=== rgb_to_hsv_stream ===
==> src/rtl/hsv_pkg.sv <==
// Shared helpers for the RGB->HSV stream converter: width helpers,
// channel expansion and the hue sector bookkeeping.
package hsv_pkg;

   // Hue sector offsets in units of d (R, G, B maximum) and number of sectors.
   localparam int HUE_OFS_R   = 0;
   localparam int HUE_OFS_G   = 2;
   localparam int HUE_OFS_B   = 4;
   localparam int HUE_SECTORS = 6;

   // Which channel won the max comparison (ties go R, then G, then B).
   typedef enum logic [1:0] {
      SEC_R = 2'd0,
      SEC_G = 2'd1,
      SEC_B = 2'd2
   } sector_e;

   // Hue numerator width: holds values up to 6*(2^CW-1).
   function automatic int cw_n_of(input int cw);
      return cw + 3;
   endfunction

   // Hue dividend width: numerator shifted left by the quotient width.
   function automatic int dividend_w_of(input int cw, input int hs_bits);
      return cw + 3 + hs_bits;
   endfunction

   // Widen an in_bits channel to cw bits by cyclic MSB-first bit replication.
   function automatic logic [31:0] chan_expand(input logic [31:0] value, input int in_bits,
                                               input int cw);
      logic [31:0] res;
      res = '0;
      for (int k = 0; k < cw; k++) begin
         res = res | (((value >> (in_bits - 1 - (k % in_bits))) & 32'd1) << (cw - 1 - k));
      end
      return res;
   endfunction

endpackage

==> src/rtl/hsv_pipe_div.sv <==
// Pipelined restoring divider: one quotient bit per stage, QW stages.
// The caller guarantees dividend < divisor * 2^QW and divisor != 0.
// Dividend bits, divisor and a passthrough word travel with the remainder.
module hsv_pipe_div
   import hsv_pkg::*;
#(
   parameter int DW = 17,
   parameter int VW = 9,
   parameter int QW = 8,
   parameter int PW = 1
) (
   input  logic          clk,
   input  logic          rst,
   input  logic          en,
   input  logic [DW-1:0] dividend,
   input  logic [VW-1:0] divisor,
   input  logic [PW-1:0] pass_in,
   output logic [QW-1:0] quotient,
   output logic [PW-1:0] pass_out
);

   logic [VW-1:0] rem_reg  [QW];
   logic [QW-1:0] dvd_reg  [QW];
   logic [VW-1:0] dvs_reg  [QW];
   logic [QW-1:0] quo_reg  [QW];
   logic [PW-1:0] pass_reg [QW];

   generate
      for (genvar gi = 0; gi < QW; gi++) begin : g_stage
         logic [VW-1:0] rem_prev;
         logic [VW-1:0] dvs_prev;
         logic [VW-1:0] rem_next;
         logic [QW-1:0] dvd_prev;
         logic [QW-1:0] quo_prev;
         logic [QW-1:0] quo_next;
         logic [PW-1:0] pass_prev;
         logic [VW:0]   trial;
         logic [VW:0]   diff;
         logic          ge;

         if (gi == 0) begin : g_first
            // High dividend bits are already below the divisor and seed the remainder.
            assign rem_prev  = VW'(dividend >> QW);
            assign dvd_prev  = dividend[QW-1:0];
            assign dvs_prev  = divisor;
            assign quo_prev  = '0;
            assign pass_prev = pass_in;
         end else begin : g_rest
            assign rem_prev  = rem_reg[gi-1];
            assign dvd_prev  = dvd_reg[gi-1];
            assign dvs_prev  = dvs_reg[gi-1];
            assign quo_prev  = quo_reg[gi-1];
            assign pass_prev = pass_reg[gi-1];
         end

         // Bring down the next dividend bit and try one subtraction.
         assign trial    = {rem_prev, dvd_prev[QW-1]};
         assign diff     = trial - {1'b0, dvs_prev};
         assign ge       = (trial >= {1'b0, dvs_prev});
         assign rem_next = VW'(ge ? diff : trial);
         assign quo_next = quo_prev | (QW'(ge) << (QW - 1 - gi));

         // Stage register; the whole stage freezes while the pipeline is stalled.
         always_ff @(posedge clk) begin
            if (rst) begin
               rem_reg[gi]  <= '0;
               dvd_reg[gi]  <= '0;
               dvs_reg[gi]  <= '0;
               quo_reg[gi]  <= '0;
               pass_reg[gi] <= '0;
            end else if (en) begin
               rem_reg[gi]  <= rem_next;
               dvd_reg[gi]  <= dvd_prev << 1;
               dvs_reg[gi]  <= dvs_prev;
               quo_reg[gi]  <= quo_next;
               pass_reg[gi] <= pass_prev;
            end
         end
      end
   endgenerate

   assign quotient = quo_reg[QW-1];
   assign pass_out = pass_reg[QW-1];

endmodule

==> src/rtl/rgb_to_hsv_stream.sv <==
// Streaming RGB->HSV converter with valid/ready handshake.
// Stage 1 finds max/min/hue numerator, two pipelined dividers produce H and S,
// and a final register assembles the output. One pixel per clock, fixed latency.
module rgb_to_hsv_stream
   import hsv_pkg::*;
#(
   parameter int R_BITS   = 5,
   parameter int G_BITS   = 6,
   parameter int B_BITS   = 5,
   parameter int CW       = 6,
   parameter int HS_BITS  = 8,
   parameter int TAG_BITS = 1
) (
   input  logic                clk,
   input  logic                rst,
   input  logic [R_BITS-1:0]   r,
   input  logic [G_BITS-1:0]   g,
   input  logic [B_BITS-1:0]   b,
   input  logic [TAG_BITS-1:0] in_tag,
   input  logic                in_valid,
   output logic                in_ready,
   output logic [HS_BITS-1:0]  h,
   output logic [HS_BITS-1:0]  s,
   output logic [CW-1:0]       v,
   output logic [TAG_BITS-1:0] out_tag,
   output logic                out_valid,
   input  logic                out_ready
);

   localparam int CW_N       = cw_n_of(CW);
   localparam int DIVIDEND_W = dividend_w_of(CW, HS_BITS);
   localparam int SD_W       = CW + HS_BITS;
   localparam int PW         = CW + TAG_BITS + 2;

   // Whole pipeline advances together; bubbles are kept, not collapsed.
   logic en;
   assign en       = !out_valid || out_ready;
   assign in_ready = en;

   logic [CW-1:0]   r_x, g_x, b_x, mx, mn, d;
   logic [CW_N-1:0] r_n, g_n, b_n, d_n, d6_n, num;
   sector_e         sector;

   // Expand channels, pick the max with R>G>B priority and form the hue numerator.
   always_comb begin
      r_x  = CW'(chan_expand(32'(r), R_BITS, CW));
      g_x  = CW'(chan_expand(32'(g), G_BITS, CW));
      b_x  = CW'(chan_expand(32'(b), B_BITS, CW));
      if (r_x >= g_x && r_x >= b_x) begin
         sector = SEC_R;
         mx     = r_x;
      end else if (g_x >= b_x) begin
         sector = SEC_G;
         mx     = g_x;
      end else begin
         sector = SEC_B;
         mx     = b_x;
      end
      mn = r_x;
      if (g_x < mn) mn = g_x;
      if (b_x < mn) mn = b_x;
      d    = mx - mn;
      r_n  = CW_N'(r_x);
      g_n  = CW_N'(g_x);
      b_n  = CW_N'(b_x);
      d_n  = CW_N'(d);
      d6_n = CW_N'(HUE_SECTORS) * d_n;
      case (sector)
         SEC_R:   num = (g_x >= b_x) ? CW_N'(HUE_OFS_R) * d_n + g_n - b_n
                                     : d6_n - (b_n - g_n);
         SEC_G:   num = CW_N'(HUE_OFS_G) * d_n + b_n - r_n;
         default: num = CW_N'(HUE_OFS_B) * d_n + r_n - g_n;
      endcase
   end

   logic                s1_valid_reg;
   logic                s1_zero_reg;
   logic [TAG_BITS-1:0] s1_tag_reg;
   logic [CW-1:0]       s1_mx_reg;
   logic [CW-1:0]       s1_d_reg;
   logic [CW_N-1:0]     s1_num_reg;
   logic [CW_N-1:0]     s1_d6_reg;

   // Stage-1 register: capture the pixel's max, delta and hue numerator.
   always_ff @(posedge clk) begin
      if (rst) begin
         s1_valid_reg <= 1'b0;
         s1_zero_reg  <= 1'b0;
         s1_tag_reg   <= '0;
         s1_mx_reg    <= '0;
         s1_d_reg     <= '0;
         s1_num_reg   <= '0;
         s1_d6_reg    <= '0;
      end else if (en) begin
         s1_valid_reg <= in_valid;
         s1_zero_reg  <= (d == '0);
         s1_tag_reg   <= in_tag;
         s1_mx_reg    <= mx;
         s1_d_reg     <= d;
         s1_num_reg   <= num;
         s1_d6_reg    <= d6_n;
      end
   end

   // Divider operands; zero divisors are replaced by 1 and the result masked later.
   logic [DIVIDEND_W-1:0] h_dividend;
   logic [CW_N-1:0]       h_divisor;
   logic [SD_W-1:0]       s_dividend;
   logic [CW-1:0]         s_divisor;
   logic [PW-1:0]         h_pass_in, h_pass_out;
   logic [HS_BITS-1:0]    h_q, s_q;
   logic                  s_zero;

   assign h_dividend = {s1_num_reg, {HS_BITS{1'b0}}};
   assign h_divisor  = s1_zero_reg ? CW_N'(1) : s1_d6_reg;
   assign s_dividend = {s1_d_reg, {HS_BITS{1'b0}}} - SD_W'(s1_d_reg);
   assign s_divisor  = (s1_mx_reg == '0) ? CW'(1) : s1_mx_reg;
   assign h_pass_in  = {s1_valid_reg, s1_zero_reg, s1_mx_reg, s1_tag_reg};

   hsv_pipe_div #(
      .DW(DIVIDEND_W), .VW(CW_N), .QW(HS_BITS), .PW(PW)
   ) u_div_h (
      .clk(clk), .rst(rst), .en(en),
      .dividend(h_dividend), .divisor(h_divisor), .pass_in(h_pass_in),
      .quotient(h_q), .pass_out(h_pass_out)
   );

   hsv_pipe_div #(
      .DW(SD_W), .VW(CW), .QW(HS_BITS), .PW(1)
   ) u_div_s (
      .clk(clk), .rst(rst), .en(en),
      .dividend(s_dividend), .divisor(s_divisor), .pass_in(s1_zero_reg),
      .quotient(s_q), .pass_out(s_zero)
   );

   logic                p_valid, p_zero;
   logic [CW-1:0]       p_v;
   logic [TAG_BITS-1:0] p_tag;
   assign {p_valid, p_zero, p_v, p_tag} = h_pass_out;

   // Output register: mask grey pixels to zero H/S and present the result.
   always_ff @(posedge clk) begin
      if (rst) begin
         out_valid <= 1'b0;
         h         <= '0;
         s         <= '0;
         v         <= '0;
         out_tag   <= '0;
      end else if (en) begin
         out_valid <= p_valid;
         h         <= p_zero ? '0 : h_q;
         s         <= s_zero ? '0 : s_q;
         v         <= p_v;
         out_tag   <= p_tag;
      end
   end

endmodule

==> config.mk <==
export PLATFORM = sky130hd
export DESIGN_NAME = rgb_to_hsv_stream
export DESIGN_NICKNAME = d
export VERILOG_FILES = /design/src/rtl/hsv_pkg.sv /design/src/rtl/hsv_pipe_div.sv /design/src/rtl/rgb_to_hsv_stream.sv
export SDC_FILE = /design/constraint.sdc
export NUM_CORES = 1
export LEC_CHECK = 0
export ABC_AREA = 1
export CORE_AREA = 3 3 203 205
export DETAILED_ROUTE_END_ITERATION = 10
export DIE_AREA = 0 0 206 208
export HOLD_SLACK_MARGIN = 0.05
export PLACE_DENSITY = 0.76
export SLEW_MARGIN = 20
export SYNTH_ARGS = -nofsm -noshare
export SYNTH_HDL_FRONTEND = slang
export SYNTH_SLANG_ARGS = --single-unit
==> constraint.sdc <==
create_clock -name clk -period 21.3 [get_ports clk]
set_input_delay 2.13 -clock clk [delete_from_list [all_inputs] [get_ports clk]]
set_output_delay 2.13 -clock clk [all_outputs]
set_load 0.005 [all_outputs]
=== multi_order_manager ===
## src/rtl/om_pkg.sv

```systemverilog
// Shared definitions for the order manager: exec report codes, intake FSM states,
// the default buy side code and the slot-index width helper.
package om_pkg;

    localparam logic [1:0] EXEC_FILL      = 2'd0;
    localparam logic [1:0] EXEC_PARTIAL   = 2'd1;
    localparam logic [1:0] EXEC_REJECT    = 2'd2;
    localparam logic [1:0] EXEC_CANCELLED = 2'd3;

    typedef enum logic [1:0] {
        ST_IDLE      = 2'd0,
        ST_RISK_WAIT = 2'd1,
        ST_SEND      = 2'd2
    } intake_state_t;

    localparam logic [7:0] BUY_CODE_DEFAULT = 8'd1;

    function automatic int slot_w(input int num_slots);
        return $clog2(num_slots);
    endfunction

endpackage

```

## src/rtl/order_slot.sv

```systemverilog
// One order table entry: liveness, generation, remaining quantity and fill-timeout age.
// Reports terminal events for this cycle so the top can count them.
module order_slot
    import om_pkg::*;
#(
    parameter int QTY_W        = 32,
    parameter int GEN_W        = 6,
    parameter int FILL_TIMEOUT = 1024
) (
    input  logic             clk,
    input  logic             rstn,
    input  logic             alloc,
    input  logic [QTY_W-1:0] alloc_qty,
    input  logic             exec_hit,
    input  logic [1:0]       exec_type,
    input  logic [QTY_W-1:0] exec_qty,
    output logic             live,
    output logic [GEN_W-1:0] gen,
    output logic             filled,
    output logic             rejected,
    output logic             timed_out
);

    localparam int AGE_W = $clog2(FILL_TIMEOUT) + 1;

    logic [QTY_W-1:0] remaining;
    logic [AGE_W-1:0] age;
    logic             qty_exec;
    logic             cancelled;
    logic             release_slot;

    // exec_hit is only raised for a live slot with a matching generation
    always_comb begin
        qty_exec     = exec_hit && (exec_type == EXEC_FILL || exec_type == EXEC_PARTIAL);
        filled       = qty_exec && (exec_type == EXEC_FILL || exec_qty >= remaining);
        rejected     = exec_hit && (exec_type == EXEC_REJECT);
        cancelled    = exec_hit && (exec_type == EXEC_CANCELLED);
        timed_out    = live && !exec_hit && (age == AGE_W'(FILL_TIMEOUT - 1));
        release_slot = filled || rejected || cancelled || timed_out;
    end

    always_ff @(posedge clk or negedge rstn) begin
        if (!rstn) begin
            live      <= 1'b0;
            gen       <= '0;
            remaining <= '0;
            age       <= '0;
        end else if (alloc) begin
            live      <= 1'b1;
            remaining <= alloc_qty;
            age       <= '0;
        end else if (release_slot) begin
            live <= 1'b0;
            gen  <= gen + GEN_W'(1);
        end else begin
            if (qty_exec) remaining <= remaining - exec_qty;
            if (live && age != '1) age <= age + AGE_W'(1);
        end
    end

endmodule

```

## src/rtl/multi_order_manager.sv

```systemverilog
// Multi-slot order manager: intake FSM with risk gate and encoder handshake, slot table
// keyed by {generation, slot}, exec report decode and lifecycle counters.
module multi_order_manager
    import om_pkg::*;
#(
    parameter int         NUM_SLOTS    = 4,
    parameter int         PRICE_W      = 32,
    parameter int         QTY_W        = 32,
    parameter int         ID_W         = 8,
    parameter int         FILL_TIMEOUT = 1024,
    parameter logic [7:0] BUY_CODE     = BUY_CODE_DEFAULT
) (
    input  logic                          clk,
    input  logic                          rstn,
    input  logic [PRICE_W-1:0]            best_bid_price,
    input  logic [PRICE_W-1:0]            best_ask_price,
    input  logic                          tob_valid,
    input  logic                          trade_signal,
    input  logic [QTY_W-1:0]              trade_qty,
    input  logic [7:0]                    trade_side,
    output logic                          trade_ready,
    output logic                          risk_req,
    input  logic                          risk_valid,
    input  logic                          risk_approved,
    output logic                          order_valid,
    input  logic                          order_ready,
    output logic [ID_W-1:0]               order_id,
    output logic [QTY_W-1:0]              order_qty,
    output logic [PRICE_W-1:0]            order_price,
    output logic [7:0]                    order_side,
    input  logic                          exec_valid,
    input  logic [ID_W-1:0]               exec_id,
    input  logic [1:0]                    exec_type,
    input  logic [QTY_W-1:0]              exec_qty,
    output logic [slot_w(NUM_SLOTS):0]    open_orders,
    output logic [31:0]                   order_count,
    output logic [31:0]                   filled_count,
    output logic [31:0]                   rejected_count,
    output logic [31:0]                   timeout_count,
    output logic [31:0]                   stray_count,
    output logic [1:0]                    state_out
);

    localparam int SLOT_W = slot_w(NUM_SLOTS);
    localparam int GEN_W  = ID_W - SLOT_W;
    localparam int CNT_W  = SLOT_W + 1;

    intake_state_t        state, state_next;
    logic [NUM_SLOTS-1:0] live, alloc_vec, hit_vec, filled_vec, rejected_vec, timeout_vec;
    logic [GEN_W-1:0]     gen [NUM_SLOTS];
    logic [SLOT_W-1:0]    free_slot, res_slot, exec_slot;
    logic [GEN_W-1:0]     exec_gen;
    logic [CNT_W-1:0]     live_cnt, timeout_cnt;
    logic                 any_free, accept, handshake, risk_reject, exec_match;

    // Lowest-index free slot wins
    always_comb begin
        any_free  = 1'b0;
        free_slot = '0;
        for (int i = NUM_SLOTS - 1; i >= 0; i--) begin
            if (!live[i]) begin
                any_free  = 1'b1;
                free_slot = SLOT_W'(i);
            end
        end
    end

    assign trade_ready = (state == ST_IDLE) && any_free && tob_valid;
    assign accept      = trade_signal && trade_ready;
    assign risk_req    = (state == ST_RISK_WAIT);
    assign order_valid = (state == ST_SEND);
    assign handshake   = order_valid && order_ready;
    assign risk_reject = risk_req && risk_valid && !risk_approved;
    assign state_out   = state;

    always_comb begin
        state_next = state;
        case (state)
            ST_IDLE:      if (accept) state_next = ST_RISK_WAIT;
            ST_RISK_WAIT: if (risk_valid) state_next = risk_approved ? ST_SEND : ST_IDLE;
            ST_SEND:      if (order_ready) state_next = ST_IDLE;
            default:      state_next = ST_IDLE;
        endcase
    end

    // The free slot cannot change while the order is in flight: only live slots are freed
    always_ff @(posedge clk or negedge rstn) begin
        if (!rstn) begin
            state       <= ST_IDLE;
            order_qty   <= '0;
            order_side  <= '0;
            order_price <= '0;
            order_id    <= '0;
            res_slot    <= '0;
        end else begin
            state <= state_next;
            if (accept) begin
                order_qty   <= trade_qty;
                order_side  <= trade_side;
                order_price <= (trade_side == BUY_CODE) ? best_ask_price : best_bid_price;
                order_id    <= {gen[free_slot], free_slot};
                res_slot    <= free_slot;
            end
        end
    end

    assign exec_slot  = exec_id[SLOT_W-1:0];
    assign exec_gen   = exec_id[ID_W-1:SLOT_W];
    assign exec_match = exec_valid && live[exec_slot] && (gen[exec_slot] == exec_gen);

    for (genvar s = 0; s < NUM_SLOTS; s++) begin : g_slot
        assign alloc_vec[s] = handshake && (res_slot == SLOT_W'(s));
        assign hit_vec[s]   = exec_match && (exec_slot == SLOT_W'(s));

        order_slot #(
            .QTY_W        (QTY_W),
            .GEN_W        (GEN_W),
            .FILL_TIMEOUT (FILL_TIMEOUT)
        ) u_slot (
            .clk       (clk),
            .rstn      (rstn),
            .alloc     (alloc_vec[s]),
            .alloc_qty (order_qty),
            .exec_hit  (hit_vec[s]),
            .exec_type (exec_type),
            .exec_qty  (exec_qty),
            .live      (live[s]),
            .gen       (gen[s]),
            .filled    (filled_vec[s]),
            .rejected  (rejected_vec[s]),
            .timed_out (timeout_vec[s])
        );
    end

    always_comb begin
        live_cnt    = '0;
        timeout_cnt = '0;
        for (int i = 0; i < NUM_SLOTS; i++) begin
            live_cnt    = live_cnt + CNT_W'(live[i]);
            timeout_cnt = timeout_cnt + CNT_W'(timeout_vec[i]);
        end
    end

    assign open_orders = live_cnt;

    // A risk reject and an exec REJECT may land in the same cycle; both count
    always_ff @(posedge clk or negedge rstn) begin
        if (!rstn) begin
            order_count    <= '0;
            filled_count   <= '0;
            rejected_count <= '0;
            timeout_count  <= '0;
            stray_count    <= '0;
        end else begin
            order_count    <= order_count + 32'(handshake) + 32'(risk_reject);
            filled_count   <= filled_count + 32'(|filled_vec);
            rejected_count <= rejected_count + 32'(|rejected_vec) + 32'(risk_reject);
            timeout_count  <= timeout_count + 32'(timeout_cnt);
            stray_count    <= stray_count + 32'(exec_valid && !exec_match);
        end
    end

endmodule

```

## config.mk

```make
export PLATFORM = sky130hd
export DESIGN_NAME = multi_order_manager
export DESIGN_NICKNAME = d
export VERILOG_FILES = /design/src/rtl/om_pkg.sv /design/src/rtl/order_slot.sv /design/src/rtl/multi_order_manager.sv
export SDC_FILE = /design/constraint.sdc
export NUM_CORES = 1
export LEC_CHECK = 0
export ABC_AREA = 0
export CAP_MARGIN = 20
export CORE_UTILIZATION = 36
export CTS_BUF_LIST = sky130_fd_sc_hd__clkbuf_4 sky130_fd_sc_hd__clkbuf_8
export DETAILED_ROUTE_END_ITERATION = 6
export SYNTH_ARGS = -nofsm -noshare
export SYNTH_HDL_FRONTEND = slang
export SYNTH_HIERARCHICAL = 1
export SYNTH_SLANG_ARGS = --single-unit
```

## constraint.sdc

```tcl
create_clock -name clk -period 6.4 [get_ports clk]
set_input_delay 1.28 -clock clk [delete_from_list [all_inputs] [get_ports clk]]
set_output_delay 1.28 -clock clk [all_outputs]
set_load 0.1 [all_outputs]
```

Fig. 1: rgb_to_hsv_stream, cell area per tile
(1.5 px per um) The die is cut into 21 by 21 equal tiles; dark purple is low, yellow is high, 0 to 100% covered.
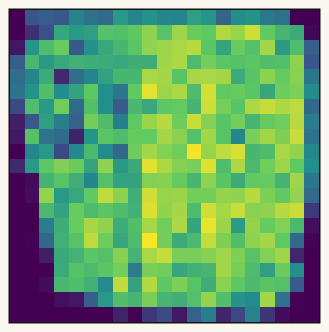
The mean over all tiles is 59%. 9.1% of the tiles are nearly empty. The fullest tile reaches 99%. 36% of the tiles are over 75% full.

==> results.py, rgb_to_hsv_stream <==
# Flow results
metrics = {
    "grt": {
        "gr-usage-all-layers_pct": 19.8,
        "globalRouteOverflowTotal": 0,
    },
    "timing": {
        "final.setup_skew_ns": 0.0213,
        "timing.final.ws_setup_ns": 12.70,
        "final.setup.tns_ns": 0,
        "report.final.hold_viol_count": 0,
        "fmaxAchievable_mhz": 116,
    },
    "critical_path": {
        "critPathKind": "in2reg",
        "r2r.worst_path.cells": 10,
    },
    "synth": {
        "post_synth_inst_count": 2391,
        "ys_types": 47,
        "post_synthesis_area_per_instance_um2": 9.86,
    },
    "pwr": {
        "netSwitchingFraction_pct": 37.9,
        "pwr-share-comb_pct": 44.2,
    },
    "cts": {
        "clk_path_buf_depth": 3,
        "path_clk_slew_ns": 0.06,
    },
    "detailed_routing": {
        "wire_per_inst_um": 14.4,
    },
    "run_status": {
        "status": "completed",
    },
    "placed_design": {
        "post-dp-hpwl_mm": 29.4,
        "portbufs": 45,
    },
    "final_layout": {
        "largest_reg_flops": 71,
    },
}
==> rgb_to_hsv_stream: layout make-up <==
| type | instances | area share, % |
|---|---|---|
| multi-input combinational | 1438 | 34.9 |
| sequential | 438 | 48.7 |
| timing repair buffer | 52 | 1.99 |
| inverter | 443 | 6.48 |
| tap | 525 | 2.54 |
| clock buffer | 61 | 4.77 |
| clock inverter | 18 | 0.652 |
==> rgb_to_hsv_stream: per-stage QoR <==
stage	total power, mW	hold slack (ns)	area, um^2	instances	util (%)
6_report	3.46	0.444	25900	2975	65.3
5_1_grt	3.72	0.468	25900	2975	65.3
3_3_place_gp	2.62	0.434	24500	2896	61.8
4_1_cts	3.45	0.450	25900	2975	65.3
2_1_floorplan	2.37	0.419	23600	2391	-
3_5_place_dp	2.69	0.437	24500	2896	61.8
==> rgb_to_hsv_stream: kinds of logic (layout without fill, tap and decap cells) <==
| logic type | Yosys count | count (layout) | synth area share, % |
|---|---|---|---|
| AOI/OAI and AO/OA | 425 | 425 | 10.3 |
| xor gates and xnor gates | 97 | 97 | 3.60 |
| buffers and inverters | 515 | 574 | 8.30 |
| and+or+nand+nor | 702 | 702 | 12.0 |
| DFF | 438 | 438 | 53.4 |
| adders and majority gates | 214 | 214 | 12.3 |
Fig. 2: multi_order_manager, I/O nets highlighted
(1.5 px per um)
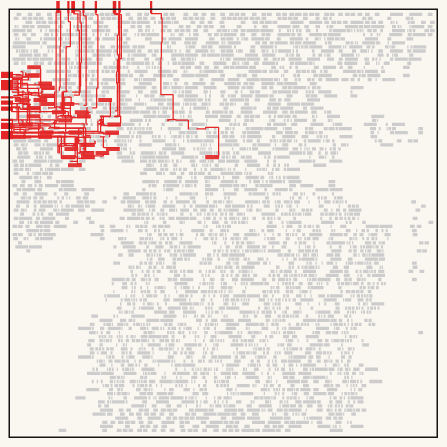
`timeout_count`: shown in red, bits 32, direction output, edge 21 left, 11 top, end cells 32, buffers 32, wire 2420 um.
PortBufs: 401
number of placed I/O pins: 402

Fig. 3: multi_order_manager, cell area per tile
(1 px per um) The die is cut into 28 by 28 equal tiles; dark purple is low, yellow is high, 0 to 100% covered.
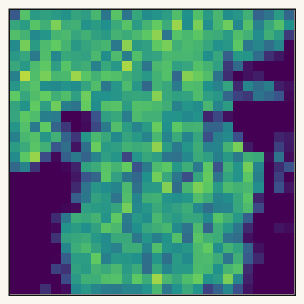
5.0% of the tiles are over 75% full. 17% of the tiles are nearly empty. The mean over all tiles is 43%. The emptiest ninth of the die: bottom left. The fullest tile reaches 89%.
area of the core: 0.0790 mm^2
final cell utilization of the core: 45.6%
Core Density at Floorplan: 36.3%

==> results.py, multi_order_manager <==
# Flow results
metrics = {
    "run_status": {
        "status": "completed",
    },
    "cts": {
        "cts.repair_timing.setup_buffer_count": 0,
        "htreeDepth": 3,
    },
    "pwr": {
        "pg_comb_mw": 5.72,
        "pwr_density_cell_mw_per_mm2": 355,
    },
    "synth": {
        "post_synth_most_frequent_cells": "442 x dfrtp_1, 292 x nand2_1, 214 x a21oi_1",
        "synth_xor_xnor_area_share_pct": 8.51,
        "postSynth.topFlopCell": "dfrtp_1",
        "yosys.stat.chipArea_mm2": 0.0287,
        "synth.cell_area_mm2": 0.0287,
        "synth.mux.area_fraction_pct": 7.48,
        "area_leaders": "dfrtp_1 39%, ha_1 6.4%, xnor2_1 6.0%",
    },
    "final_layout": {
        "post_route_standard_cell_area_excluding_fillers_mm2": 0.0360,
        "signal_buffers": 462,
    },
    "grt": {
        "antenna_violations_before_repair": 7,
    },
    "detailed_routing": {
        "vias_per_cell": 5.27,
    },
    "critical_path": {
        "cp_data_arrival_time_ns": 6.19,
    },
}
[multi_order_manager: worst max-delay path, cell delays in order]
cell and delay (ns):
clkdlybuf4s50_1 0.69, buf_4 0.22, mux2i_1 0.23, xnor2_1 0.08
or3_1 0.36, nor2_1 0.11, and3b_1 0.19, nand2b_1 0.11
or3_1 0.12, inv_1 0.07, fa_1 0.51, inv_1 0.05
fa_1 0.47, fa_1 0.46, and4b_1 0.31, nand4_2 0.14
or3_1 0.46, nor2_1 0.16, xor2_1 0.16
[multi_order_manager: path summary, 6_finish.rpt]
| kind | from | to | slack (ns) | depth (start not counted) |
|---|---|---|---|---|
| worst max-delay path | exec_id[1] | timeout_count[30] | 0.85 | 19 |
| worst min-delay path | rejected_count[31] | rejected_count[31] | 0.47 | 1 |
| worst max register to register | g_slot[1].u_slot/live | timeout_count[30] | 1.56 | 17 |
| worst min register to register | rejected_count[31] | rejected_count[31] | 0.47 | 1 |
| max in group asynchronous | rstn | order_id[4] | 4.56 | 2 |
| min in group asynchronous | rstn | g_slot[2].u_slot/remaining[1] | 0.61 | 1 |

## Gallery

Sequential cells grouped by signal name.
(a)
(2 px per um) Other sequential cells in the stronger gray, the rest of the logic in the fainter gray.
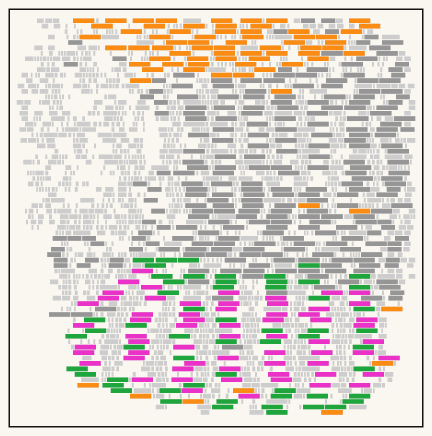
(b)
(1.5 px per um) Other sequential cells in the stronger gray, the rest of the logic in the fainter gray.
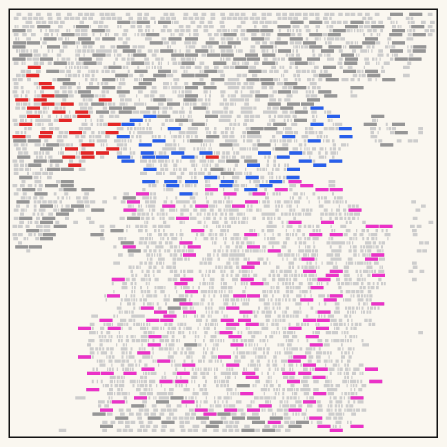
multi_order_manager -> (b)
rgb_to_hsv_stream -> (a)
Of these, largest die: (b)
Of these, most cells: (b)


=== fetch_stage ===
Fig. 4: fetch_stage, sequential cells grouped by signal name
(4 px per um) Other cells in gray.
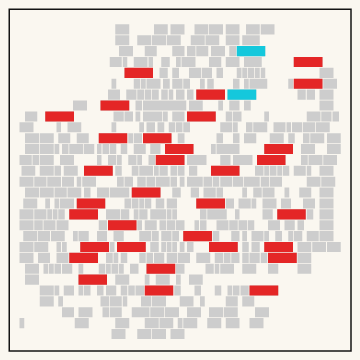

File: src/rtl/fetch_stage.sv
// Instruction-fetch stage: PC register, boot/run/fault sequencing, redirect and stall handling.
// Optional direct-mapped BTB is compiled in when FETCH_BTB_EN is defined.
module fetch_stage #(
    parameter int                       ADDRESS_WIDTH = 32,
    parameter logic [ADDRESS_WIDTH-1:0] RESET_PC      = '0,
    parameter int                       BTB_ENTRIES   = 4
) (
    input  logic                     clk,
    input  logic                     rst,
    input  logic                     stallf,
    input  logic                     pcsrce,
    input  logic [ADDRESS_WIDTH-1:0] pctargete,
    input  logic                     btb_upd,
    input  logic [ADDRESS_WIDTH-1:0] btb_pc,
    input  logic [ADDRESS_WIDTH-1:0] btb_target,
    output logic [ADDRESS_WIDTH-1:0] pcf,
    output logic [ADDRESS_WIDTH-1:0] pcplus4f,
    output logic                     validf,
    output logic                     predtakenf,
    output logic                     faultf
);

    typedef enum logic [1:0] {BOOT, RUN, FAULT} state_t;

    state_t                   state, state_next;
    logic [ADDRESS_WIDTH-1:0] pc_next;
    logic                     hit;
    logic [ADDRESS_WIDTH-1:0] hit_target;

    assign pcplus4f = pcf + ADDRESS_WIDTH'(4);

`ifdef FETCH_BTB_EN
    localparam int IDX_W = $clog2(BTB_ENTRIES);
    localparam int TAG_W = ADDRESS_WIDTH - IDX_W - 2;

    logic [BTB_ENTRIES-1:0]   btb_valid;
    logic [TAG_W-1:0]         btb_tag [BTB_ENTRIES];
    logic [ADDRESS_WIDTH-1:0] btb_tgt [BTB_ENTRIES];
    logic [IDX_W-1:0]         rd_idx, wr_idx;
    logic                     wr_en;
    logic                     unused_btb_bits;

    assign rd_idx     = pcf[IDX_W+1:2];
    assign wr_idx     = btb_pc[IDX_W+1:2];
    // misaligned targets never enter the table, and a faulted stage stops learning
    assign wr_en      = btb_upd && (btb_target[1:0] == 2'b00) && (state != FAULT);
    assign hit        = btb_valid[rd_idx] && (btb_tag[rd_idx] == pcf[ADDRESS_WIDTH-1:IDX_W+2]);
    assign hit_target = btb_tgt[rd_idx];
    assign unused_btb_bits = ^btb_pc[1:0];

    always_ff @(posedge clk) begin
        if (rst)
            btb_valid <= '0;
        else if (wr_en)
            btb_valid[wr_idx] <= 1'b1;
    end

    // lookup is combinational on the current contents, so a same-cycle write is seen next cycle
    always_ff @(posedge clk) begin
        if (wr_en) begin
            btb_tag[wr_idx] <= btb_pc[ADDRESS_WIDTH-1:IDX_W+2];
            btb_tgt[wr_idx] <= btb_target;
        end
    end
`else
    logic unused_btb;
    assign unused_btb = ^{btb_upd, btb_pc, btb_target, BTB_ENTRIES[0]};
    assign hit        = 1'b0;
    assign hit_target = '0;
`endif

    always_ff @(posedge clk) begin
        if (rst) begin
            state <= BOOT;
            pcf   <= RESET_PC;
        end else begin
            state <= state_next;
            pcf   <= pc_next;
        end
    end

    always_comb begin
        state_next = state;
        pc_next    = pcf;
        case (state)
            BOOT: state_next = RUN;
            RUN: begin
                // a redirect flushes, so it beats a stall
                if (pcsrce) begin
                    if (pctargete[1:0] != 2'b00)
                        state_next = FAULT;
                    else
                        pc_next = pctargete;
                end else if (stallf) begin
                    pc_next = pcf;
                end else if (hit) begin
                    pc_next = hit_target;
                end else begin
                    pc_next = pcplus4f;
                end
            end
            FAULT:   state_next = FAULT;
            default: state_next = BOOT;
        endcase
    end

    assign validf     = (state == RUN);
    assign faultf     = (state == FAULT);
    assign predtakenf = (state == RUN) && hit;

endmodule

File: config.mk
export PLATFORM = sky130hd
export DESIGN_NAME = fetch_stage
export DESIGN_NICKNAME = d
export VERILOG_FILES = /design/src/rtl/fetch_stage.sv
export SDC_FILE = /design/constraint.sdc
export NUM_CORES = 1
export LEC_CHECK = 0
export CORE_MARGIN = 2
export CORE_UTILIZATION = 40
export CTS_CLUSTER_SIZE = 30
export DETAILED_ROUTE_END_ITERATION = 7
export PLACE_DENSITY = 0.87
export SLEW_MARGIN = 10
export SYNTH_ARGS = -nofsm -noshare
export SYNTH_HDL_FRONTEND = slang
export SYNTH_SLANG_ARGS = --single-unit
File: constraint.sdc
create_clock -name clk -period 7.1 [get_ports clk]
set_clock_uncertainty 0.15 [all_clocks]
set_input_delay 1.42 -clock clk [delete_from_list [all_inputs] [get_ports clk]]
set_output_delay 1.42 -clock clk [all_outputs]
set_load 0.01 [all_outputs]
=== reg_bank_param_flat ===
**src/rtl/reg_bank_if.sv**
```systemverilog
// Operand-fetch bus between decode and the register bank: write port, reserve port,
// dual read request and the registered read response with scoreboard state.
interface reg_bank_if #(
    parameter int DATA_W = 32,
    parameter int ADDR_W = 2
);
    localparam int NREG = 1 << ADDR_W;

    logic              opwrite;
    logic [ADDR_W-1:0] reg_write;
    logic [DATA_W-1:0] data;
    logic              rsv_en;
    logic [ADDR_W-1:0] rsv_addr;
    logic              rd_en;
    logic [ADDR_W-1:0] src_1;
    logic [ADDR_W-1:0] src_2;
    logic [DATA_W-1:0] data_src_1;
    logic [DATA_W-1:0] data_src_2;
    logic              rd_valid;
    logic              rd_stall;
    logic [NREG-1:0]   pending;

    modport master (
        output opwrite, reg_write, data, rsv_en, rsv_addr, rd_en, src_1, src_2,
        input  data_src_1, data_src_2, rd_valid, rd_stall, pending
    );

    modport slave (
        input  opwrite, reg_write, data, rsv_en, rsv_addr, rd_en, src_1, src_2,
        output data_src_1, data_src_2, rd_valid, rd_stall, pending
    );
endinterface

```
**src/rtl/reg_bank_param.sv**
```systemverilog
// Parametrised register bank with two registered read ports, write-to-read bypass,
// optional hard-wired zero register and a pending scoreboard that stalls reads.
//
// state | meaning
// IDLE  | accepting read requests from decode
// HOLD  | latched request waiting for its pending source registers to be written
module reg_bank_param #(
    parameter int DATA_W   = 32,
    parameter int ADDR_W   = 2,
    parameter int ZERO_REG = 0,
    parameter int BYPASS   = 1
) (
    input  logic       CLK,
    input  logic       RST_N,
    reg_bank_if.slave  bus
);
    localparam int NREG = 1 << ADDR_W;

    typedef enum logic [0:0] {
        IDLE = 1'b0,
        HOLD = 1'b1
    } state_t;

    state_t            state_q, state_d;
    logic [DATA_W-1:0] mem [NREG];
    logic [NREG-1:0]   pend_q, pend_d;
    logic [ADDR_W-1:0] hold_1_q, hold_2_q;
    logic [DATA_W-1:0] data_1_q, data_2_q;
    logic              valid_q, stall_q;

    logic [ADDR_W-1:0] addr_1, addr_2;
    logic              fwd_1, fwd_2;
    logic              ready_1, ready_2;
    logic [DATA_W-1:0] rdata_1, rdata_2;
    logic              load, latch;

    function automatic logic is_zero(input logic [ADDR_W-1:0] a);
        return (ZERO_REG != 0) && (a == '0);
    endfunction

    always_comb begin
        addr_1  = (state_q == HOLD) ? hold_1_q : bus.src_1;
        addr_2  = (state_q == HOLD) ? hold_2_q : bus.src_2;
        fwd_1   = (BYPASS != 0) && bus.opwrite && (bus.reg_write == addr_1);
        fwd_2   = (BYPASS != 0) && bus.opwrite && (bus.reg_write == addr_2);
        ready_1 = !pend_q[addr_1] || fwd_1;
        ready_2 = !pend_q[addr_2] || fwd_2;
        // Zero register wins over a forwarded write to address 0.
        rdata_1 = is_zero(addr_1) ? '0 : (fwd_1 ? bus.data : mem[addr_1]);
        rdata_2 = is_zero(addr_2) ? '0 : (fwd_2 ? bus.data : mem[addr_2]);
    end

    always_comb begin
        state_d = state_q;
        load    = 1'b0;
        latch   = 1'b0;
        case (state_q)
            IDLE: begin
                if (bus.rd_en) begin
                    if (ready_1 && ready_2) begin
                        load = 1'b1;
                    end else begin
                        latch   = 1'b1;
                        state_d = HOLD;
                    end
                end
            end
            HOLD: begin
                if (ready_1 && ready_2) begin
                    load    = 1'b1;
                    state_d = IDLE;
                end
            end
            default: state_d = IDLE;
        endcase
    end

    always_ff @(posedge CLK or negedge RST_N) begin
        if (!RST_N) begin
            state_q  <= IDLE;
            hold_1_q <= '0;
            hold_2_q <= '0;
            data_1_q <= '0;
            data_2_q <= '0;
            valid_q  <= 1'b0;
            stall_q  <= 1'b0;
        end else begin
            state_q <= state_d;
            if (latch) begin
                hold_1_q <= bus.src_1;
                hold_2_q <= bus.src_2;
            end
            if (load) begin
                data_1_q <= rdata_1;
                data_2_q <= rdata_2;
            end
            valid_q <= load;
            stall_q <= (state_d == HOLD);
        end
    end

    // Reserve is applied after the write clear so a same-edge reserve keeps the bit set.
    always_comb begin
        pend_d = pend_q;
        if (bus.opwrite) pend_d[bus.reg_write] = 1'b0;
        if (bus.rsv_en)  pend_d[bus.rsv_addr]  = 1'b1;
        if (ZERO_REG != 0) pend_d[0] = 1'b0;
    end

    always_ff @(posedge CLK or negedge RST_N) begin
        if (!RST_N) begin
            pend_q <= '0;
        end else begin
            pend_q <= pend_d;
        end
    end

    always_ff @(posedge CLK or negedge RST_N) begin
        if (!RST_N) begin
            for (int i = 0; i < NREG; i++) mem[i] <= '0;
        end else if (bus.opwrite && !is_zero(bus.reg_write)) begin
            mem[bus.reg_write] <= bus.data;
        end
    end

    assign bus.data_src_1 = data_1_q;
    assign bus.data_src_2 = data_2_q;
    assign bus.rd_valid   = valid_q;
    assign bus.rd_stall   = stall_q;
    assign bus.pending    = pend_q;
endmodule
```
**src/flat_wrapper.sv**
```systemverilog
// flat-port wrapper written by rule: the top's interface ports become plain ports
module reg_bank_param_flat 
#(
    parameter int DATA_W   = 32,
    parameter int ADDR_W   = 2,
    parameter int ZERO_REG = 0,
    parameter int BYPASS   = 1
)
  (CLK, RST_N, bus_opwrite, bus_reg_write, bus_data, bus_rsv_en, bus_rsv_addr, bus_rd_en, bus_src_1, bus_src_2, bus_data_src_1, bus_data_src_2, bus_rd_valid, bus_rd_stall, bus_pending);
  reg_bank_if #(.DATA_W(DATA_W), .ADDR_W(ADDR_W)) bus_i ();
  input  logic CLK;
  input  logic RST_N;
  input wire logic [$bits(bus_i.opwrite)-1:0] bus_opwrite;
  input wire logic [$bits(bus_i.reg_write)-1:0] bus_reg_write;
  input wire logic [$bits(bus_i.data)-1:0] bus_data;
  input wire logic [$bits(bus_i.rsv_en)-1:0] bus_rsv_en;
  input wire logic [$bits(bus_i.rsv_addr)-1:0] bus_rsv_addr;
  input wire logic [$bits(bus_i.rd_en)-1:0] bus_rd_en;
  input wire logic [$bits(bus_i.src_1)-1:0] bus_src_1;
  input wire logic [$bits(bus_i.src_2)-1:0] bus_src_2;
  output wire logic [$bits(bus_i.data_src_1)-1:0] bus_data_src_1;
  output wire logic [$bits(bus_i.data_src_2)-1:0] bus_data_src_2;
  output wire logic [$bits(bus_i.rd_valid)-1:0] bus_rd_valid;
  output wire logic [$bits(bus_i.rd_stall)-1:0] bus_rd_stall;
  output wire logic [$bits(bus_i.pending)-1:0] bus_pending;
  assign bus_i.opwrite = bus_opwrite;
  assign bus_i.reg_write = bus_reg_write;
  assign bus_i.data = bus_data;
  assign bus_i.rsv_en = bus_rsv_en;
  assign bus_i.rsv_addr = bus_rsv_addr;
  assign bus_i.rd_en = bus_rd_en;
  assign bus_i.src_1 = bus_src_1;
  assign bus_i.src_2 = bus_src_2;
  assign bus_data_src_1 = bus_i.data_src_1;
  assign bus_data_src_2 = bus_i.data_src_2;
  assign bus_rd_valid = bus_i.rd_valid;
  assign bus_rd_stall = bus_i.rd_stall;
  assign bus_pending = bus_i.pending;
  reg_bank_param #(.DATA_W(DATA_W), .ADDR_W(ADDR_W), .ZERO_REG(ZERO_REG), .BYPASS(BYPASS)) u_core (.CLK(CLK), .RST_N(RST_N), .bus(bus_i));
endmodule
```
**config.mk**
```make
export PLATFORM = sky130hd
export DESIGN_NAME = reg_bank_param_flat
export DESIGN_NICKNAME = d
export VERILOG_FILES = /design/src/rtl/reg_bank_if.sv /design/src/rtl/reg_bank_param.sv /design/src/flat_wrapper.sv
export SDC_FILE = /design/constraint.sdc
export NUM_CORES = 1
export LEC_CHECK = 0
export CAP_MARGIN = 20
export CORE_MARGIN = 2
export CORE_UTILIZATION = 35
export CTS_CLUSTER_DIAMETER = 200
export CTS_CLUSTER_SIZE = 28
export DETAILED_ROUTE_END_ITERATION = 10
export PLACE_DENSITY = 0.64
export SETUP_SLACK_MARGIN = 0.4
export SLEW_MARGIN = 20
export SYNTH_ARGS = -nofsm -noshare
export SYNTH_HDL_FRONTEND = slang
export SYNTH_SLANG_ARGS = --single-unit
```
**constraint.sdc**
```tcl
create_clock -name CLK -period 2.4 [get_ports CLK]
set_input_delay 0.6 -clock CLK [delete_from_list [all_inputs] [get_ports CLK]]
set_output_delay 0.6 -clock CLK [all_outputs]
set_load 0.01 [all_outputs]
```
=== lv_wdg_scan_ctrl ===
`config.mk`:
```
export PLATFORM = sky130hd
export DESIGN_NAME = lv_wdg_scan_ctrl
export DESIGN_NICKNAME = d
export VERILOG_FILES = /design/src/rtl/lv_wdg_scan_ctrl.sv
export SDC_FILE = /design/constraint.sdc
export NUM_CORES = 1
export LEC_CHECK = 0
export CORE_ASPECT_RATIO = 0.8
export CORE_MARGIN = 8
export CORE_UTILIZATION = 30
export CTS_CLUSTER_SIZE = 30
export DETAILED_ROUTE_END_ITERATION = 10
export PLACE_DENSITY = 0.63
export SKIP_LAST_GASP = 1
export SLEW_MARGIN = 20
export SYNTH_ARGS = -nofsm -noshare
export SYNTH_HDL_FRONTEND = slang
export SYNTH_SLANG_ARGS = --single-unit
```
`constraint.sdc`:
```
create_clock -name i_clk -period 2.1 [get_ports i_clk]
set_input_delay 0.525 -clock i_clk [delete_from_list [all_inputs] [get_ports i_clk]]
set_output_delay 0.525 -clock i_clk [all_outputs]
set_load 0.05 [all_outputs]
```
`src/rtl/lv_wdg_scan_ctrl.sv`:
```
// lv_wdg_scan_ctrl
// Watchdog register-scan scheduler for the LV side. Every SCAN_PERIOD cycles
// it issues one read on the arbiter's watchdog-scan port. It walks the address
// window [i_scan_start_addr, i_scan_end_addr] one address per read. Each
// returned byte is checked against its stored CRC-8 (poly 0x07, init 0x00,
// MSB first). Mismatches, ack timeouts and scan-pass completion are reported.
//
// Ports:
//   i_clk, i_rst_n          clock, asynchronous active-low reset
//   i_scan_en               level, enables scanning
//   i_scan_start_addr       first address of the scan window
//   i_scan_end_addr         last address of the scan window (inclusive)
//   i_spi_rst_wdg           pulse, restarts the period timer while waiting
//   i_err_clr               pulse, clears sticky flags, error address and count
//   o_wdg_scan_rac_rd_req   registered read request to the arbiter
//   o_wdg_scan_rac_addr     registered read address
//   i_rac_wdg_scan_ack      read ack, data and crc valid in the same cycle
//   i_rac_wdg_scan_data     read data
//   i_rac_wdg_scan_crc      stored CRC of the read data
//   o_scan_crc_err          sticky CRC mismatch flag
//   o_scan_err_addr         address of the most recent CRC mismatch
//   o_scan_err_cnt          saturating CRC mismatch count
//   o_scan_ack_tmo          sticky ack-timeout flag
//   o_scan_done             one-cycle pulse after the end address completes
module lv_wdg_scan_ctrl #(
  parameter int REG_AW      = 7,
  parameter int REG_DW      = 8,
  parameter int REG_CRC_W   = 8,
  parameter int SCAN_PERIOD = 1000,
  parameter int ACK_TO      = 64,
  parameter int ERR_CNT_W   = 4
) (
  input  logic                 i_clk,
  input  logic                 i_rst_n,
  input  logic                 i_scan_en,
  input  logic [REG_AW-1:0]    i_scan_start_addr,
  input  logic [REG_AW-1:0]    i_scan_end_addr,
  input  logic                 i_spi_rst_wdg,
  input  logic                 i_err_clr,
  output logic                 o_wdg_scan_rac_rd_req,
  output logic [REG_AW-1:0]    o_wdg_scan_rac_addr,
  input  logic                 i_rac_wdg_scan_ack,
  input  logic [REG_DW-1:0]    i_rac_wdg_scan_data,
  input  logic [REG_CRC_W-1:0] i_rac_wdg_scan_crc,
  output logic                 o_scan_crc_err,
  output logic [REG_AW-1:0]    o_scan_err_addr,
  output logic [ERR_CNT_W-1:0] o_scan_err_cnt,
  output logic                 o_scan_ack_tmo,
  output logic                 o_scan_done
);

  localparam int TIMER_W = $clog2(SCAN_PERIOD);
  localparam int TMO_W   = $clog2(ACK_TO);
  localparam logic [TIMER_W-1:0]   TIMER_LAST = TIMER_W'(SCAN_PERIOD - 1);
  localparam logic [TMO_W-1:0]     TMO_LAST   = TMO_W'(ACK_TO - 1);
  localparam logic [REG_CRC_W-1:0] CRC_POLY   = REG_CRC_W'(7);

  typedef enum logic [1:0] {
    ST_IDLE,
    ST_WAIT,
    ST_REQ
  } state_t;

  state_t              state;
  logic [TIMER_W-1:0]  timer;
  logic [TMO_W-1:0]    tmo_cnt;
  logic [REG_AW-1:0]   pointer;

  logic                crc_bad;
  logic                ack_evt;
  logic                tmo_evt;
  logic                at_end;
  logic [REG_AW-1:0]   next_ptr;

  // Bitwise MSB-first CRC over the data bits only, starting from zero.
  function automatic logic [REG_CRC_W-1:0] crc_calc(input logic [REG_DW-1:0] data);
    logic [REG_CRC_W-1:0] crc;
    logic                 fb;
    crc = '0;
    for (int i = REG_DW - 1; i >= 0; i--) begin
      fb  = crc[REG_CRC_W-1] ^ data[i];
      crc = {crc[REG_CRC_W-2:0], 1'b0};
      if (fb) crc = crc ^ CRC_POLY;
    end
    return crc;
  endfunction

  // Ack/timeout only count while actually requesting and still enabled;
  // a disable in the same cycle discards them. Ack beats a same-cycle timeout.
  always_comb begin
    crc_bad  = (crc_calc(i_rac_wdg_scan_data) != i_rac_wdg_scan_crc);
    ack_evt  = (state == ST_REQ) && i_scan_en && i_rac_wdg_scan_ack;
    tmo_evt  = (state == ST_REQ) && i_scan_en && !i_rac_wdg_scan_ack &&
               (tmo_cnt == TMO_LAST);
    // ">=" also covers a window shrunk below the current pointer and start>end.
    at_end   = (pointer >= i_scan_end_addr);
    next_ptr = at_end ? i_scan_start_addr : pointer + REG_AW'(1);
  end

  // Scan sequencer: idle, count out the period, then hold the request until
  // ack or timeout. Dropping i_scan_en returns to idle from any state.
  always_ff @(posedge i_clk or negedge i_rst_n) begin
    if (!i_rst_n) begin
      state                 <= ST_IDLE;
      timer                 <= '0;
      tmo_cnt               <= '0;
      pointer               <= '0;
      o_wdg_scan_rac_rd_req <= 1'b0;
      o_wdg_scan_rac_addr   <= '0;
      o_scan_done           <= 1'b0;
    end else begin
      o_scan_done <= 1'b0;
      if (!i_scan_en) begin
        state                 <= ST_IDLE;
        timer                 <= '0;
        tmo_cnt               <= '0;
        o_wdg_scan_rac_rd_req <= 1'b0;
      end else begin
        case (state)
          ST_IDLE: begin
            pointer <= i_scan_start_addr;
            timer   <= '0;
            state   <= ST_WAIT;
          end
          ST_WAIT: begin
            // A restart strobe wins over a same-cycle period expiry.
            if (i_spi_rst_wdg) begin
              timer <= '0;
            end else if (timer == TIMER_LAST) begin
              state                 <= ST_REQ;
              timer                 <= '0;
              tmo_cnt               <= '0;
              o_wdg_scan_rac_rd_req <= 1'b1;
              o_wdg_scan_rac_addr   <= pointer;
            end else begin
              timer <= timer + TIMER_W'(1);
            end
          end
          ST_REQ: begin
            if (ack_evt || tmo_evt) begin
              state                 <= ST_WAIT;
              timer                 <= '0;
              o_wdg_scan_rac_rd_req <= 1'b0;
              pointer               <= next_ptr;
              o_scan_done           <= at_end;
            end else begin
              tmo_cnt <= tmo_cnt + TMO_W'(1);
            end
          end
          default: state <= ST_IDLE;
        endcase
      end
    end
  end

  // Sticky error reporting. A clear is applied first so that a new event in
  // the same cycle still lands (flag set, count restarts at one).
  always_ff @(posedge i_clk or negedge i_rst_n) begin
    if (!i_rst_n) begin
      o_scan_crc_err  <= 1'b0;
      o_scan_err_addr <= '0;
      o_scan_err_cnt  <= '0;
      o_scan_ack_tmo  <= 1'b0;
    end else begin
      if (i_err_clr) begin
        o_scan_crc_err  <= 1'b0;
        o_scan_err_addr <= '0;
        o_scan_err_cnt  <= '0;
        o_scan_ack_tmo  <= 1'b0;
      end
      if (ack_evt && crc_bad) begin
        o_scan_crc_err  <= 1'b1;
        o_scan_err_addr <= pointer;
        if (i_err_clr)
          o_scan_err_cnt <= ERR_CNT_W'(1);
        else if (!(&o_scan_err_cnt))
          o_scan_err_cnt <= o_scan_err_cnt + ERR_CNT_W'(1);
      end
      if (tmo_evt) o_scan_ack_tmo <= 1'b1;
    end
  end

endmodule
```
=== if_fetch_queue_flat ===
## src/rtl/if_fetch_queue_if.sv

```systemverilog
`default_nettype none
// ============================================================================
//  Module   : if_fetch_queue_if
//  Purpose  : Bundles the fetch-queue signals: the instruction-memory request
//             channel, the BTB lookup, the EX redirect, and the ID-side
//             dequeue port.
//  Modports : master - the fetch queue (drives imem request and deq_* outputs)
//             slave  - the environment (memory, BTB, EX, ID)
//  Ports    : imem_read_o/imem_addr_o/imem_rdata_i/imem_resp_i  memory request
//             pred_taken_i/pred_target_i                        BTB lookup
//             redirect_i/redirect_pc_i                          EX restart
//             deq_ready_i/deq_valid_o/deq_pc_o/deq_instr_o/
//             deq_pred_taken_o/deq_next_pc_o                    queue head
//             count_o                                           occupancy
//  Revision : 1.0  initial release
// ============================================================================
interface if_fetch_queue_if #(
  parameter int XLEN   = 32,
  parameter int QDEPTH = 4,
  parameter int CW     = $clog2(QDEPTH + 1)
) ();

  logic            imem_read_o;
  logic [XLEN-1:0] imem_addr_o;
  logic [31:0]     imem_rdata_i;
  logic            imem_resp_i;

  logic            pred_taken_i;
  logic [XLEN-1:0] pred_target_i;

  logic            redirect_i;
  logic [XLEN-1:0] redirect_pc_i;

  logic            deq_ready_i;
  logic            deq_valid_o;
  logic [XLEN-1:0] deq_pc_o;
  logic [31:0]     deq_instr_o;
  logic            deq_pred_taken_o;
  logic [XLEN-1:0] deq_next_pc_o;
  logic [CW-1:0]   count_o;

  modport master (
    output imem_read_o,
    output imem_addr_o,
    input  imem_rdata_i,
    input  imem_resp_i,
    input  pred_taken_i,
    input  pred_target_i,
    input  redirect_i,
    input  redirect_pc_i,
    input  deq_ready_i,
    output deq_valid_o,
    output deq_pc_o,
    output deq_instr_o,
    output deq_pred_taken_o,
    output deq_next_pc_o,
    output count_o
  );

  modport slave (
    input  imem_read_o,
    input  imem_addr_o,
    output imem_rdata_i,
    output imem_resp_i,
    output pred_taken_i,
    output pred_target_i,
    output redirect_i,
    output redirect_pc_i,
    output deq_ready_i,
    input  deq_valid_o,
    input  deq_pc_o,
    input  deq_instr_o,
    input  deq_pred_taken_o,
    input  deq_next_pc_o,
    input  count_o
  );

endinterface
`default_nettype wire

```

## src/rtl/if_fetch_queue.sv

```systemverilog
`default_nettype none
// ============================================================================
//  Module   : if_fetch_queue
//  Purpose  : Instruction fetch stage with BTB-steered next PC and a
//             QDEPTH-entry first-word-fall-through queue in front of ID.
//             One memory request is outstanding at a time; the request is
//             held until the one-cycle response strobe. EX redirects flush
//             the queue and squash any fetch still in flight.
//  Ports    : clk  - clock, rising edge
//             rst  - asynchronous, active-low reset
//             bus  - if_fetch_queue_if.master (memory, BTB, redirect, dequeue)
//  Revision : 1.0  initial release
// ============================================================================
module if_fetch_queue #(
  parameter int              XLEN     = 32,
  parameter int              QDEPTH   = 4,
  parameter logic [XLEN-1:0] RESET_PC = 32'h0000_0060,
  parameter int              CW       = $clog2(QDEPTH + 1)
) (
  input  logic             clk,
  input  logic             rst,
  if_fetch_queue_if.master bus
);

  localparam int              c_ptr_w     = (QDEPTH > 1) ? $clog2(QDEPTH) : 1;
  localparam logic [XLEN-1:0] c_addr_mask = ~XLEN'(3);

  typedef enum logic [1:0] {
    S_IDLE = 2'd0,   // ready to issue the next fetch
    S_WAIT = 2'd1,   // fetch outstanding, result will be queued
    S_DROP = 2'd2    // fetch outstanding but squashed by a redirect
  } state_t;

  // --------------------------------------------------------------------------
  // State
  // --------------------------------------------------------------------------
  state_t            r_state;
  state_t            w_state_nxt;
  logic [XLEN-1:0]   r_pc;
  logic [XLEN-1:0]   w_pc_nxt;
  logic [XLEN-1:0]   r_redir_pc;
  logic [XLEN-1:0]   w_redir_pc_nxt;
  logic              r_pred_taken;
  logic [XLEN-1:0]   r_pred_target;

  logic [XLEN-1:0]   r_q_pc     [QDEPTH];
  logic [31:0]       r_q_instr  [QDEPTH];
  logic              r_q_pred   [QDEPTH];
  logic [XLEN-1:0]   r_q_next   [QDEPTH];
  logic [c_ptr_w-1:0] r_head;
  logic [c_ptr_w-1:0] r_tail;
  logic [CW-1:0]     r_count;

  // --------------------------------------------------------------------------
  // Combinational helpers
  // --------------------------------------------------------------------------
  logic              w_read_req;
  logic              w_issue;
  logic              w_push;
  logic              w_pop;
  logic              w_full;
  logic [XLEN-1:0]   w_seq_pc;
  logic [XLEN-1:0]   w_next_pc;
  logic [XLEN-1:0]   w_redir_aligned;

  // pc+4 wraps naturally at XLEN bits.
  assign w_seq_pc        = r_pc + XLEN'(4);
  // The prediction captured at issue decides where the fetch stream goes next.
  assign w_next_pc       = r_pred_taken ? r_pred_target : w_seq_pc;
  assign w_redir_aligned = bus.redirect_pc_i & c_addr_mask;
  assign w_full          = (r_count == CW'(QDEPTH));

  // A redirect kills the whole queue, so an ID handshake in that cycle is
  // meaningless and must not move the head pointer.
  assign w_pop = (r_count != '0) && bus.deq_ready_i && !bus.redirect_i;

  function automatic logic [c_ptr_w-1:0] f_ptr_inc(input logic [c_ptr_w-1:0] p);
    return (p == c_ptr_w'(QDEPTH - 1)) ? '0 : p + c_ptr_w'(1);
  endfunction

  // --------------------------------------------------------------------------
  // FSM: next state, next PC and request strobe
  // --------------------------------------------------------------------------
  always_comb begin
    w_state_nxt    = r_state;
    w_pc_nxt       = r_pc;
    w_redir_pc_nxt = r_redir_pc;
    w_read_req     = 1'b0;
    w_issue        = 1'b0;
    w_push         = 1'b0;

    case (r_state)
      S_IDLE: begin
        // Issue is suppressed while the queue is full, which together with a
        // single outstanding request guarantees the push can never overflow.
        w_read_req = !w_full && !bus.redirect_i;
        if (bus.redirect_i) begin
          w_pc_nxt = w_redir_aligned;
        end else if (!w_full) begin
          w_issue     = 1'b1;
          w_state_nxt = S_WAIT;
        end
      end

      S_WAIT: begin
        w_read_req = 1'b1;
        if (bus.redirect_i) begin
          if (bus.imem_resp_i) begin
            // Response and redirect collide: the data belongs to the wrong
            // path, and the request is already closed, so restart directly.
            w_pc_nxt    = w_redir_aligned;
            w_state_nxt = S_IDLE;
          end else begin
            // The memory still owes us a response; wait it out in DROP.
            w_redir_pc_nxt = w_redir_aligned;
            w_state_nxt    = S_DROP;
          end
        end else if (bus.imem_resp_i) begin
          w_push      = 1'b1;
          w_pc_nxt    = w_next_pc;
          w_state_nxt = S_IDLE;
        end
      end

      S_DROP: begin
        w_read_req = 1'b1;
        if (bus.redirect_i) begin
          w_redir_pc_nxt = w_redir_aligned;
        end
        if (bus.imem_resp_i) begin
          // A redirect arriving with the response is newer than the saved PC.
          w_pc_nxt    = bus.redirect_i ? w_redir_aligned : r_redir_pc;
          w_state_nxt = S_IDLE;
        end
      end

      default: begin
        w_state_nxt = S_IDLE;
      end
    endcase
  end

  // --------------------------------------------------------------------------
  // FSM and PC registers
  // --------------------------------------------------------------------------
  always_ff @(posedge clk or negedge rst) begin
    if (!rst) begin
      r_state       <= S_IDLE;
      r_pc          <= RESET_PC;
      r_redir_pc    <= '0;
      r_pred_taken  <= 1'b0;
      r_pred_target <= '0;
    end else begin
      r_state    <= w_state_nxt;
      r_pc       <= w_pc_nxt;
      r_redir_pc <= w_redir_pc_nxt;
      // The BTB lookup is combinational on imem_addr_o, so it is only valid
      // for this fetch at the moment of issue.
      if (w_issue) begin
        r_pred_taken  <= bus.pred_taken_i;
        r_pred_target <= bus.pred_target_i & c_addr_mask;
      end
    end
  end

  // --------------------------------------------------------------------------
  // Queue pointers and occupancy
  // --------------------------------------------------------------------------
  always_ff @(posedge clk or negedge rst) begin
    if (!rst) begin
      r_head  <= '0;
      r_tail  <= '0;
      r_count <= '0;
    end else if (bus.redirect_i) begin
      r_head  <= '0;
      r_tail  <= '0;
      r_count <= '0;
    end else begin
      if (w_push) begin
        r_tail <= f_ptr_inc(r_tail);
      end
      if (w_pop) begin
        r_head <= f_ptr_inc(r_head);
      end
      if (w_push && !w_pop) begin
        r_count <= r_count + CW'(1);
      end else if (!w_push && w_pop) begin
        r_count <= r_count - CW'(1);
      end
    end
  end

  // --------------------------------------------------------------------------
  // Queue storage; contents are qualified by r_count so no reset is needed.
  // --------------------------------------------------------------------------
  always_ff @(posedge clk) begin
    if (w_push) begin
      r_q_pc[r_tail]    <= r_pc;
      r_q_instr[r_tail] <= bus.imem_rdata_i;
      r_q_pred[r_tail]  <= r_pred_taken;
      r_q_next[r_tail]  <= w_next_pc;
    end
  end

  // --------------------------------------------------------------------------
  // Outputs
  // --------------------------------------------------------------------------
  // The FSM sits in IDLE with an empty queue during reset, which would
  // otherwise request; the request is explicitly held low while rst is low.
  assign bus.imem_read_o      = rst && w_read_req;
  assign bus.imem_addr_o      = r_pc;

  assign bus.deq_valid_o      = (r_count != '0);
  assign bus.deq_pc_o         = r_q_pc[r_head];
  assign bus.deq_instr_o      = r_q_instr[r_head];
  assign bus.deq_pred_taken_o = r_q_pred[r_head];
  assign bus.deq_next_pc_o    = r_q_next[r_head];
  assign bus.count_o          = r_count;

endmodule
`default_nettype wire

```

## src/flat_wrapper.sv

```systemverilog
// flat-port wrapper written by rule: the top's interface ports become plain ports
module if_fetch_queue_flat 
#(
  parameter int              XLEN     = 32,
  parameter int              QDEPTH   = 4,
  parameter logic [XLEN-1:0] RESET_PC = 32'h0000_0060,
  parameter int              CW       = $clog2(QDEPTH + 1)
)
  (clk, rst, bus_imem_read_o, bus_imem_addr_o, bus_imem_rdata_i, bus_imem_resp_i, bus_pred_taken_i, bus_pred_target_i, bus_redirect_i, bus_redirect_pc_i, bus_deq_ready_i, bus_deq_valid_o, bus_deq_pc_o, bus_deq_instr_o, bus_deq_pred_taken_o, bus_deq_next_pc_o, bus_count_o);
  if_fetch_queue_if #(.XLEN(XLEN), .QDEPTH(QDEPTH), .CW(CW)) bus_i ();
  input  logic clk;
  input  logic rst;
  output wire logic [$bits(bus_i.imem_read_o)-1:0] bus_imem_read_o;
  output wire logic [$bits(bus_i.imem_addr_o)-1:0] bus_imem_addr_o;
  input wire logic [$bits(bus_i.imem_rdata_i)-1:0] bus_imem_rdata_i;
  input wire logic [$bits(bus_i.imem_resp_i)-1:0] bus_imem_resp_i;
  input wire logic [$bits(bus_i.pred_taken_i)-1:0] bus_pred_taken_i;
  input wire logic [$bits(bus_i.pred_target_i)-1:0] bus_pred_target_i;
  input wire logic [$bits(bus_i.redirect_i)-1:0] bus_redirect_i;
  input wire logic [$bits(bus_i.redirect_pc_i)-1:0] bus_redirect_pc_i;
  input wire logic [$bits(bus_i.deq_ready_i)-1:0] bus_deq_ready_i;
  output wire logic [$bits(bus_i.deq_valid_o)-1:0] bus_deq_valid_o;
  output wire logic [$bits(bus_i.deq_pc_o)-1:0] bus_deq_pc_o;
  output wire logic [$bits(bus_i.deq_instr_o)-1:0] bus_deq_instr_o;
  output wire logic [$bits(bus_i.deq_pred_taken_o)-1:0] bus_deq_pred_taken_o;
  output wire logic [$bits(bus_i.deq_next_pc_o)-1:0] bus_deq_next_pc_o;
  output wire logic [$bits(bus_i.count_o)-1:0] bus_count_o;
  assign bus_imem_read_o = bus_i.imem_read_o;
  assign bus_imem_addr_o = bus_i.imem_addr_o;
  assign bus_i.imem_rdata_i = bus_imem_rdata_i;
  assign bus_i.imem_resp_i = bus_imem_resp_i;
  assign bus_i.pred_taken_i = bus_pred_taken_i;
  assign bus_i.pred_target_i = bus_pred_target_i;
  assign bus_i.redirect_i = bus_redirect_i;
  assign bus_i.redirect_pc_i = bus_redirect_pc_i;
  assign bus_i.deq_ready_i = bus_deq_ready_i;
  assign bus_deq_valid_o = bus_i.deq_valid_o;
  assign bus_deq_pc_o = bus_i.deq_pc_o;
  assign bus_deq_instr_o = bus_i.deq_instr_o;
  assign bus_deq_pred_taken_o = bus_i.deq_pred_taken_o;
  assign bus_deq_next_pc_o = bus_i.deq_next_pc_o;
  assign bus_count_o = bus_i.count_o;
  if_fetch_queue #(.XLEN(XLEN), .QDEPTH(QDEPTH), .RESET_PC(RESET_PC), .CW(CW)) u_core (.clk(clk), .rst(rst), .bus(bus_i));
endmodule
```

## config.mk

```make
export PLATFORM = sky130hd
export DESIGN_NAME = if_fetch_queue_flat
export DESIGN_NICKNAME = d
export VERILOG_FILES = /design/src/rtl/if_fetch_queue_if.sv /design/src/rtl/if_fetch_queue.sv /design/src/flat_wrapper.sv
export SDC_FILE = /design/constraint.sdc
export NUM_CORES = 1
export LEC_CHECK = 0
export CAP_MARGIN = 5
export CELL_PAD_IN_SITES_DETAIL_PLACEMENT = 1
export CELL_PAD_IN_SITES_GLOBAL_PLACEMENT = 1
export CORE_UTILIZATION = 35
export CTS_CLUSTER_DIAMETER = 80
export DETAILED_ROUTE_END_ITERATION = 10
export MAX_ROUTING_LAYER = met4
export PLACE_DENSITY_LB_ADDON = 0.1
export SLEW_MARGIN = 20
export SYNTH_ARGS = -nofsm -noshare
export SYNTH_HDL_FRONTEND = slang
export SYNTH_SLANG_ARGS = --single-unit
```

## constraint.sdc

```tcl
create_clock -name clk -period 5.3 [get_ports clk]
set_input_delay 0.795 -clock clk [delete_from_list [all_inputs] [get_ports clk]]
set_output_delay 0.795 -clock clk [all_outputs]
set_load 0.05 [all_outputs]
```

Fig. 5: if_fetch_queue_flat, selected gate families
(2 px per um)
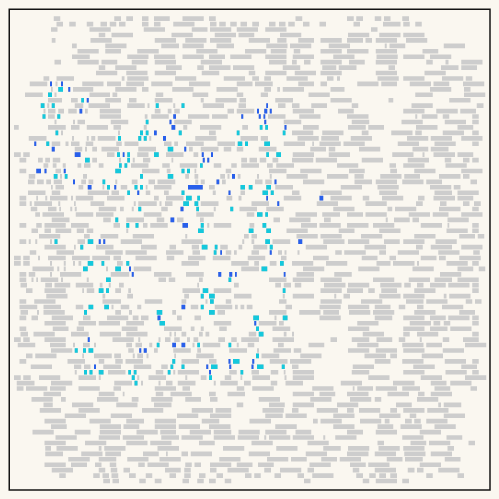
nor cells: shown in blue, cells 72. aoi and oai cells: shown in cyan, cells 130.
top logic cell by instance count in the layout: edfxtp_1
number of cells in the finished layout apart from fillers: 2176
fraction of area in multi-input gates: 21.0%

Fig. 6: if_fetch_queue_flat, clock routing
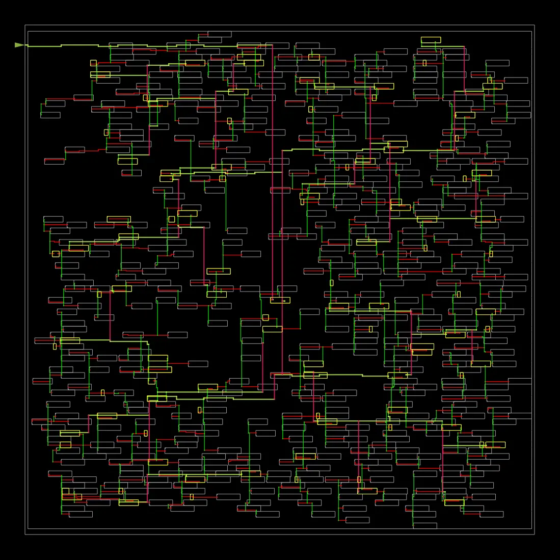
number of sequential cells in the layout: 492
sink count of the clock tree: 492
P_clk: 3.84 mW
worst setup skew after layout: 0.0120 ns

==> results.py, if_fetch_queue_flat <==
# Flow results
metrics = {
    "critical_path": {
        "critPathKind": "reg2out",
        "cp-startpoint": "u_core.r_head[1]",
        "worst-endpoint-required_ns": 4.51,
        "cp_slowest_stage_delay_ns": 1.06,
    },
    "synth": {
        "ys_types": 55,
        "post-synth-top-count-cell": "edfxtp_1",
        "synth.top_cell.area_share_pct": 59.0,
        "register_bit_count_reported_by_yosys": 492,
    },
    "timing": {
        "fmaxAchievable_mhz": 249,
        "slew_violations": 0,
        "grt_setup_unrepaired": "no",
        "max_slew.worst_pin.slew_ns": 1.00,
    },
    "detailed_routing": {
        "wl_met2_mm": 26.2,
        "routedLengthMet1_mm": 24.3,
        "dr.max_layer_used": "met4",
        "route.vias.total": 11200,
    },
    "final_layout": {
        "number_of_nets_in_the_final_layout": 1490,
        "signal_buffers": 263,
        "post_route_standard_cell_area_excluding_fillers_mm2": 0.0250,
        "sh_seq_area_pct": 57.2,
    },
    "worst_hold_path": {
        "timing.hold.worst.class": "in2async",
    },
    "pwr": {
        "pwr_density_cell_mw_per_mm2": 588,
    },
    "grt": {
        "grt_start_max_net_pins": 72,
    },
    "floorplanning": {
        "fp-row-count": 86,
    },
    "placed_design": {
        "placed_cells_incl_taps": 2068,
        "place.gp.congestion": 0.715,
    },
    "job": {
        "maxCapViolCount": 0,
    },
    "run_status": {
        "status": "completed",
    },
}
## if_fetch_queue_flat: metrics by stage
| stage | hold slack [ns] | setup slack, ns | util, % |
|---|---|---|---|
| 6_report | 0.324 | 1.28 | 45.0 |
| 3_3_place_gp | 0.468 | 1.32 | 41.7 |
| 4_1_cts | 0.378 | 1.22 | 45.0 |
| 3_5_place_dp | 0.469 | 1.31 | 41.7 |
| 2_1_floorplan | 0.446 | 1.07 | - |
| 5_1_grt | 0.401 | 1.17 | 45.0 |
## if_fetch_queue_flat: layer usage
| metal | global-route usage, % | vias up |
|---|---|---|
| met3 | 3.93 | 66 |
| met4 | 4.10 | 0 |
| li1 | - | 5003 |
| met2 | 31.9 | 201 |
| met5 | - | - |
| met1 | 26.2 | 5931 |
## if_fetch_queue_flat: kinds of logic after synthesis
family	count (synthesis)	share of synthesized area, %
adder cells (fa/ha/maj)	11	0.735
multiplexers	157	14.5
AND/OR/NAND/NOR	211	5.11
XOR/XNOR	25	1.11
flip-flops	492	72.2
buffers and inverters	76	1.47
AND-OR/OR-AND	149	4.96
## if_fetch_queue_flat: report_power, final
group          switching, mW  internal (mW)
clock network           1.56           2.28
logic                   3.33           1.87
registers              0.574           5.05
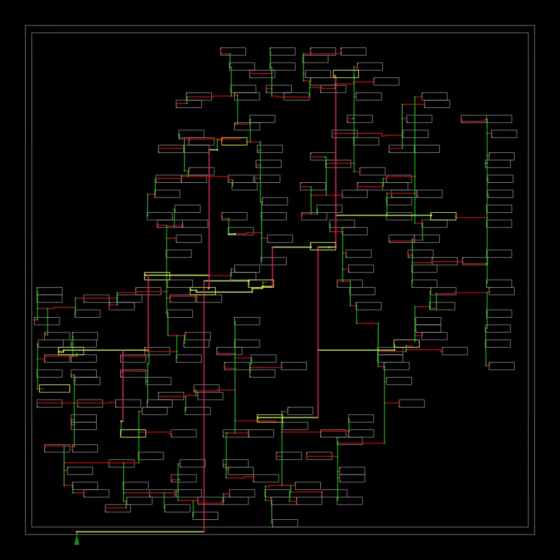
Fig. 7. Clock routing (reg_bank_param_flat).
number of sequential cells in the layout: 202
worst setup skew after layout: 0.0391 ns

==> results.py, reg_bank_param_flat <==
# Flow results
metrics = {
    "run_status": {
        "status": "completed",
    },
    "detailed_routing": {
        "wire_per_inst_um": 21.5,
        "drt_first_pass_iters": 5,
        "postRouteWirelength_mm": 35.3,
        "wire_length_on_met3_mm": 1.94,
    },
    "synth": {
        "largest_area_contributor_in_the_synthesized_netlist": "dfrtp_1",
        "postSynth.topFlopCell": "dfrtp_1",
        "synth.cell_area_mm2": 0.0115,
        "synth.yosys.warnings": 0,
        "post_synth_inst_count": 1056,
    },
    "final_layout": {
        "comb_area_share_pct": 42.7,
        "seq_area_mm2": 0.00505,
        "post_route_standard_cell_area_excluding_fillers_mm2": 0.0152,
        "clock_buffer_cells": 11,
        "logic_gate_count": 743,
    },
    "pwr": {
        "ir_worst_vdd_mv": 0.768,
        "power_frac_seq_pct": 26.2,
        "total_power_mw": 19.8,
        "clkPwrFrac_pct": 10.1,
        "p_clk_mw": 2.01,
        "total_switching_power_mw": 7.98,
    },
    "critical_path": {
        "critical_path.reg2reg.endpoint": "u_core.bus.data_src_1[22]",
        "cp_num_buf_inv": 2,
        "worstReg2RegStart": "u_core.state_q",
    },
    "grt": {
        "grt_start_max_net_pins": 61,
        "globalRouteOverflowTotal": 0,
    },
    "timing": {
        "fmaxAchievable_mhz": 427,
        "max_slew.worst_pin.slew_ns": 0.502,
        "whs_ns": 0.0778,
        "final_min_period_over_clock_period_pct": 97.6,
    },
    "floorplanning": {
        "tap-cell-count": 442,
        "top_level_ports": 115,
        "die_w_um": 185,
    },
    "cts": {
        "sink_count_of_the_clock_tree": 202,
    },
    "placed_design": {
        "place.gp.congestion": 0.803,
        "place_worst_setup_slack_ns": -0.405,
    },
    "job": {
        "maxCapViolCount": 0,
        "log.warning_count": 29,
    },
}
[reg_bank_param_flat: logic make-up after synthesis]
family / synth area share, %
multiplexers: 26.1
AND-OR/OR-AND: 16.6
AND/OR/NAND/NOR: 8.53
flip-flops: 44.1
buffers and inverters: 4.35
XOR/XNOR: 0.306
[reg_bank_param_flat: worst register-to-register path: stages, from the launching register on]
cell      delay (ns)
dfrtp_1         0.41
buf_12          0.15
mux2_4          0.31
mux4_2          0.43
a21bo_4         0.21
nand3b_4        0.13
buf_12          0.21
mux2_1          0.34
[reg_bank_param_flat: worst min path at each step]
stage,start,endpoint,slack (ns),cells after the start
finish,RST_N,u_core.bus.data_src_1[23],0.08,1
global route,RST_N,u_core.mem[58],0.10,1
CTS,RST_N,u_core.mem[90],0.09,1
detailed placement,u_core.bus.data_src_1[24],u_core.bus.data_src_1[24],0.48,1
global placement,u_core.bus.data_src_2[6],u_core.bus.data_src_2[6],0.47,1
floorplan,RST_N,u_core.bus.data_src_1[0],0.30,0
[reg_bank_param_flat: metal layers]
metal / vias to the layer above / track usage, %
met5: - / 0
met4: 0 / 5.68
met3: 78 / 2.71
met2: 350 / 32.8
met1: 4815 / 26.8
li1: 4297 / -
Fig. 8: fetch_stage, clock routing
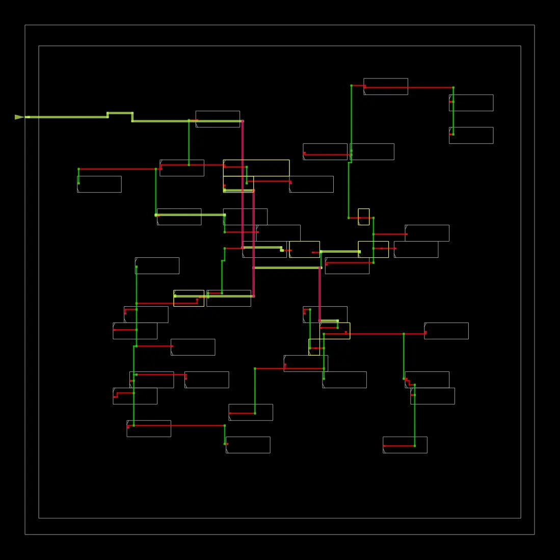
clk latency late pin: 0.29 ns
CTS buffer count: 5
number of sequential cells in the layout: 34
P_clk: 0.180 mW

Fig. 9: fetch_stage, I/O nets highlighted
(4 px per um)
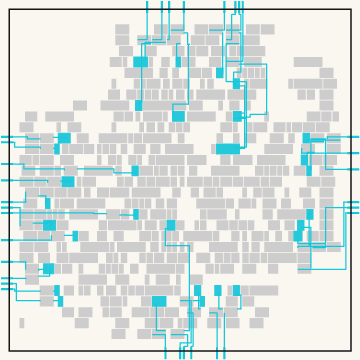
`pctargete`: shown in cyan, bits 32, direction input, edge 12 left, 8 top, 6 bottom, 6 right, end cells 32, buffers 32, wire 696 um.
PortBufs: 101
number of placed I/O pins: 168

Notes on Fig. 4 above:
`pcf`: shown in red, placed flops 32. `state`: shown in cyan, placed flops 2.

==> results.py, fetch_stage <==
# Flow results
metrics = {
    "final_layout": {
        "post-route-util_pct": 58.1,
        "final-instance-count-excl-fill": 515,
        "count_of_antenna_diodes_in_the_layout": 0,
        "post_route_cells_drive_above_1_share_pct": 5.25,
    },
    "synth": {
        "synth.top_cell.area_share_pct": 25.9,
        "post-synth-top-count-cell": "nand2_1",
        "yosys.stat.chipArea_mm2": 0.00263,
        "synth-cells-yosys": 362,
        "synth-async-reset-ratio_pct": 0,
        "post_synth_most_frequent_cells": "43 x nand2_1, 34 x dfxtp_1, 32 x nand3_1",
        "area_leaders": "dfxtp_1 26%, nand2_1 6.1%, nand3_1 6.1%",
    },
    "critical_path": {
        "worstReg2RegStart": "state[1]",
        "cp_data_arrival_time_ns": 2.99,
        "worst-endpoint-required_ns": 5.53,
        "crit_path_start_kind": "register",
        "rrSetupSlack_ns": 4.26,
    },
    "cts": {
        "htreeDepth": 2,
        "clk_path_buf_depth": 2,
        "cts.repair_timing.setup_buffer_count": 0,
    },
    "timing": {
        "final_period_minus_worst_setup_slack_ns": 4.56,
        "slew_headroom_pct": 24.2,
        "slew_violations": 0,
        "whs_ns": 0.339,
        "timing.final.ws_setup_ns": 2.54,
        "final_min_period_over_clock_period_pct": 64.2,
    },
    "pwr": {
        "pwr-share-comb_pct": 33.2,
        "clkPwrFrac_pct": 28.7,
        "pwr_density_cell_mw_per_mm2": 170,
        "total_switching_power_mw": 0.208,
        "total_power_mw": 0.627,
        "netSwitchingFraction_pct": 33.2,
    },
    "grt": {
        "gr-usage-all-layers_pct": 22.4,
    },
    "worst_hold_path": {
        "timing.hold.worst.class": "reg2reg",
        "min_delay_worst_endpoint": "pcf[0]",
    },
    "floorplanning": {
        "floorplan.die_area_mm2": 0.00724,
    },
    "run_status": {
        "status": "completed",
    },
}
fetch_stage: layout make-up:
class | instances | area, um^2
timing repair buffer | 105 | 1040
multi-input combinational | 283 | 1740
tap | 77 | 96.3
fill | 569 | 2660
clock buffer | 5 | 68.8
clock inverter | 3 | 40.0
inverter | 8 | 30.0
sequential | 34 | 681
fetch_stage: sequential cells by signal, summed over array words and instances (netlist names):
register / cells
state: 2
pcf: 32
fetch_stage: worst max-delay path, cell delays in order (launching register included):
cell,delay [ns]
dfxtp_1,0.54
and4_1,0.40
nand2_4,0.08
or4_1,0.65
nor3_1,0.29
xor2_1,0.17
clkdlybuf4s50_1,0.55
fetch_stage: logic make-up (layout without fill, tap and decap cells):
kind of cell,Yosys count,after routing,synth area share [%]
flip-flops,34,34,25.9
buffers and inverters,45,121,8.33
AND-OR/OR-AND,92,92,23.2
AND/OR/NAND/NOR,155,155,30.1
XOR/XNOR,28,28,9.32
multiplexers,3,3,1.14
adder cells (fa/ha/maj),4,4,1.90
other,1,1,0.143
fetch_stage: metal layers:
layer  global-route usage, %  part of all wire (%)
met5                       0                     0
met4                    7.22                   1.5
met1                    29.7                    43
met3                    5.06                   7.7
met2                    36.2                    48
Fig. 10: lv_wdg_scan_ctrl, selected gate families
(4 px per um)
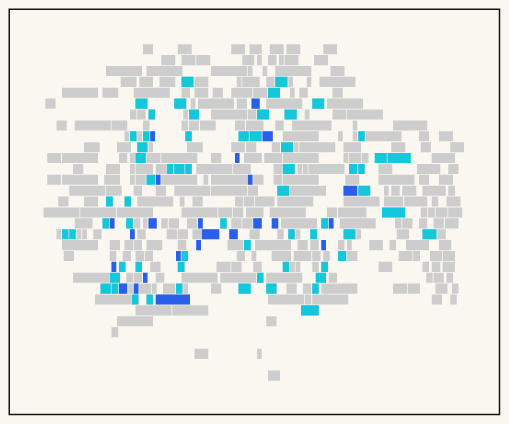
aoi and oai cells: shown in cyan, cells 63. nor cells: shown in blue, cells 24.
number of cells in the finished layout apart from fillers: 488
top logic cell by instance count in the layout: dfrtp_1
fraction of area in multi-input gates: 41.1%

==> results.py, lv_wdg_scan_ctrl <==
# Flow results
metrics = {
    "synth": {
        "postSynth.topFlopCell": "dfrtp_1",
    },
    "run_status": {
        "status": "completed",
    },
    "grt": {
        "wire_length_of_the_first_global_routing_pass_mm": 11.9,
        "grt.met2_usage_pct": 18.6,
        "antenna_violations_before_repair": 0,
    },
    "cts": {
        "sink_count_of_the_clock_tree": 47,
        "clock_insertion_delay_worst_skew_ns": 0.28,
    },
    "detailed_routing": {
        "route.vias.total": 2413,
        "wire_length_on_met3_um": 467,
        "drt_first_pass_iters": 4,
    },
    "timing": {
        "timing.final.ws_setup_ns": 0.0154,
        "whs_ns": 0.202,
        "slew_headroom_pct": 63.5,
    },
    "floorplanning": {
        "floorplanUtilization_pct": 30.3,
        "tap-cell-count": 115,
    },
    "placed_design": {
        "placed_cells_incl_taps": 475,
    },
    "critical_path": {
        "r2r.worst_path.cells": 10,
    },
    "final_layout": {
        "num-fill-cells": 879,
        "logic_gate_count": 216,
    },
}
-- lv_wdg_scan_ctrl: kinds of logic (layout without fill, tap and decap cells) --
family / after synthesis / after routing / share of synthesized area, %
fa+ha+maj: 11 / 11 / 5.09
simple gates: 107 / 107 / 20.9
xor+xnor: 15 / 15 / 5.41
buf+inv: 24 / 110 / 4.02
compound gates: 69 / 69 / 15.6
mux: 14 / 14 / 5.50
flops: 47 / 47 / 43.5
-- lv_wdg_scan_ctrl: worst max-delay path, cell delays in order --
cell and delay (ns):
clkdlybuf4s50_1 0.46, inv_1 0.05, ha_1 0.32, a21oi_2 0.21, buf_4 0.14, o211ai_1 0.08
buf_4 0.17, o21ai_0 0.16, a22oi_1 0.11
-- lv_wdg_scan_ctrl: report_power, final --
part | total, mW | switching (mW) | internal, mW | leakage [nW]
sequential | 0.948 | 0.0219 | 0.926 | 0.634
combinational | 0.382 | 0.187 | 0.195 | 1.08
clock | 0.771 | 0.336 | 0.435 | 0.0733

=== instr_fetch_unit ===
Fig. 11: instr_fetch_unit, sequential cells grouped by signal name
(1.5 px per um) Other sequential cells in the stronger gray, the rest of the logic in the fainter gray.
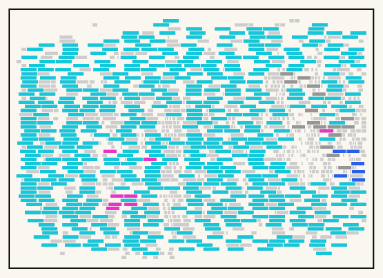

## src/rtl/instr_fetch_unit.sv

```systemverilog
// rtl/instr_fetch_unit.sv - program sequencer issuing one {imm,instr} word per clock to the execute stage
// Idle and stalled cycles present the MOV A,A bubble because the execute stage has no valid input.
module instr_fetch_unit #(
  parameter int DEPTH = 32,
  parameter int AW    = 5
) (
  input  logic          clk,
  input  logic          rst,
  input  logic          prog_we,
  input  logic [AW-1:0] prog_addr,
  input  logic [15:0]   prog_data,
  input  logic [AW:0]   prog_len,
  input  logic          start,
  input  logic          stall,
  output logic [7:0]    instr,
  output logic [7:0]    in_data,
  output logic          instr_valid,
  output logic [AW-1:0] pc,
  output logic          busy,
  output logic          done
);

  typedef enum logic {IDLE, RUN} state_t;
  localparam int LW = AW + 1;
  localparam logic [7:0] BUBBLE = 8'h80;

  logic [15:0]   mem [DEPTH];

  state_t        state_q, state_d;
  logic [AW:0]   len_q, len_d;
  logic [AW-1:0] pc_q, pc_d;
  logic [7:0]    instr_q, instr_d;
  logic [7:0]    in_data_q, in_data_d;
  logic          instr_valid_q, instr_valid_d;
  logic          done_q, done_d;

  logic [15:0]   rd_word;
  logic [AW:0]   len_clamp;
  logic          last_word;

  // Program memory is deliberately not reset so a reset mid-run keeps the program.
  always_ff @(posedge clk) begin
    if (prog_we && state_q == IDLE) begin
      mem[prog_addr] <= prog_data;
    end
  end

  assign rd_word   = mem[pc_q];
  assign len_clamp = (prog_len > LW'(DEPTH)) ? LW'(DEPTH) : prog_len;
  assign last_word = ({1'b0, pc_q} == (len_q - LW'(1)));

  always_comb begin
    state_d       = state_q;
    len_d         = len_q;
    pc_d          = pc_q;
    instr_d       = BUBBLE;
    in_data_d     = in_data_q;
    instr_valid_d = 1'b0;
    done_d        = 1'b0;
    case (state_q)
      IDLE: begin
        if (start) begin
          if (len_clamp != '0) begin
            state_d = RUN;
            len_d   = len_clamp;
            pc_d    = '0;
          end else begin
            done_d = 1'b1;
          end
        end
      end
      RUN: begin
        if (!stall) begin
          instr_d       = rd_word[7:0];
          in_data_d     = rd_word[15:8];
          instr_valid_d = 1'b1;
          if (last_word) begin
            done_d  = 1'b1;
            state_d = IDLE;
            pc_d    = '0;
          end else begin
            pc_d = pc_q + AW'(1);
          end
        end
      end
      default: state_d = IDLE;
    endcase
  end

  always_ff @(posedge clk or posedge rst) begin
    if (rst) begin
      state_q       <= IDLE;
      len_q         <= '0;
      pc_q          <= '0;
      instr_q       <= BUBBLE;
      in_data_q     <= '0;
      instr_valid_q <= 1'b0;
      done_q        <= 1'b0;
    end else begin
      state_q       <= state_d;
      len_q         <= len_d;
      pc_q          <= pc_d;
      instr_q       <= instr_d;
      in_data_q     <= in_data_d;
      instr_valid_q <= instr_valid_d;
      done_q        <= done_d;
    end
  end

  assign instr       = instr_q;
  assign in_data     = in_data_q;
  assign instr_valid = instr_valid_q;
  assign pc          = pc_q;
  assign busy        = (state_q == RUN);
  assign done        = done_q;

endmodule

```

## config.mk

```make
export PLATFORM = sky130hd
export DESIGN_NAME = instr_fetch_unit
export DESIGN_NICKNAME = d
export VERILOG_FILES = /design/src/rtl/instr_fetch_unit.sv
export SDC_FILE = /design/constraint.sdc
export NUM_CORES = 1
export LEC_CHECK = 0
export ABC_CLOCK_PERIOD_IN_PS = 6350
export CORE_ASPECT_RATIO = 0.7
export CORE_MARGIN = 4
export CORE_UTILIZATION = 55
export DETAILED_ROUTE_END_ITERATION = 8
export GPL_TIMING_DRIVEN = 0
export PLACE_DENSITY = 0.7
export SYNTH_ARGS = -nofsm -noshare
export SYNTH_HDL_FRONTEND = slang
export SYNTH_SLANG_ARGS = --single-unit
```

## constraint.sdc

```tcl
create_clock -name clk -period 6.35 [get_ports clk]
set_input_delay 1.27 -clock clk [delete_from_list [all_inputs] [get_ports clk]]
set_output_delay 1.27 -clock clk [all_outputs]
set_load 0.01 [all_outputs]
```

=== mdc_delay_commutator_flat ===
`config.mk`:
```
export PLATFORM = sky130hd
export DESIGN_NAME = mdc_delay_commutator_flat
export DESIGN_NICKNAME = d
export VERILOG_FILES = /design/src/rtl/fft_mdc_pkg.sv /design/src/rtl/mdc_delay_commutator_if.sv /design/src/rtl/mdc_delay_line.sv /design/src/rtl/mdc_delay_commutator.sv /design/src/flat_wrapper.sv
export SDC_FILE = /design/constraint.sdc
export NUM_CORES = 1
export LEC_CHECK = 0
export ABC_AREA = 1
export CAP_MARGIN = 25
export CORE_ASPECT_RATIO = 1.25
export CORE_MARGIN = 1
export CORE_UTILIZATION = 25
export CTS_CLUSTER_SIZE = 28
export DETAILED_ROUTE_END_ITERATION = 10
export MAX_ROUTING_LAYER = met4
export PLACE_DENSITY = 0.42
export REMOVE_ABC_BUFFERS = 1
export SETUP_SLACK_MARGIN = 0.1
export SYNTH_ARGS = -nofsm -noshare
export SYNTH_HDL_FRONTEND = slang
export SYNTH_SLANG_ARGS = --single-unit
```
`constraint.sdc`:
```
create_clock -name clk -period 7.3 [get_ports clk]
set_input_delay 1.46 -clock clk [delete_from_list [all_inputs] [get_ports clk]]
set_output_delay 1.46 -clock clk [all_outputs]
set_load 0.005 [all_outputs]
```
`src/rtl/fft_mdc_pkg.sv`:
```
// rtl/fft_mdc_pkg.sv - shared types and helpers for the radix-2 MDC FFT pipeline
package fft_mdc_pkg;

    localparam int CPLX_W = 9;

    typedef struct packed {
        logic signed [CPLX_W-1:0] re;
        logic signed [CPLX_W-1:0] im;
    } cplx_t;

    function automatic int clog2(input int value);
        int r;
        r = 0;
        for (int v = value - 1; v > 0; v = v >> 1) begin
            r++;
        end
        return r;
    endfunction

endpackage

```
`src/rtl/mdc_delay_commutator_if.sv`:
```
// rtl/mdc_delay_commutator_if.sv - sample-pair stream bundle for one commutator stage
interface mdc_delay_commutator_if #(
    parameter int WIDTH = 9
);
    logic                    mode;
    logic                    in_valid;
    logic signed [WIDTH-1:0] inUI_re;
    logic signed [WIDTH-1:0] inUI_im;
    logic signed [WIDTH-1:0] inLI_re;
    logic signed [WIDTH-1:0] inLI_im;
    logic signed [WIDTH-1:0] Up_out_re;
    logic signed [WIDTH-1:0] Up_out_im;
    logic signed [WIDTH-1:0] Low_out_re;
    logic signed [WIDTH-1:0] Low_out_im;
    logic                    out_valid;

    modport master (
        output mode, in_valid, inUI_re, inUI_im, inLI_re, inLI_im,
        input  Up_out_re, Up_out_im, Low_out_re, Low_out_im, out_valid
    );

    modport slave (
        input  mode, in_valid, inUI_re, inUI_im, inLI_re, inLI_im,
        output Up_out_re, Up_out_im, Low_out_re, Low_out_im, out_valid
    );

endinterface

```
`src/rtl/mdc_delay_line.sv`:
```
// rtl/mdc_delay_line.sv - DEPTH-entry complex shift register advancing on enable
module mdc_delay_line #(
    parameter int WIDTH = 9,
    parameter int DEPTH = 8
) (
    input  logic                    clk,
    input  logic                    en,
    input  logic signed [WIDTH-1:0] din_re,
    input  logic signed [WIDTH-1:0] din_im,
    output logic signed [WIDTH-1:0] dout_re,
    output logic signed [WIDTH-1:0] dout_im
);

    // Contents are deliberately not reset; the stage's fill counter masks stale entries.
    logic [2*WIDTH-1:0] taps [DEPTH];

    always_ff @(posedge clk) begin
        if (en) begin
            taps[0] <= {din_re, din_im};
            for (int i = 1; i < DEPTH; i++) begin
                taps[i] <= taps[i-1];
            end
        end
    end

    assign dout_re = taps[DEPTH-1][2*WIDTH-1:WIDTH];
    assign dout_im = taps[DEPTH-1][WIDTH-1:0];

endmodule

```
`src/rtl/mdc_delay_commutator.sv`:
```
// rtl/mdc_delay_commutator.sv - radix-2 MDC delay-commutator stage with bypass and valid tracking
module mdc_delay_commutator
    import fft_mdc_pkg::*;
#(
    parameter int WIDTH = 9,
    parameter int DEPTH = 8
) (
    input  logic                   clk,
    input  logic                   rst_n,
    mdc_delay_commutator_if.slave  bus
);

    localparam int CW = clog2(DEPTH) + 1;

    logic [CW-1:0]           cnt;
    logic [CW-1:0]           fill;
    logic                    prev_mode;
    logic                    accept;
    logic                    restart;
    logic                    shift;
    logic [CW-1:0]           cnt_cur;
    logic [CW-1:0]           fill_cur;
    logic                    sel;
    logic                    primed;
    logic signed [WIDTH-1:0] ld_re, ld_im;
    logic signed [WIDTH-1:0] p_re, p_im, q_re, q_im;
    logic signed [WIDTH-1:0] pd_re, pd_im;

    assign accept  = bus.in_valid;
    // A 1->0 mode change on an accepted sample makes that sample n = 0.
    assign restart = accept && !bus.mode && prev_mode;
    assign shift   = accept && !bus.mode;

    assign cnt_cur  = restart ? '0 : cnt;
    assign fill_cur = restart ? '0 : fill;
    assign sel      = cnt_cur[CW-1];
    assign primed   = (fill_cur == CW'(DEPTH));

    mdc_delay_line #(.WIDTH(WIDTH), .DEPTH(DEPTH)) u_line_a (
        .clk     (clk),
        .en      (shift),
        .din_re  (bus.inLI_re),
        .din_im  (bus.inLI_im),
        .dout_re (ld_re),
        .dout_im (ld_im)
    );

    always_comb begin
        p_re = bus.inUI_re;
        p_im = bus.inUI_im;
        q_re = ld_re;
        q_im = ld_im;
        if (sel) begin
            p_re = ld_re;
            p_im = ld_im;
            q_re = bus.inUI_re;
            q_im = bus.inUI_im;
        end
    end

    mdc_delay_line #(.WIDTH(WIDTH), .DEPTH(DEPTH)) u_line_b (
        .clk     (clk),
        .en      (shift),
        .din_re  (p_re),
        .din_im  (p_im),
        .dout_re (pd_re),
        .dout_im (pd_im)
    );

    always_ff @(posedge clk) begin
        if (!rst_n) begin
            cnt            <= '0;
            fill           <= '0;
            prev_mode      <= 1'b0;
            bus.Up_out_re  <= '0;
            bus.Up_out_im  <= '0;
            bus.Low_out_re <= '0;
            bus.Low_out_im <= '0;
            bus.out_valid  <= 1'b0;
        end else begin
            bus.out_valid <= 1'b0;
            if (accept) begin
                prev_mode <= bus.mode;
                if (bus.mode) begin
                    bus.Up_out_re  <= bus.inUI_re;
                    bus.Up_out_im  <= bus.inUI_im;
                    bus.Low_out_re <= bus.inLI_re;
                    bus.Low_out_im <= bus.inLI_im;
                    bus.out_valid  <= 1'b1;
                end else begin
                    cnt            <= cnt_cur + 1'b1;
                    fill           <= primed ? fill_cur : fill_cur + 1'b1;
                    bus.Up_out_re  <= pd_re;
                    bus.Up_out_im  <= pd_im;
                    bus.Low_out_re <= q_re;
                    bus.Low_out_im <= q_im;
                    bus.out_valid  <= primed;
                end
            end
        end
    end

endmodule

```
`src/flat_wrapper.sv`:
```
// flat-port wrapper written by rule: the top's interface ports become plain ports
module mdc_delay_commutator_flat import fft_mdc_pkg::*;
#(
    parameter int WIDTH = 9,
    parameter int DEPTH = 8
)
  (clk, rst_n, bus_mode, bus_in_valid, bus_inUI_re, bus_inUI_im, bus_inLI_re, bus_inLI_im, bus_Up_out_re, bus_Up_out_im, bus_Low_out_re, bus_Low_out_im, bus_out_valid);
  mdc_delay_commutator_if #(.WIDTH(WIDTH)) bus_i ();
  input  logic clk;
  input  logic rst_n;
  input wire logic [$bits(bus_i.mode)-1:0] bus_mode;
  input wire logic [$bits(bus_i.in_valid)-1:0] bus_in_valid;
  input wire logic [$bits(bus_i.inUI_re)-1:0] bus_inUI_re;
  input wire logic [$bits(bus_i.inUI_im)-1:0] bus_inUI_im;
  input wire logic [$bits(bus_i.inLI_re)-1:0] bus_inLI_re;
  input wire logic [$bits(bus_i.inLI_im)-1:0] bus_inLI_im;
  output wire logic [$bits(bus_i.Up_out_re)-1:0] bus_Up_out_re;
  output wire logic [$bits(bus_i.Up_out_im)-1:0] bus_Up_out_im;
  output wire logic [$bits(bus_i.Low_out_re)-1:0] bus_Low_out_re;
  output wire logic [$bits(bus_i.Low_out_im)-1:0] bus_Low_out_im;
  output wire logic [$bits(bus_i.out_valid)-1:0] bus_out_valid;
  assign bus_i.mode = bus_mode;
  assign bus_i.in_valid = bus_in_valid;
  assign bus_i.inUI_re = bus_inUI_re;
  assign bus_i.inUI_im = bus_inUI_im;
  assign bus_i.inLI_re = bus_inLI_re;
  assign bus_i.inLI_im = bus_inLI_im;
  assign bus_Up_out_re = bus_i.Up_out_re;
  assign bus_Up_out_im = bus_i.Up_out_im;
  assign bus_Low_out_re = bus_i.Low_out_re;
  assign bus_Low_out_im = bus_i.Low_out_im;
  assign bus_out_valid = bus_i.out_valid;
  mdc_delay_commutator #(.WIDTH(WIDTH), .DEPTH(DEPTH)) u_core (.clk(clk), .rst_n(rst_n), .bus(bus_i));
endmodule
```
=== uart_tx_arbiter ===
$ cat config.mk
export PLATFORM = sky130hd
export DESIGN_NAME = uart_tx_arbiter
export DESIGN_NICKNAME = d
export VERILOG_FILES = /design/src/rtl/uart_pkg.sv /design/src/rtl/rr_arbiter.sv /design/src/rtl/uart_tx_arbiter.sv
export SDC_FILE = /design/constraint.sdc
export NUM_CORES = 1
export LEC_CHECK = 0
export CAP_MARGIN = 10
export CORE_AREA = 2 2 102 94
export DETAILED_ROUTE_END_ITERATION = 6
export DIE_AREA = 0 0 104 96
export PLACE_DENSITY_LB_ADDON = 0.3
export RECOVER_POWER = 25
export SLEW_MARGIN = 20
export SYNTH_ARGS = -nofsm -noshare
export SYNTH_HDL_FRONTEND = slang
export SYNTH_HIERARCHICAL = 1
export SYNTH_SLANG_ARGS = --single-unit
$ cat constraint.sdc
create_clock -name clk -period 7.42 [get_ports clk]
set_input_delay 1.113 -clock clk [delete_from_list [all_inputs] [get_ports clk]]
set_output_delay 1.113 -clock clk [all_outputs]
set_load 0.03 [all_outputs]
$ cat src/rtl/uart_pkg.sv
// Shared UART constants and the arbiter state encoding.
package uart_pkg;

  localparam int CLK_FREQ_HZ = 50_000_000;
  localparam int BAUD_DIV    = 434;
  localparam int FRAME_BITS  = 10;

  // IDLE: free to arbitrate; LAUNCH: trigger held until busy rises;
  // SEND: waiting for busy to fall; GAP: forced idle time before re-arbitration.
  typedef enum logic [1:0] {
    ARB_IDLE   = 2'd0,
    ARB_LAUNCH = 2'd1,
    ARB_SEND   = 2'd2,
    ARB_GAP    = 2'd3
  } arb_state_t;

endpackage

$ cat src/rtl/rr_arbiter.sv
// Combinational round-robin pick: the first set request at or after ptr,
// wrapping modulo N. Returns a one-hot grant, its index and an any flag.
module rr_arbiter #(
  parameter int N    = 4,
  parameter int ID_W = $clog2(N)
) (
  input  logic [N-1:0]    req,
  input  logic [ID_W-1:0] ptr,
  output logic [N-1:0]    grant,
  output logic [ID_W-1:0] grant_id,
  output logic            any
);

  // Scan upward from the pointer; the first hit wins and later hits are ignored.
  always_comb begin
    grant    = '0;
    grant_id = '0;
    any      = 1'b0;
    for (int o = 0; o < N; o++) begin
      if (!any && req[(int'(ptr) + o) % N]) begin
        any                          = 1'b1;
        grant[(int'(ptr) + o) % N]   = 1'b1;
        grant_id                     = ID_W'((int'(ptr) + o) % N);
      end
    end
  end

endmodule

$ cat src/rtl/uart_tx_arbiter.sv
// Shares one uart_tx between NUM_REQ byte sources. One byte per grant,
// round-robin order, one frame in flight at a time, launch timeout abort.
//
// Handshakes: a source raises req[i] with req_data byte i stable and keeps
// both until ack[i] pulses for one cycle (the byte is latched at that edge);
// it may change or drop them from the next cycle. done[i] pulses once when
// that byte's frame ends (tx_busy sampled low after it was seen high).
// Toward uart_tx, tx_trigger is held with tx_data stable until tx_busy is
// sampled high; the byte is dropped with err_timeout if that never happens.
module uart_tx_arbiter
  import uart_pkg::*;
#(
  parameter int  NUM_REQ        = 4,
  parameter int  GAP_CYCLES     = 0,
  parameter int  LAUNCH_TIMEOUT = 1024,
  localparam int ID_W           = $clog2(NUM_REQ)
) (
  input  logic                 clk,
  input  logic                 rst,
  input  logic [NUM_REQ-1:0]   req,
  input  logic [NUM_REQ*8-1:0] req_data,
  output logic [NUM_REQ-1:0]   ack,
  output logic [NUM_REQ-1:0]   done,
  output logic                 tx_trigger,
  output logic [7:0]           tx_data,
  input  logic                 tx_busy,
  output logic [ID_W-1:0]      active_id,
  output logic                 err_timeout,
  output arb_state_t           fsm_state
);

  localparam int CNT_MAX     = (LAUNCH_TIMEOUT > GAP_CYCLES) ? LAUNCH_TIMEOUT : GAP_CYCLES;
  localparam int CNT_W       = $clog2(CNT_MAX + 1);
  localparam int LAUNCH_LAST = (LAUNCH_TIMEOUT > 0) ? LAUNCH_TIMEOUT - 1 : 0;
  localparam int GAP_LAST    = (GAP_CYCLES > 0) ? GAP_CYCLES - 1 : 0;

  arb_state_t           state, state_n;
  logic [CNT_W-1:0]     cnt, cnt_n;
  logic [ID_W-1:0]      ptr, ptr_n;
  logic [NUM_REQ-1:0]   ack_n, done_n;
  logic                 trig_n, err_n;
  logic [7:0]           data_n;
  logic [ID_W-1:0]      id_n;

  logic [NUM_REQ-1:0]   grant;
  logic [ID_W-1:0]      grant_id;
  logic                 grant_any;

  rr_arbiter #(
    .N    (NUM_REQ),
    .ID_W (ID_W)
  ) u_rr (
    .req      (req),
    .ptr      (ptr),
    .grant    (grant),
    .grant_id (grant_id),
    .any      (grant_any)
  );

  assign fsm_state = state;

  // Next-state and next-output logic; pulses default low, held outputs default to their current value.
  always_comb begin
    state_n = state;
    cnt_n   = cnt;
    ptr_n   = ptr;
    ack_n   = '0;
    done_n  = '0;
    err_n   = 1'b0;
    trig_n  = tx_trigger;
    data_n  = tx_data;
    id_n    = active_id;
    case (state)
      ARB_IDLE: begin
        // A busy line here means a frame is still running from before a reset.
        if (!tx_busy && grant_any) begin
          ack_n   = grant;
          trig_n  = 1'b1;
          data_n  = req_data[8*grant_id +: 8];
          id_n    = grant_id;
          ptr_n   = (grant_id == ID_W'(NUM_REQ - 1)) ? '0 : grant_id + 1'b1;
          cnt_n   = '0;
          state_n = ARB_LAUNCH;
        end
      end
      ARB_LAUNCH: begin
        if (tx_busy) begin
          trig_n  = 1'b0;
          state_n = ARB_SEND;
        end else if (cnt == CNT_W'(LAUNCH_LAST)) begin
          trig_n  = 1'b0;
          err_n   = 1'b1;
          state_n = ARB_IDLE;
        end else begin
          cnt_n = cnt + 1'b1;
        end
      end
      ARB_SEND: begin
        if (!tx_busy) begin
          for (int i = 0; i < NUM_REQ; i++) begin
            done_n[i] = (active_id == ID_W'(i));
          end
          cnt_n   = '0;
          state_n = (GAP_CYCLES > 0) ? ARB_GAP : ARB_IDLE;
        end
      end
      ARB_GAP: begin
        if (cnt == CNT_W'(GAP_LAST)) begin
          state_n = ARB_IDLE;
        end else begin
          cnt_n = cnt + 1'b1;
        end
      end
      default: begin
        state_n = ARB_IDLE;
      end
    endcase
  end

  // State, counters and all outputs registered; reset clears everything, even mid-frame.
  always_ff @(posedge clk) begin
    if (rst) begin
      state       <= ARB_IDLE;
      cnt         <= '0;
      ptr         <= '0;
      ack         <= '0;
      done        <= '0;
      tx_trigger  <= 1'b0;
      tx_data     <= 8'h00;
      active_id   <= '0;
      err_timeout <= 1'b0;
    end else begin
      state       <= state_n;
      cnt         <= cnt_n;
      ptr         <= ptr_n;
      ack         <= ack_n;
      done        <= done_n;
      tx_trigger  <= trig_n;
      tx_data     <= data_n;
      active_id   <= id_n;
      err_timeout <= err_n;
    end
  end

endmodule

Fig. 12: instr_fetch_unit, selected gate families
(2 px per um)
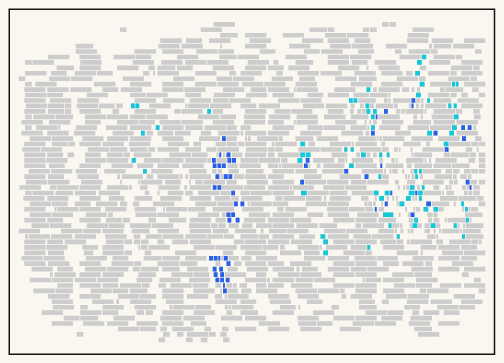
aoi and oai cells: shown in cyan, cells 72. nor cells: shown in blue, cells 59.

Fig. 13: instr_fetch_unit, I/O nets highlighted
(1.5 px per um)
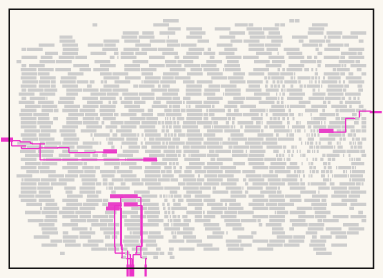
`instr`: shown in magenta, bits 8, direction output, edge 5 bottom, 2 left, 1 right, end cells 8, buffers 8, wire 485 um.
PortBufs: 55
number of placed I/O pins: 56

Notes on Fig. 11 above:
`mem`: shown in cyan, placed flops 512, where all over the die. `len_q`: shown in blue, placed flops 6, where right middle. `instr`: shown in magenta, placed flops 8.
Seq power: 4.10 mW
final cell utilization of the core: 64.9%
Flop area: 0.0161 mm^2
fraction of area in registers: 66.2%

==> results.py, instr_fetch_unit <==
# Flow results
metrics = {
    "worst_hold_path": {
        "timing.hold.worst.class": "reg2reg",
        "min_delay_worst_endpoint": "len_q[1]",
    },
    "timing": {
        "slew_headroom_pct": 5.93,
        "final.setup_skew_ns": 0.0148,
    },
    "synth": {
        "synth-cells-yosys": 1024,
        "area_leaders": "edfxtp_1 73%, mux4_2 12%, dfrtp_1 3.4%",
        "post_synthesis_area_per_instance_um2": 20.6,
    },
    "grt": {
        "grt_start_max_net_pins": 33,
        "globalRouteOverflowTotal": 0,
    },
    "floorplanning": {
        "floorplan.die_area_mm2": 0.0415,
    },
    "final_layout": {
        "num-fill-cells": 2535,
        "logic_area_mm2": 0.00472,
        "largest-register": "mem",
    },
    "critical_path": {
        "cp-startpoint": "prog_we",
    },
    "run_status": {
        "status": "completed",
    },
    "placed_design": {
        "dpl_cell_area_mm2": 0.0228,
    },
    "cts": {
        "clock_insertion_delay_worst_skew_ns": 0.57,
    },
}
==> instr_fetch_unit: where the power goes <==
part | leakage (nW) | switching, mW | internal [mW]
Combinational | 1.94 | 1.34 | 1.13
Clock | 0.764 | 1.26 | 1.65
Sequential | 4.98 | 0.0882 | 4.01
Total | 7.68 | 2.68 | 6.80
==> instr_fetch_unit: cells by family (layout without fill, tap and decap cells) <==
group / after synthesis / after routing / synth area share, %
DFF: 542 / 542 / 76.6
muxes: 180 / 180 / 15.3
and+or+nand+nor: 155 / 155 / 3.69
AOI/OAI and AO/OA: 82 / 82 / 2.70
buffers and inverters: 58 / 233 / 1.38
xor gates and xnor gates: 5 / 5 / 0.208
adders and majority gates: 2 / 2 / 0.119
==> instr_fetch_unit: per-layer routing <==
metal	vias to the layer above	GRT usage, %
met3	71	6.45
met2	582	35.5
met4	0	4.62
met1	5566	36.3
met5	-	0
li1	4499	-
==> instr_fetch_unit: metrics by stage <==
step                total power, mW  hold WS [ns]  setup slack, ns  utilization (%)
floorplan                      5.78         0.465             3.28                -
global placement               6.60         0.503             1.87             59.3
detailed placement             6.64         0.503             2.53             60.7
CTS                            9.52         0.526             3.12             64.9
global route                   9.87         0.559             3.05             64.9
finish                         9.48         0.522             3.11             64.9
Fig. 14: mdc_delay_commutator_flat, cell area per tile
(1 px per um) The die is cut into 19 by 24 equal tiles; dark purple is low, yellow is high, 0 to 100% covered.
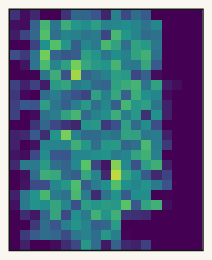
The mean over all tiles is 28%. 26% of the tiles are nearly empty. 1.3% of the tiles are over 75% full. The fullest tile reaches 90%. The emptiest ninth of the die: bottom right.
Core Density at Floorplan: 25.5%
final cell utilization of the core: 31.2%

Fig. 15: mdc_delay_commutator_flat, I/O nets highlighted
(1.5 px per um)
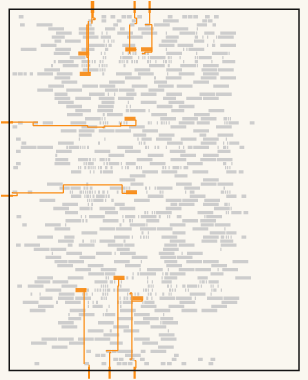
`bus_Low_out_re`: shown in orange, bits 9, direction output, edge 4 top, 3 bottom, 2 left, end cells 9, buffers 9, wire 540 um.

==> results.py, mdc_delay_commutator_flat <==
# Flow results
metrics = {
    "run_status": {
        "status": "completed",
    },
    "final_layout": {
        "post_route_cells_drive_above_1_share_pct": 6.97,
        "seq_area_mm2": 0.00957,
        "num-fill-cells": 4416,
        "comb_area_share_pct": 9.27,
        "most-common-layout-cells": "288 x edfxtp_1, 159 x nand2_1, 79 x inv_1, 76 x clkdlybuf4s50_1, 46 x dfxtp_1",
        "signal_buffers": 81,
        "seq_cell_count": 334,
        "sh_seq_area_pct": 69.2,
    },
    "pwr": {
        "pwr-share-comb_pct": 3.9,
        "netSwitchingFraction_pct": 20.4,
    },
    "placed_design": {
        "dpl_cell_area_mm2": 0.0127,
    },
    "critical_path": {
        "worst-endpoint-required_ns": 7.76,
        "cp_data_arrival_time_ns": 4.27,
        "worst_path_max_delay_cell": "inv_8",
        "worst_setup_path_end_kind": "register",
    },
    "floorplanning": {
        "tap-cell-count": 572,
        "floorplan.die_area_mm2": 0.0461,
        "floorplan.die.height_um": 240,
    },
    "timing": {
        "grt_setup_unrepaired": "no",
        "timing.final.ws_setup_ns": 3.49,
        "fmaxAchievable_mhz": 262,
    },
    "cts": {
        "post_cts_resized": 0,
        "clock_insertion_delay_worst_skew_ns": 0.51,
        "clk_path_buf_depth": 3,
    },
    "synth": {
        "synth-simple-area-share_pct": 7.98,
        "yosysSeqAreaShare_pct": 84.6,
        "synth.yosys.warnings": 0,
        "synth-cells-yosys": 725,
        "synth.cell_area_mm2": 0.0113,
    },
    "detailed_routing": {
        "drcViolationCount": 0,
        "postRouteWirelength_mm": 21.9,
    },
    "grt": {
        "grt.met2_usage_pct": 14.2,
        "wire_length_of_the_first_global_routing_pass_mm": 33.1,
        "antenna_violations_before_repair": 0,
    },
}
==> mdc_delay_commutator_flat: power by group through the flow <==
stage / Sequential (mW) / Clock (mW) / Combinational [mW]
2_1_floorplan: 2.22 / 0 / 0.0688
3_3_place_gp: 2.22 / 0 / 0.160
3_5_place_dp: 2.22 / 0 / 0.162
4_1_cts: 2.18 / 1.80 / 0.163
5_1_grt: 2.19 / 1.87 / 0.176
6_report: 2.18 / 1.73 / 0.158
==> mdc_delay_commutator_flat: Yosys cell counts (all sizes together) <==
cell type / number / area (um^2)
a21oi: 22 / 110
a31oi: 1 / 6.26
and3: 1 / 6.26
buf: 21 / 130
clkbuf: 3 / 11.3
clkinv: 2 / 7.51
dfxtp: 46 / 921
edfxtp: 288 / 8650
ha: 1 / 12.5
inv: 82 / 308
nand2: 162 / 616
nand3: 44 / 233
nand4: 2 / 12.5
nor2: 8 / 30.0
nor3: 1 / 5.00
o211ai: 18 / 135
o21ai: 23 / 115
==> mdc_delay_commutator_flat: routing by layer <==
metal | up-vias | share of wire (%)
li1 | 2720 | -
met1 | 2778 | 49
met2 | 98 | 45
met3 | 37 | 3.7
met4 | 0 | 2.6
met5 | - | 0
Fig. 16: uart_tx_arbiter, sequential cells grouped by signal name
(4 px per um) Other sequential cells in the stronger gray, the rest of the logic in the fainter gray.
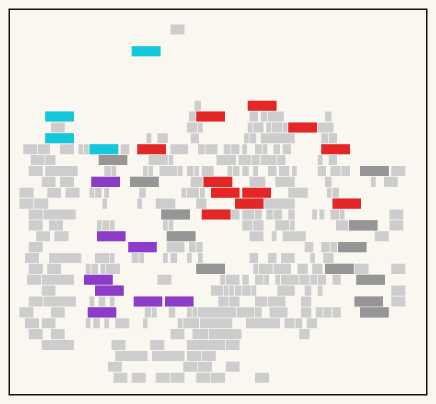
`cnt`: shown in red, placed flops 11, where middle. `tx_data`: shown in purple, placed flops 8, where bottom left. `done`: shown in cyan, placed flops 4.

==> results.py, uart_tx_arbiter <==
# Flow results
metrics = {
    "cts": {
        "cts_made_buffers": 5,
        "clock_insertion_delay_worst_skew_ns": 0.28,
        "clk_path_buf_depth": 2,
        "sink_count_of_the_clock_tree": 35,
        "post_cts_resized": 0,
    },
    "critical_path": {
        "rrSetupSlack_ns": 4.12,
        "cp_num_buf_inv": 2,
        "worst_setup_path_end_kind": "register",
        "cpLargestDelayFamily": "multiplexers",
        "worst-endpoint-required_ns": 7.53,
    },
    "floorplanning": {
        "fp-row-count": 33,
        "floorplan.die_area_mm2": 0.00998,
    },
    "detailed_routing": {
        "dr.max_layer_used": "met4",
        "wl_met2_mm": 2.47,
        "wire_length_on_met3_um": 358,
        "routedLengthMet1_mm": 2.73,
        "wire_per_inst_um": 13.5,
    },
    "synth": {
        "synth-cells-yosys": 239,
        "largest_area_contributor_in_the_synthesized_netlist": "dfxtp_1",
        "post_synth_most_frequent_cells": "37 x nand2_1, 35 x dfxtp_1, 18 x a21oi_1",
    },
    "grt": {
        "grt_start_max_net_pins": 30,
        "globalRoute.busiestLayer": "met2",
        "globalRouteOverflowTotal": 0,
    },
    "pwr": {
        "power.leakage_nw": 1.02,
        "total_switching_power_mw": 0.376,
        "clkPwrFrac_pct": 15.1,
        "pg_comb_mw": 0.506,
    },
    "final_layout": {
        "seq_area_um2": 701,
        "signal_buffers": 62,
        "post-route-util_pct": 33.1,
        "final-nonclk-buf-share_pct": 20.7,
        "final-instance-count-excl-fill": 416,
    },
    "timing": {
        "setup_viol": 0,
    },
    "run_status": {
        "status": "completed",
    },
    "placed_design": {
        "place.gp.congestion": 0.841,
    },
}
-- uart_tx_arbiter: cell families after synthesis --
family	count (synthesis)	share of synthesized area (%)
buffers and inverters	23	5.39
adders and majority gates	8	4.58
AOI/OAI and AO/OA	59	18.2
and+or+nand+nor	99	25.5
DFF	35	32.1
muxes	15	14.2
-- uart_tx_arbiter: worst register-to-register path, cell delays in order (launching register included) --
cell and delay [ns]:
dfxtp_1 0.66, inv_1 0.17, ha_1 0.40, mux4_2 0.45, and2b_2 0.31, o21ai_0 0.10, o31ai_2 0.10, buf_4 0.27
mux4_2 0.53, nand2_1 0.08, a21oi_1 0.06
-- uart_tx_arbiter: registers in the layout, indices dropped and copies added, names as in the netlist --
name / flops
ptr: 2
done: 4
ack: 4
fsm_state: 2
err_timeout: 1
cnt: 11
tx_data: 8
tx_trigger: 1
active_id: 2
-- uart_tx_arbiter: final timing paths --
path / startpoint / end / cells past startpoint
max: req[2] / tx_data[7] / 9
min: tx_data[3] / tx_data[3] / 2
max reg2reg: ptr[0] / tx_data[7] / 10
min reg2reg: tx_data[3] / tx_data[3] / 2

=== seg7_scan_decoder_flat ===
### config.mk
export PLATFORM = sky130hd
export DESIGN_NAME = seg7_scan_decoder_flat
export DESIGN_NICKNAME = d
export VERILOG_FILES = /design/src/rtl/seg7_pkg.sv /design/src/rtl/seg7_scan_decoder_if.sv /design/src/rtl/seg7_glyph_decode.sv /design/src/rtl/seg7_scan_decoder.sv /design/src/flat_wrapper.sv
export SDC_FILE = /design/constraint.sdc
export NUM_CORES = 1
export LEC_CHECK = 0
export ABC_CLOCK_PERIOD_IN_PS = 4900
export CAP_MARGIN = 20
export CORE_MARGIN = 1.5
export CORE_UTILIZATION = 56
export CTS_CLUSTER_DIAMETER = 60
export DETAILED_ROUTE_END_ITERATION = 10
export PLACE_DENSITY_LB_ADDON = 0.15
export SLEW_MARGIN = 0
export SYNTH_ARGS = -nofsm -noshare
export SYNTH_HDL_FRONTEND = slang
export SYNTH_SLANG_ARGS = --single-unit
### constraint.sdc
create_clock -name clk -period 4.9 [get_ports clk]
set_input_delay 0.735 -clock clk [delete_from_list [all_inputs] [get_ports clk]]
set_output_delay 0.735 -clock clk [all_outputs]
set_load 0.05 [all_outputs]
### src/rtl/seg7_pkg.sv
// Shared 7-segment definitions: glyph table for hex digits and scan-decoder state codes.
// The encoder and the decoder both use hex_glyph so the two ends agree on every pattern.
package seg7_pkg;

  localparam int SEG_W = 7;

  localparam logic [1:0] ST_WAIT    = 2'd0;
  localparam logic [1:0] ST_HELD    = 2'd1;
  localparam logic [1:0] ST_PUBLISH = 2'd2;

  // Active-high segment pattern, bit order {g,f,e,d,c,b,a}
  function automatic logic [SEG_W-1:0] hex_glyph(input logic [3:0] nib);
    logic [SEG_W-1:0] pat;
    case (nib)
      4'h0: pat = 7'h3F;
      4'h1: pat = 7'h06;
      4'h2: pat = 7'h5B;
      4'h3: pat = 7'h4F;
      4'h4: pat = 7'h66;
      4'h5: pat = 7'h6D;
      4'h6: pat = 7'h7D;
      4'h7: pat = 7'h07;
      4'h8: pat = 7'h7F;
      4'h9: pat = 7'h6F;
      4'hA: pat = 7'h77;
      4'hB: pat = 7'h7C;
      4'hC: pat = 7'h58;
      4'hD: pat = 7'h5E;
      4'hE: pat = 7'h79;
      default: pat = 7'h71;
    endcase
    return pat;
  endfunction

endpackage

### src/rtl/seg7_scan_decoder_if.sv
// Display-bus snoop interface: the driver side presents seg/an, the decoder returns frames.
// Handshake: frame_valid is a one-cycle pulse with no back-pressure; value/err_mask hold until the next pulse.
interface seg7_scan_decoder_if #(
  parameter int DIGITS = 4
);
  import seg7_pkg::*;

  logic [SEG_W-1:0]    seg;
  logic [DIGITS-1:0]   an;
  logic [4*DIGITS-1:0] value;
  logic                frame_valid;
  logic [DIGITS-1:0]   err_mask;
  logic [1:0]          dbg_state;

  modport master (
    output seg, an,
    input  value, frame_valid, err_mask, dbg_state
  );

  modport slave (
    input  seg, an,
    output value, frame_valid, err_mask, dbg_state
  );

endinterface

### src/rtl/seg7_glyph_decode.sv
// Combinational reverse lookup of a 7-segment pattern to its hex nibble.
// Anything outside the 16 hex glyphs, blank included, reports invalid with nibble 0.
module seg7_glyph_decode
  import seg7_pkg::*;
(
  input  logic [SEG_W-1:0] i_pattern,
  output logic [3:0]       o_nibble,
  output logic             o_invalid
);

  always_comb begin
    o_nibble  = 4'h0;
    o_invalid = 1'b1;
    for (int k = 0; k < 16; k++) begin
      if (i_pattern == hex_glyph(4'(k))) begin
        o_nibble  = 4'(k);
        o_invalid = 1'b0;
      end
    end
  end

endmodule

### src/rtl/seg7_scan_decoder.sv
// Snoops a multiplexed active-low 7-segment bus and recovers the displayed hex digits,
// accepting each digit only after a stable dwell and publishing complete frames.
module seg7_scan_decoder
  import seg7_pkg::*;
#(
  parameter int DIGITS        = 4,
  parameter int STABLE_CYCLES = 4
) (
  input  logic               clk,
  input  logic               rst,
  seg7_scan_decoder_if.slave bus
);

  localparam int         SW      = DIGITS + SEG_W;
  localparam logic [7:0] CNT_MAX = 8'(STABLE_CYCLES);
  localparam logic [7:0] CNT_HIT = 8'(STABLE_CYCLES - 1);

  logic [SW-1:0]       r_samp;
  logic [7:0]          r_stab_cnt;
  logic [1:0]          r_state;
  logic [DIGITS-1:0]   r_seen;
  logic [4*DIGITS-1:0] r_slot_val;
  logic [DIGITS-1:0]   r_slot_err;
  logic [4*DIGITS-1:0] r_value;
  logic [DIGITS-1:0]   r_err_mask;

  logic [SW-1:0]       w_pins;
  logic [DIGITS-1:0]   w_slot;
  logic                w_changed;
  logic                w_inc;
  logic [7:0]          w_cnt_next;
  logic                w_capture;
  logic                w_complete;
  logic [3:0]          w_nibble;
  logic                w_invalid;
  logic [DIGITS-1:0]   w_seen_next;
  logic [4*DIGITS-1:0] w_val_merge;
  logic [DIGITS-1:0]   w_err_merge;

  seg7_glyph_decode u_decode (
    .i_pattern (~r_samp[SEG_W-1:0]),
    .o_nibble  (w_nibble),
    .o_invalid (w_invalid)
  );

  assign w_pins    = {bus.an, bus.seg};
  assign w_slot    = ~r_samp[SW-1:SEG_W];
  assign w_changed = (w_pins != r_samp);
  // Counting only continues while the held sample selects exactly one digit
  assign w_inc     = !w_changed && $onehot(w_slot);

  always_comb begin
    w_cnt_next = 8'd0;
    if (w_inc) begin
      w_cnt_next = (r_stab_cnt == CNT_MAX) ? CNT_MAX : r_stab_cnt + 8'd1;
    end
  end

  // Capture on the edge the counter reaches its threshold; HELD blocks repeat captures of one dwell
  assign w_capture   = w_inc && (w_cnt_next == CNT_HIT) && (r_state != ST_HELD);
  assign w_seen_next = r_seen | w_slot;
  assign w_complete  = w_capture && (&w_seen_next);

  always_comb begin
    w_val_merge = r_slot_val;
    w_err_merge = r_slot_err;
    for (int i = 0; i < DIGITS; i++) begin
      if (w_slot[i]) begin
        w_val_merge[4*i +: 4] = w_nibble;
        w_err_merge[i]        = w_invalid;
      end
    end
  end

  always_ff @(posedge clk or posedge rst) begin
    if (rst) begin
      r_samp     <= '1;
      r_stab_cnt <= 8'd0;
      r_state    <= ST_WAIT;
      r_seen     <= '0;
      r_slot_val <= '0;
      r_slot_err <= '0;
      r_value    <= '0;
      r_err_mask <= '0;
    end else begin
      r_samp     <= w_pins;
      r_stab_cnt <= w_cnt_next;
      if (w_complete) begin
        r_value    <= w_val_merge;
        r_err_mask <= w_err_merge;
        r_slot_val <= w_val_merge;
        r_seen     <= '0;
        r_slot_err <= '0;
        r_state    <= ST_PUBLISH;
      end else if (w_capture) begin
        r_slot_val <= w_val_merge;
        r_slot_err <= w_err_merge;
        r_seen     <= w_seen_next;
        r_state    <= ST_HELD;
      end else begin
        case (r_state)
          ST_HELD:    if (w_changed) r_state <= ST_WAIT;
          ST_PUBLISH: r_state <= ST_WAIT;
          default:    r_state <= ST_WAIT;
        endcase
      end
    end
  end

  assign bus.value       = r_value;
  assign bus.err_mask    = r_err_mask;
  assign bus.frame_valid = (r_state == ST_PUBLISH);
  assign bus.dbg_state   = r_state;

endmodule

### src/flat_wrapper.sv
// flat-port wrapper written by rule: the top's interface ports become plain ports
module seg7_scan_decoder_flat import seg7_pkg::*;
#(
  parameter int DIGITS        = 4,
  parameter int STABLE_CYCLES = 4
)
  (clk, rst, bus_seg, bus_an, bus_value, bus_frame_valid, bus_err_mask, bus_dbg_state);
  seg7_scan_decoder_if #(.DIGITS(DIGITS)) bus_i ();
  input  logic clk;
  input  logic rst;
  input wire logic [$bits(bus_i.seg)-1:0] bus_seg;
  input wire logic [$bits(bus_i.an)-1:0] bus_an;
  output wire logic [$bits(bus_i.value)-1:0] bus_value;
  output wire logic [$bits(bus_i.frame_valid)-1:0] bus_frame_valid;
  output wire logic [$bits(bus_i.err_mask)-1:0] bus_err_mask;
  output wire logic [$bits(bus_i.dbg_state)-1:0] bus_dbg_state;
  assign bus_i.seg = bus_seg;
  assign bus_i.an = bus_an;
  assign bus_value = bus_i.value;
  assign bus_frame_valid = bus_i.frame_valid;
  assign bus_err_mask = bus_i.err_mask;
  assign bus_dbg_state = bus_i.dbg_state;
  seg7_scan_decoder #(.DIGITS(DIGITS), .STABLE_CYCLES(STABLE_CYCLES)) u_core (.clk(clk), .rst(rst), .bus(bus_i));
endmodule
==> results.py <==
# Flow results
metrics = {
    "run_status": {
        "status": "completed",
    },
    "pwr": {
        "ir_worst_vdd_mv": 0.205,
    },
    "final_layout": {
        "seq_area_mm2": 0.00164,
        "signal_buffers": 37,
        "layout-area-overhead-vs-synth_pct": 17.1,
        "clk_share_pct": 5.71,
        "sh_seq_area_pct": 41.3,
    },
    "timing": {
        "whs_ns": 0.506,
        "grt_setup_unrepaired": "no",
    },
    "grt": {
        "gr-usage-all-layers_pct": 23.4,
    },
    "synth": {
        "synth-cells-yosys": 302,
        "synth.yosys.warnings": 0,
        "postSynth.topFlopCell": "dfrtp_1",
        "post_synth_inst_count": 302,
        "yosys-dominant-comb-family": "multiplexers",
        "synth-simple-area-share_pct": 13.8,
        "synthAoiAreaFrac_pct": 10.7,
        "ys_types": 51,
    },
    "cts": {
        "cts_made_buffers": 9,
        "htreeDepth": 3,
        "clock-root-buffer": "clkbuf_8",
    },
    "critical_path": {
        "worst_setup_path_end_kind": "register",
        "worst-endpoint-required_ns": 5.13,
    },
    "floorplanning": {
        "die_w_um": 80.8,
        "tap-cell-count": 75,
    },
    "detailed_routing": {
        "vias_per_cell": 5.71,
    },
}
-- report_power, final --
part | internal, mW | leakage (nW) | switching [mW]
combinational | 0.0315 | 0.846 | 0.0376
sequential | 0.545 | 0.850 | 0.0163
clock | 0.292 | 0.116 | 0.227
-- layer usage --
layer,GRT usage (%),share of wire [%]
met4,9.66,1.6
met5,0,0
met2,36.3,48
met3,5.51,2.9
met1,31.6,48
-- Yosys cell counts, types with 3 or more instances --
| cell type | count |
|---|---|
| a21oi_1 | 11 |
| and3b_1 | 3 |
| buf_6 | 6 |
| clkbuf_1 | 8 |
| dfrtp_1 | 54 |
| dfstp_2 | 11 |
| ha_1 | 5 |
| inv_1 | 14 |
| mux2_2 | 24 |
| mux2_4 | 16 |
| nand2_1 | 23 |
| nand3_1 | 7 |
| nand4b_1 | 3 |
| nor2_1 | 16 |
| nor2b_1 | 4 |
| nor3_1 | 6 |
| nor4_1 | 4 |
| o21a_1 | 5 |
| o21ai_0 | 16 |
| o22ai_1 | 12 |
| or4_1 | 3 |
| xnor2_1 | 12 |
| xor2_1 | 5 |
Fig. 17: seg7_scan_decoder_flat, sequential cells grouped by signal name
(4 px per um) Other sequential cells in the stronger gray, the rest of the logic in the fainter gray.
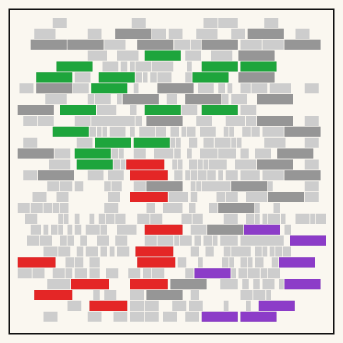
`u_core.r_stab_cnt`: shown in purple, placed flops 8, where bottom right. `u_core.r_samp`: shown in red, placed flops 11. `u_core.r_slot_val`: shown in green, placed flops 16.
Another 30 sequential cells are not colored.

Fig. 18: seg7_scan_decoder_flat, selected gate families
(6 px per um)
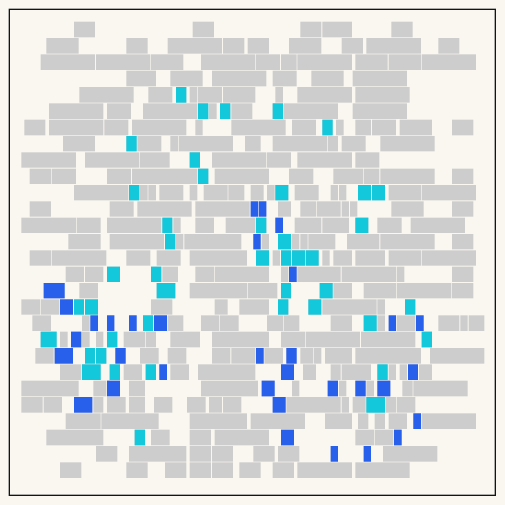
aoi and oai cells: shown in cyan, cells 44. nor cells: shown in blue, cells 33.
fraction of area in multi-input gates: 40.1%
number of cells in the finished layout apart from fillers: 414
top logic cell by instance count in the layout: dfrtp_1

Fig. 19: seg7_scan_decoder_flat, I/O nets highlighted
(4 px per um)
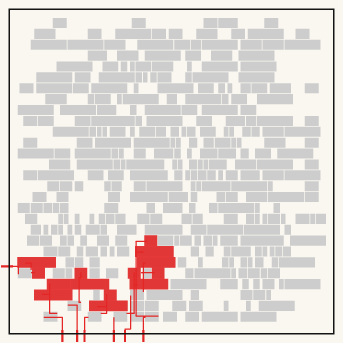
`bus_seg`: shown in red, bits 7, direction input, edge 6 bottom, 1 left, end cells 14, buffers 7, wire 129 um.



==> screenshots <==
Selected gate families.
picture 1
(2 px per um)
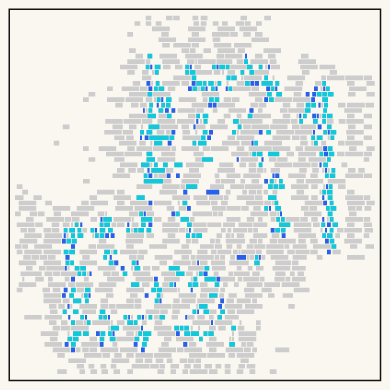
picture 2
(2 px per um)
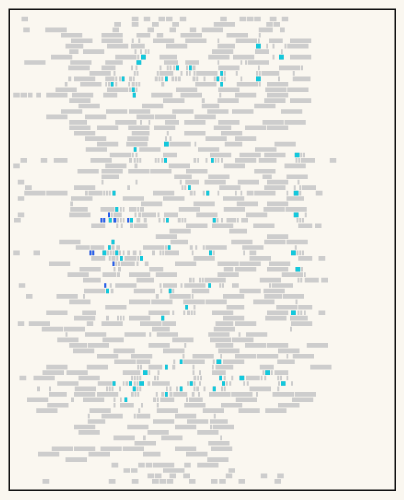
picture 3
(1.5 px per um)
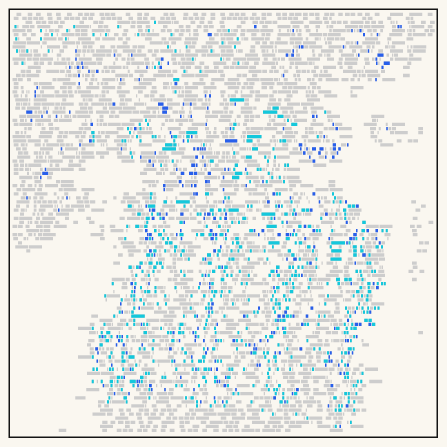
picture 4
(2 px per um)
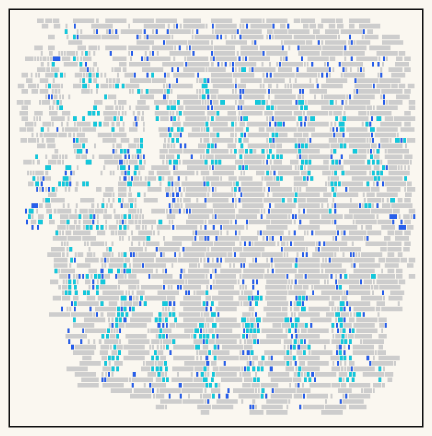
picture 5
(4 px per um)
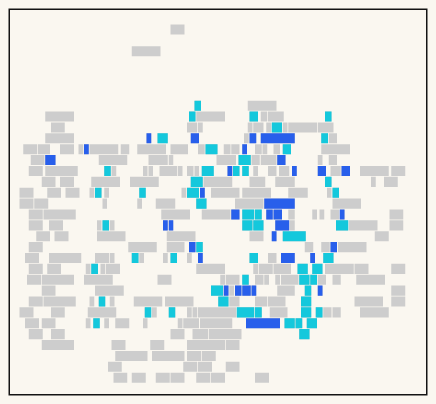
picture 6
(6 px per um)
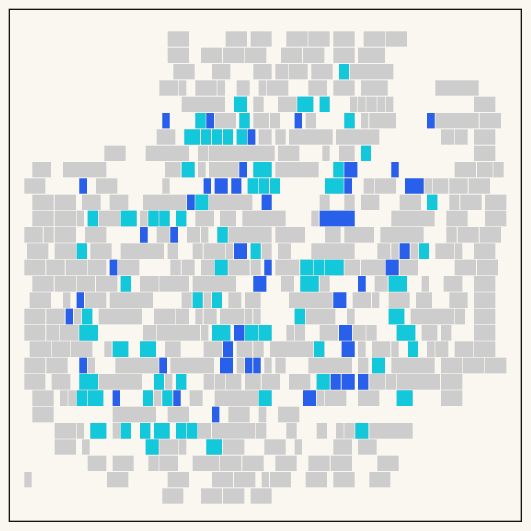
For rgb_to_hsv_stream, see picture 4.
For multi_order_manager, see picture 3.
For reg_bank_param_flat, see picture 1.
For fetch_stage, see picture 6.
For mdc_delay_commutator_flat, see picture 2.
For uart_tx_arbiter, see picture 5.

Key to picture 3:
aoi and oai cells: shown in cyan, cells 608. nor cells: shown in blue, cells 347.


==> layout pictures side by side <==
Sequential cells grouped by signal name.
panel A
(3 px per um) Other sequential cells in the stronger gray, the rest of the logic in the fainter gray.
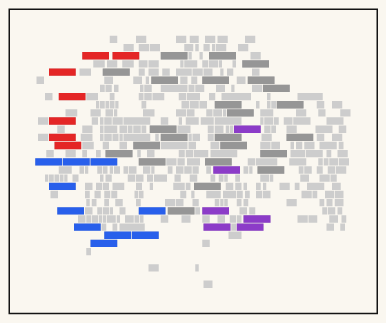
panel B
(2 px per um) Other sequential cells in the stronger gray, the rest of the logic in the fainter gray.
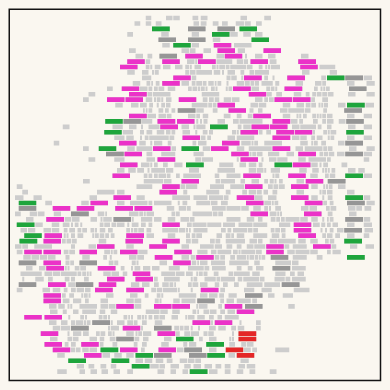
panel C
(1.5 px per um) Other sequential cells in the stronger gray, the rest of the logic in the fainter gray.
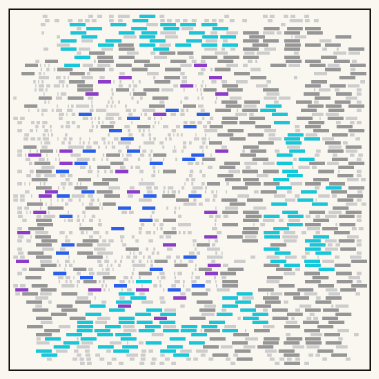
panel D
(1.5 px per um) Other sequential cells in the stronger gray, the rest of the logic in the fainter gray.
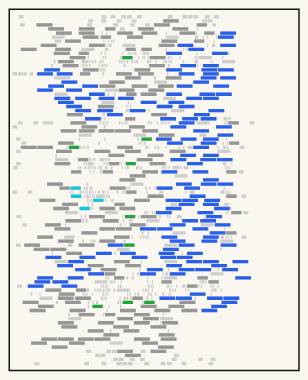
Panel C comes from if_fetch_queue_flat.
Panel D comes from mdc_delay_commutator_flat.
Panel A comes from lv_wdg_scan_ctrl.
Panel B comes from reg_bank_param_flat.

No activity file was given, so power comes from the tool's default toggle rates.
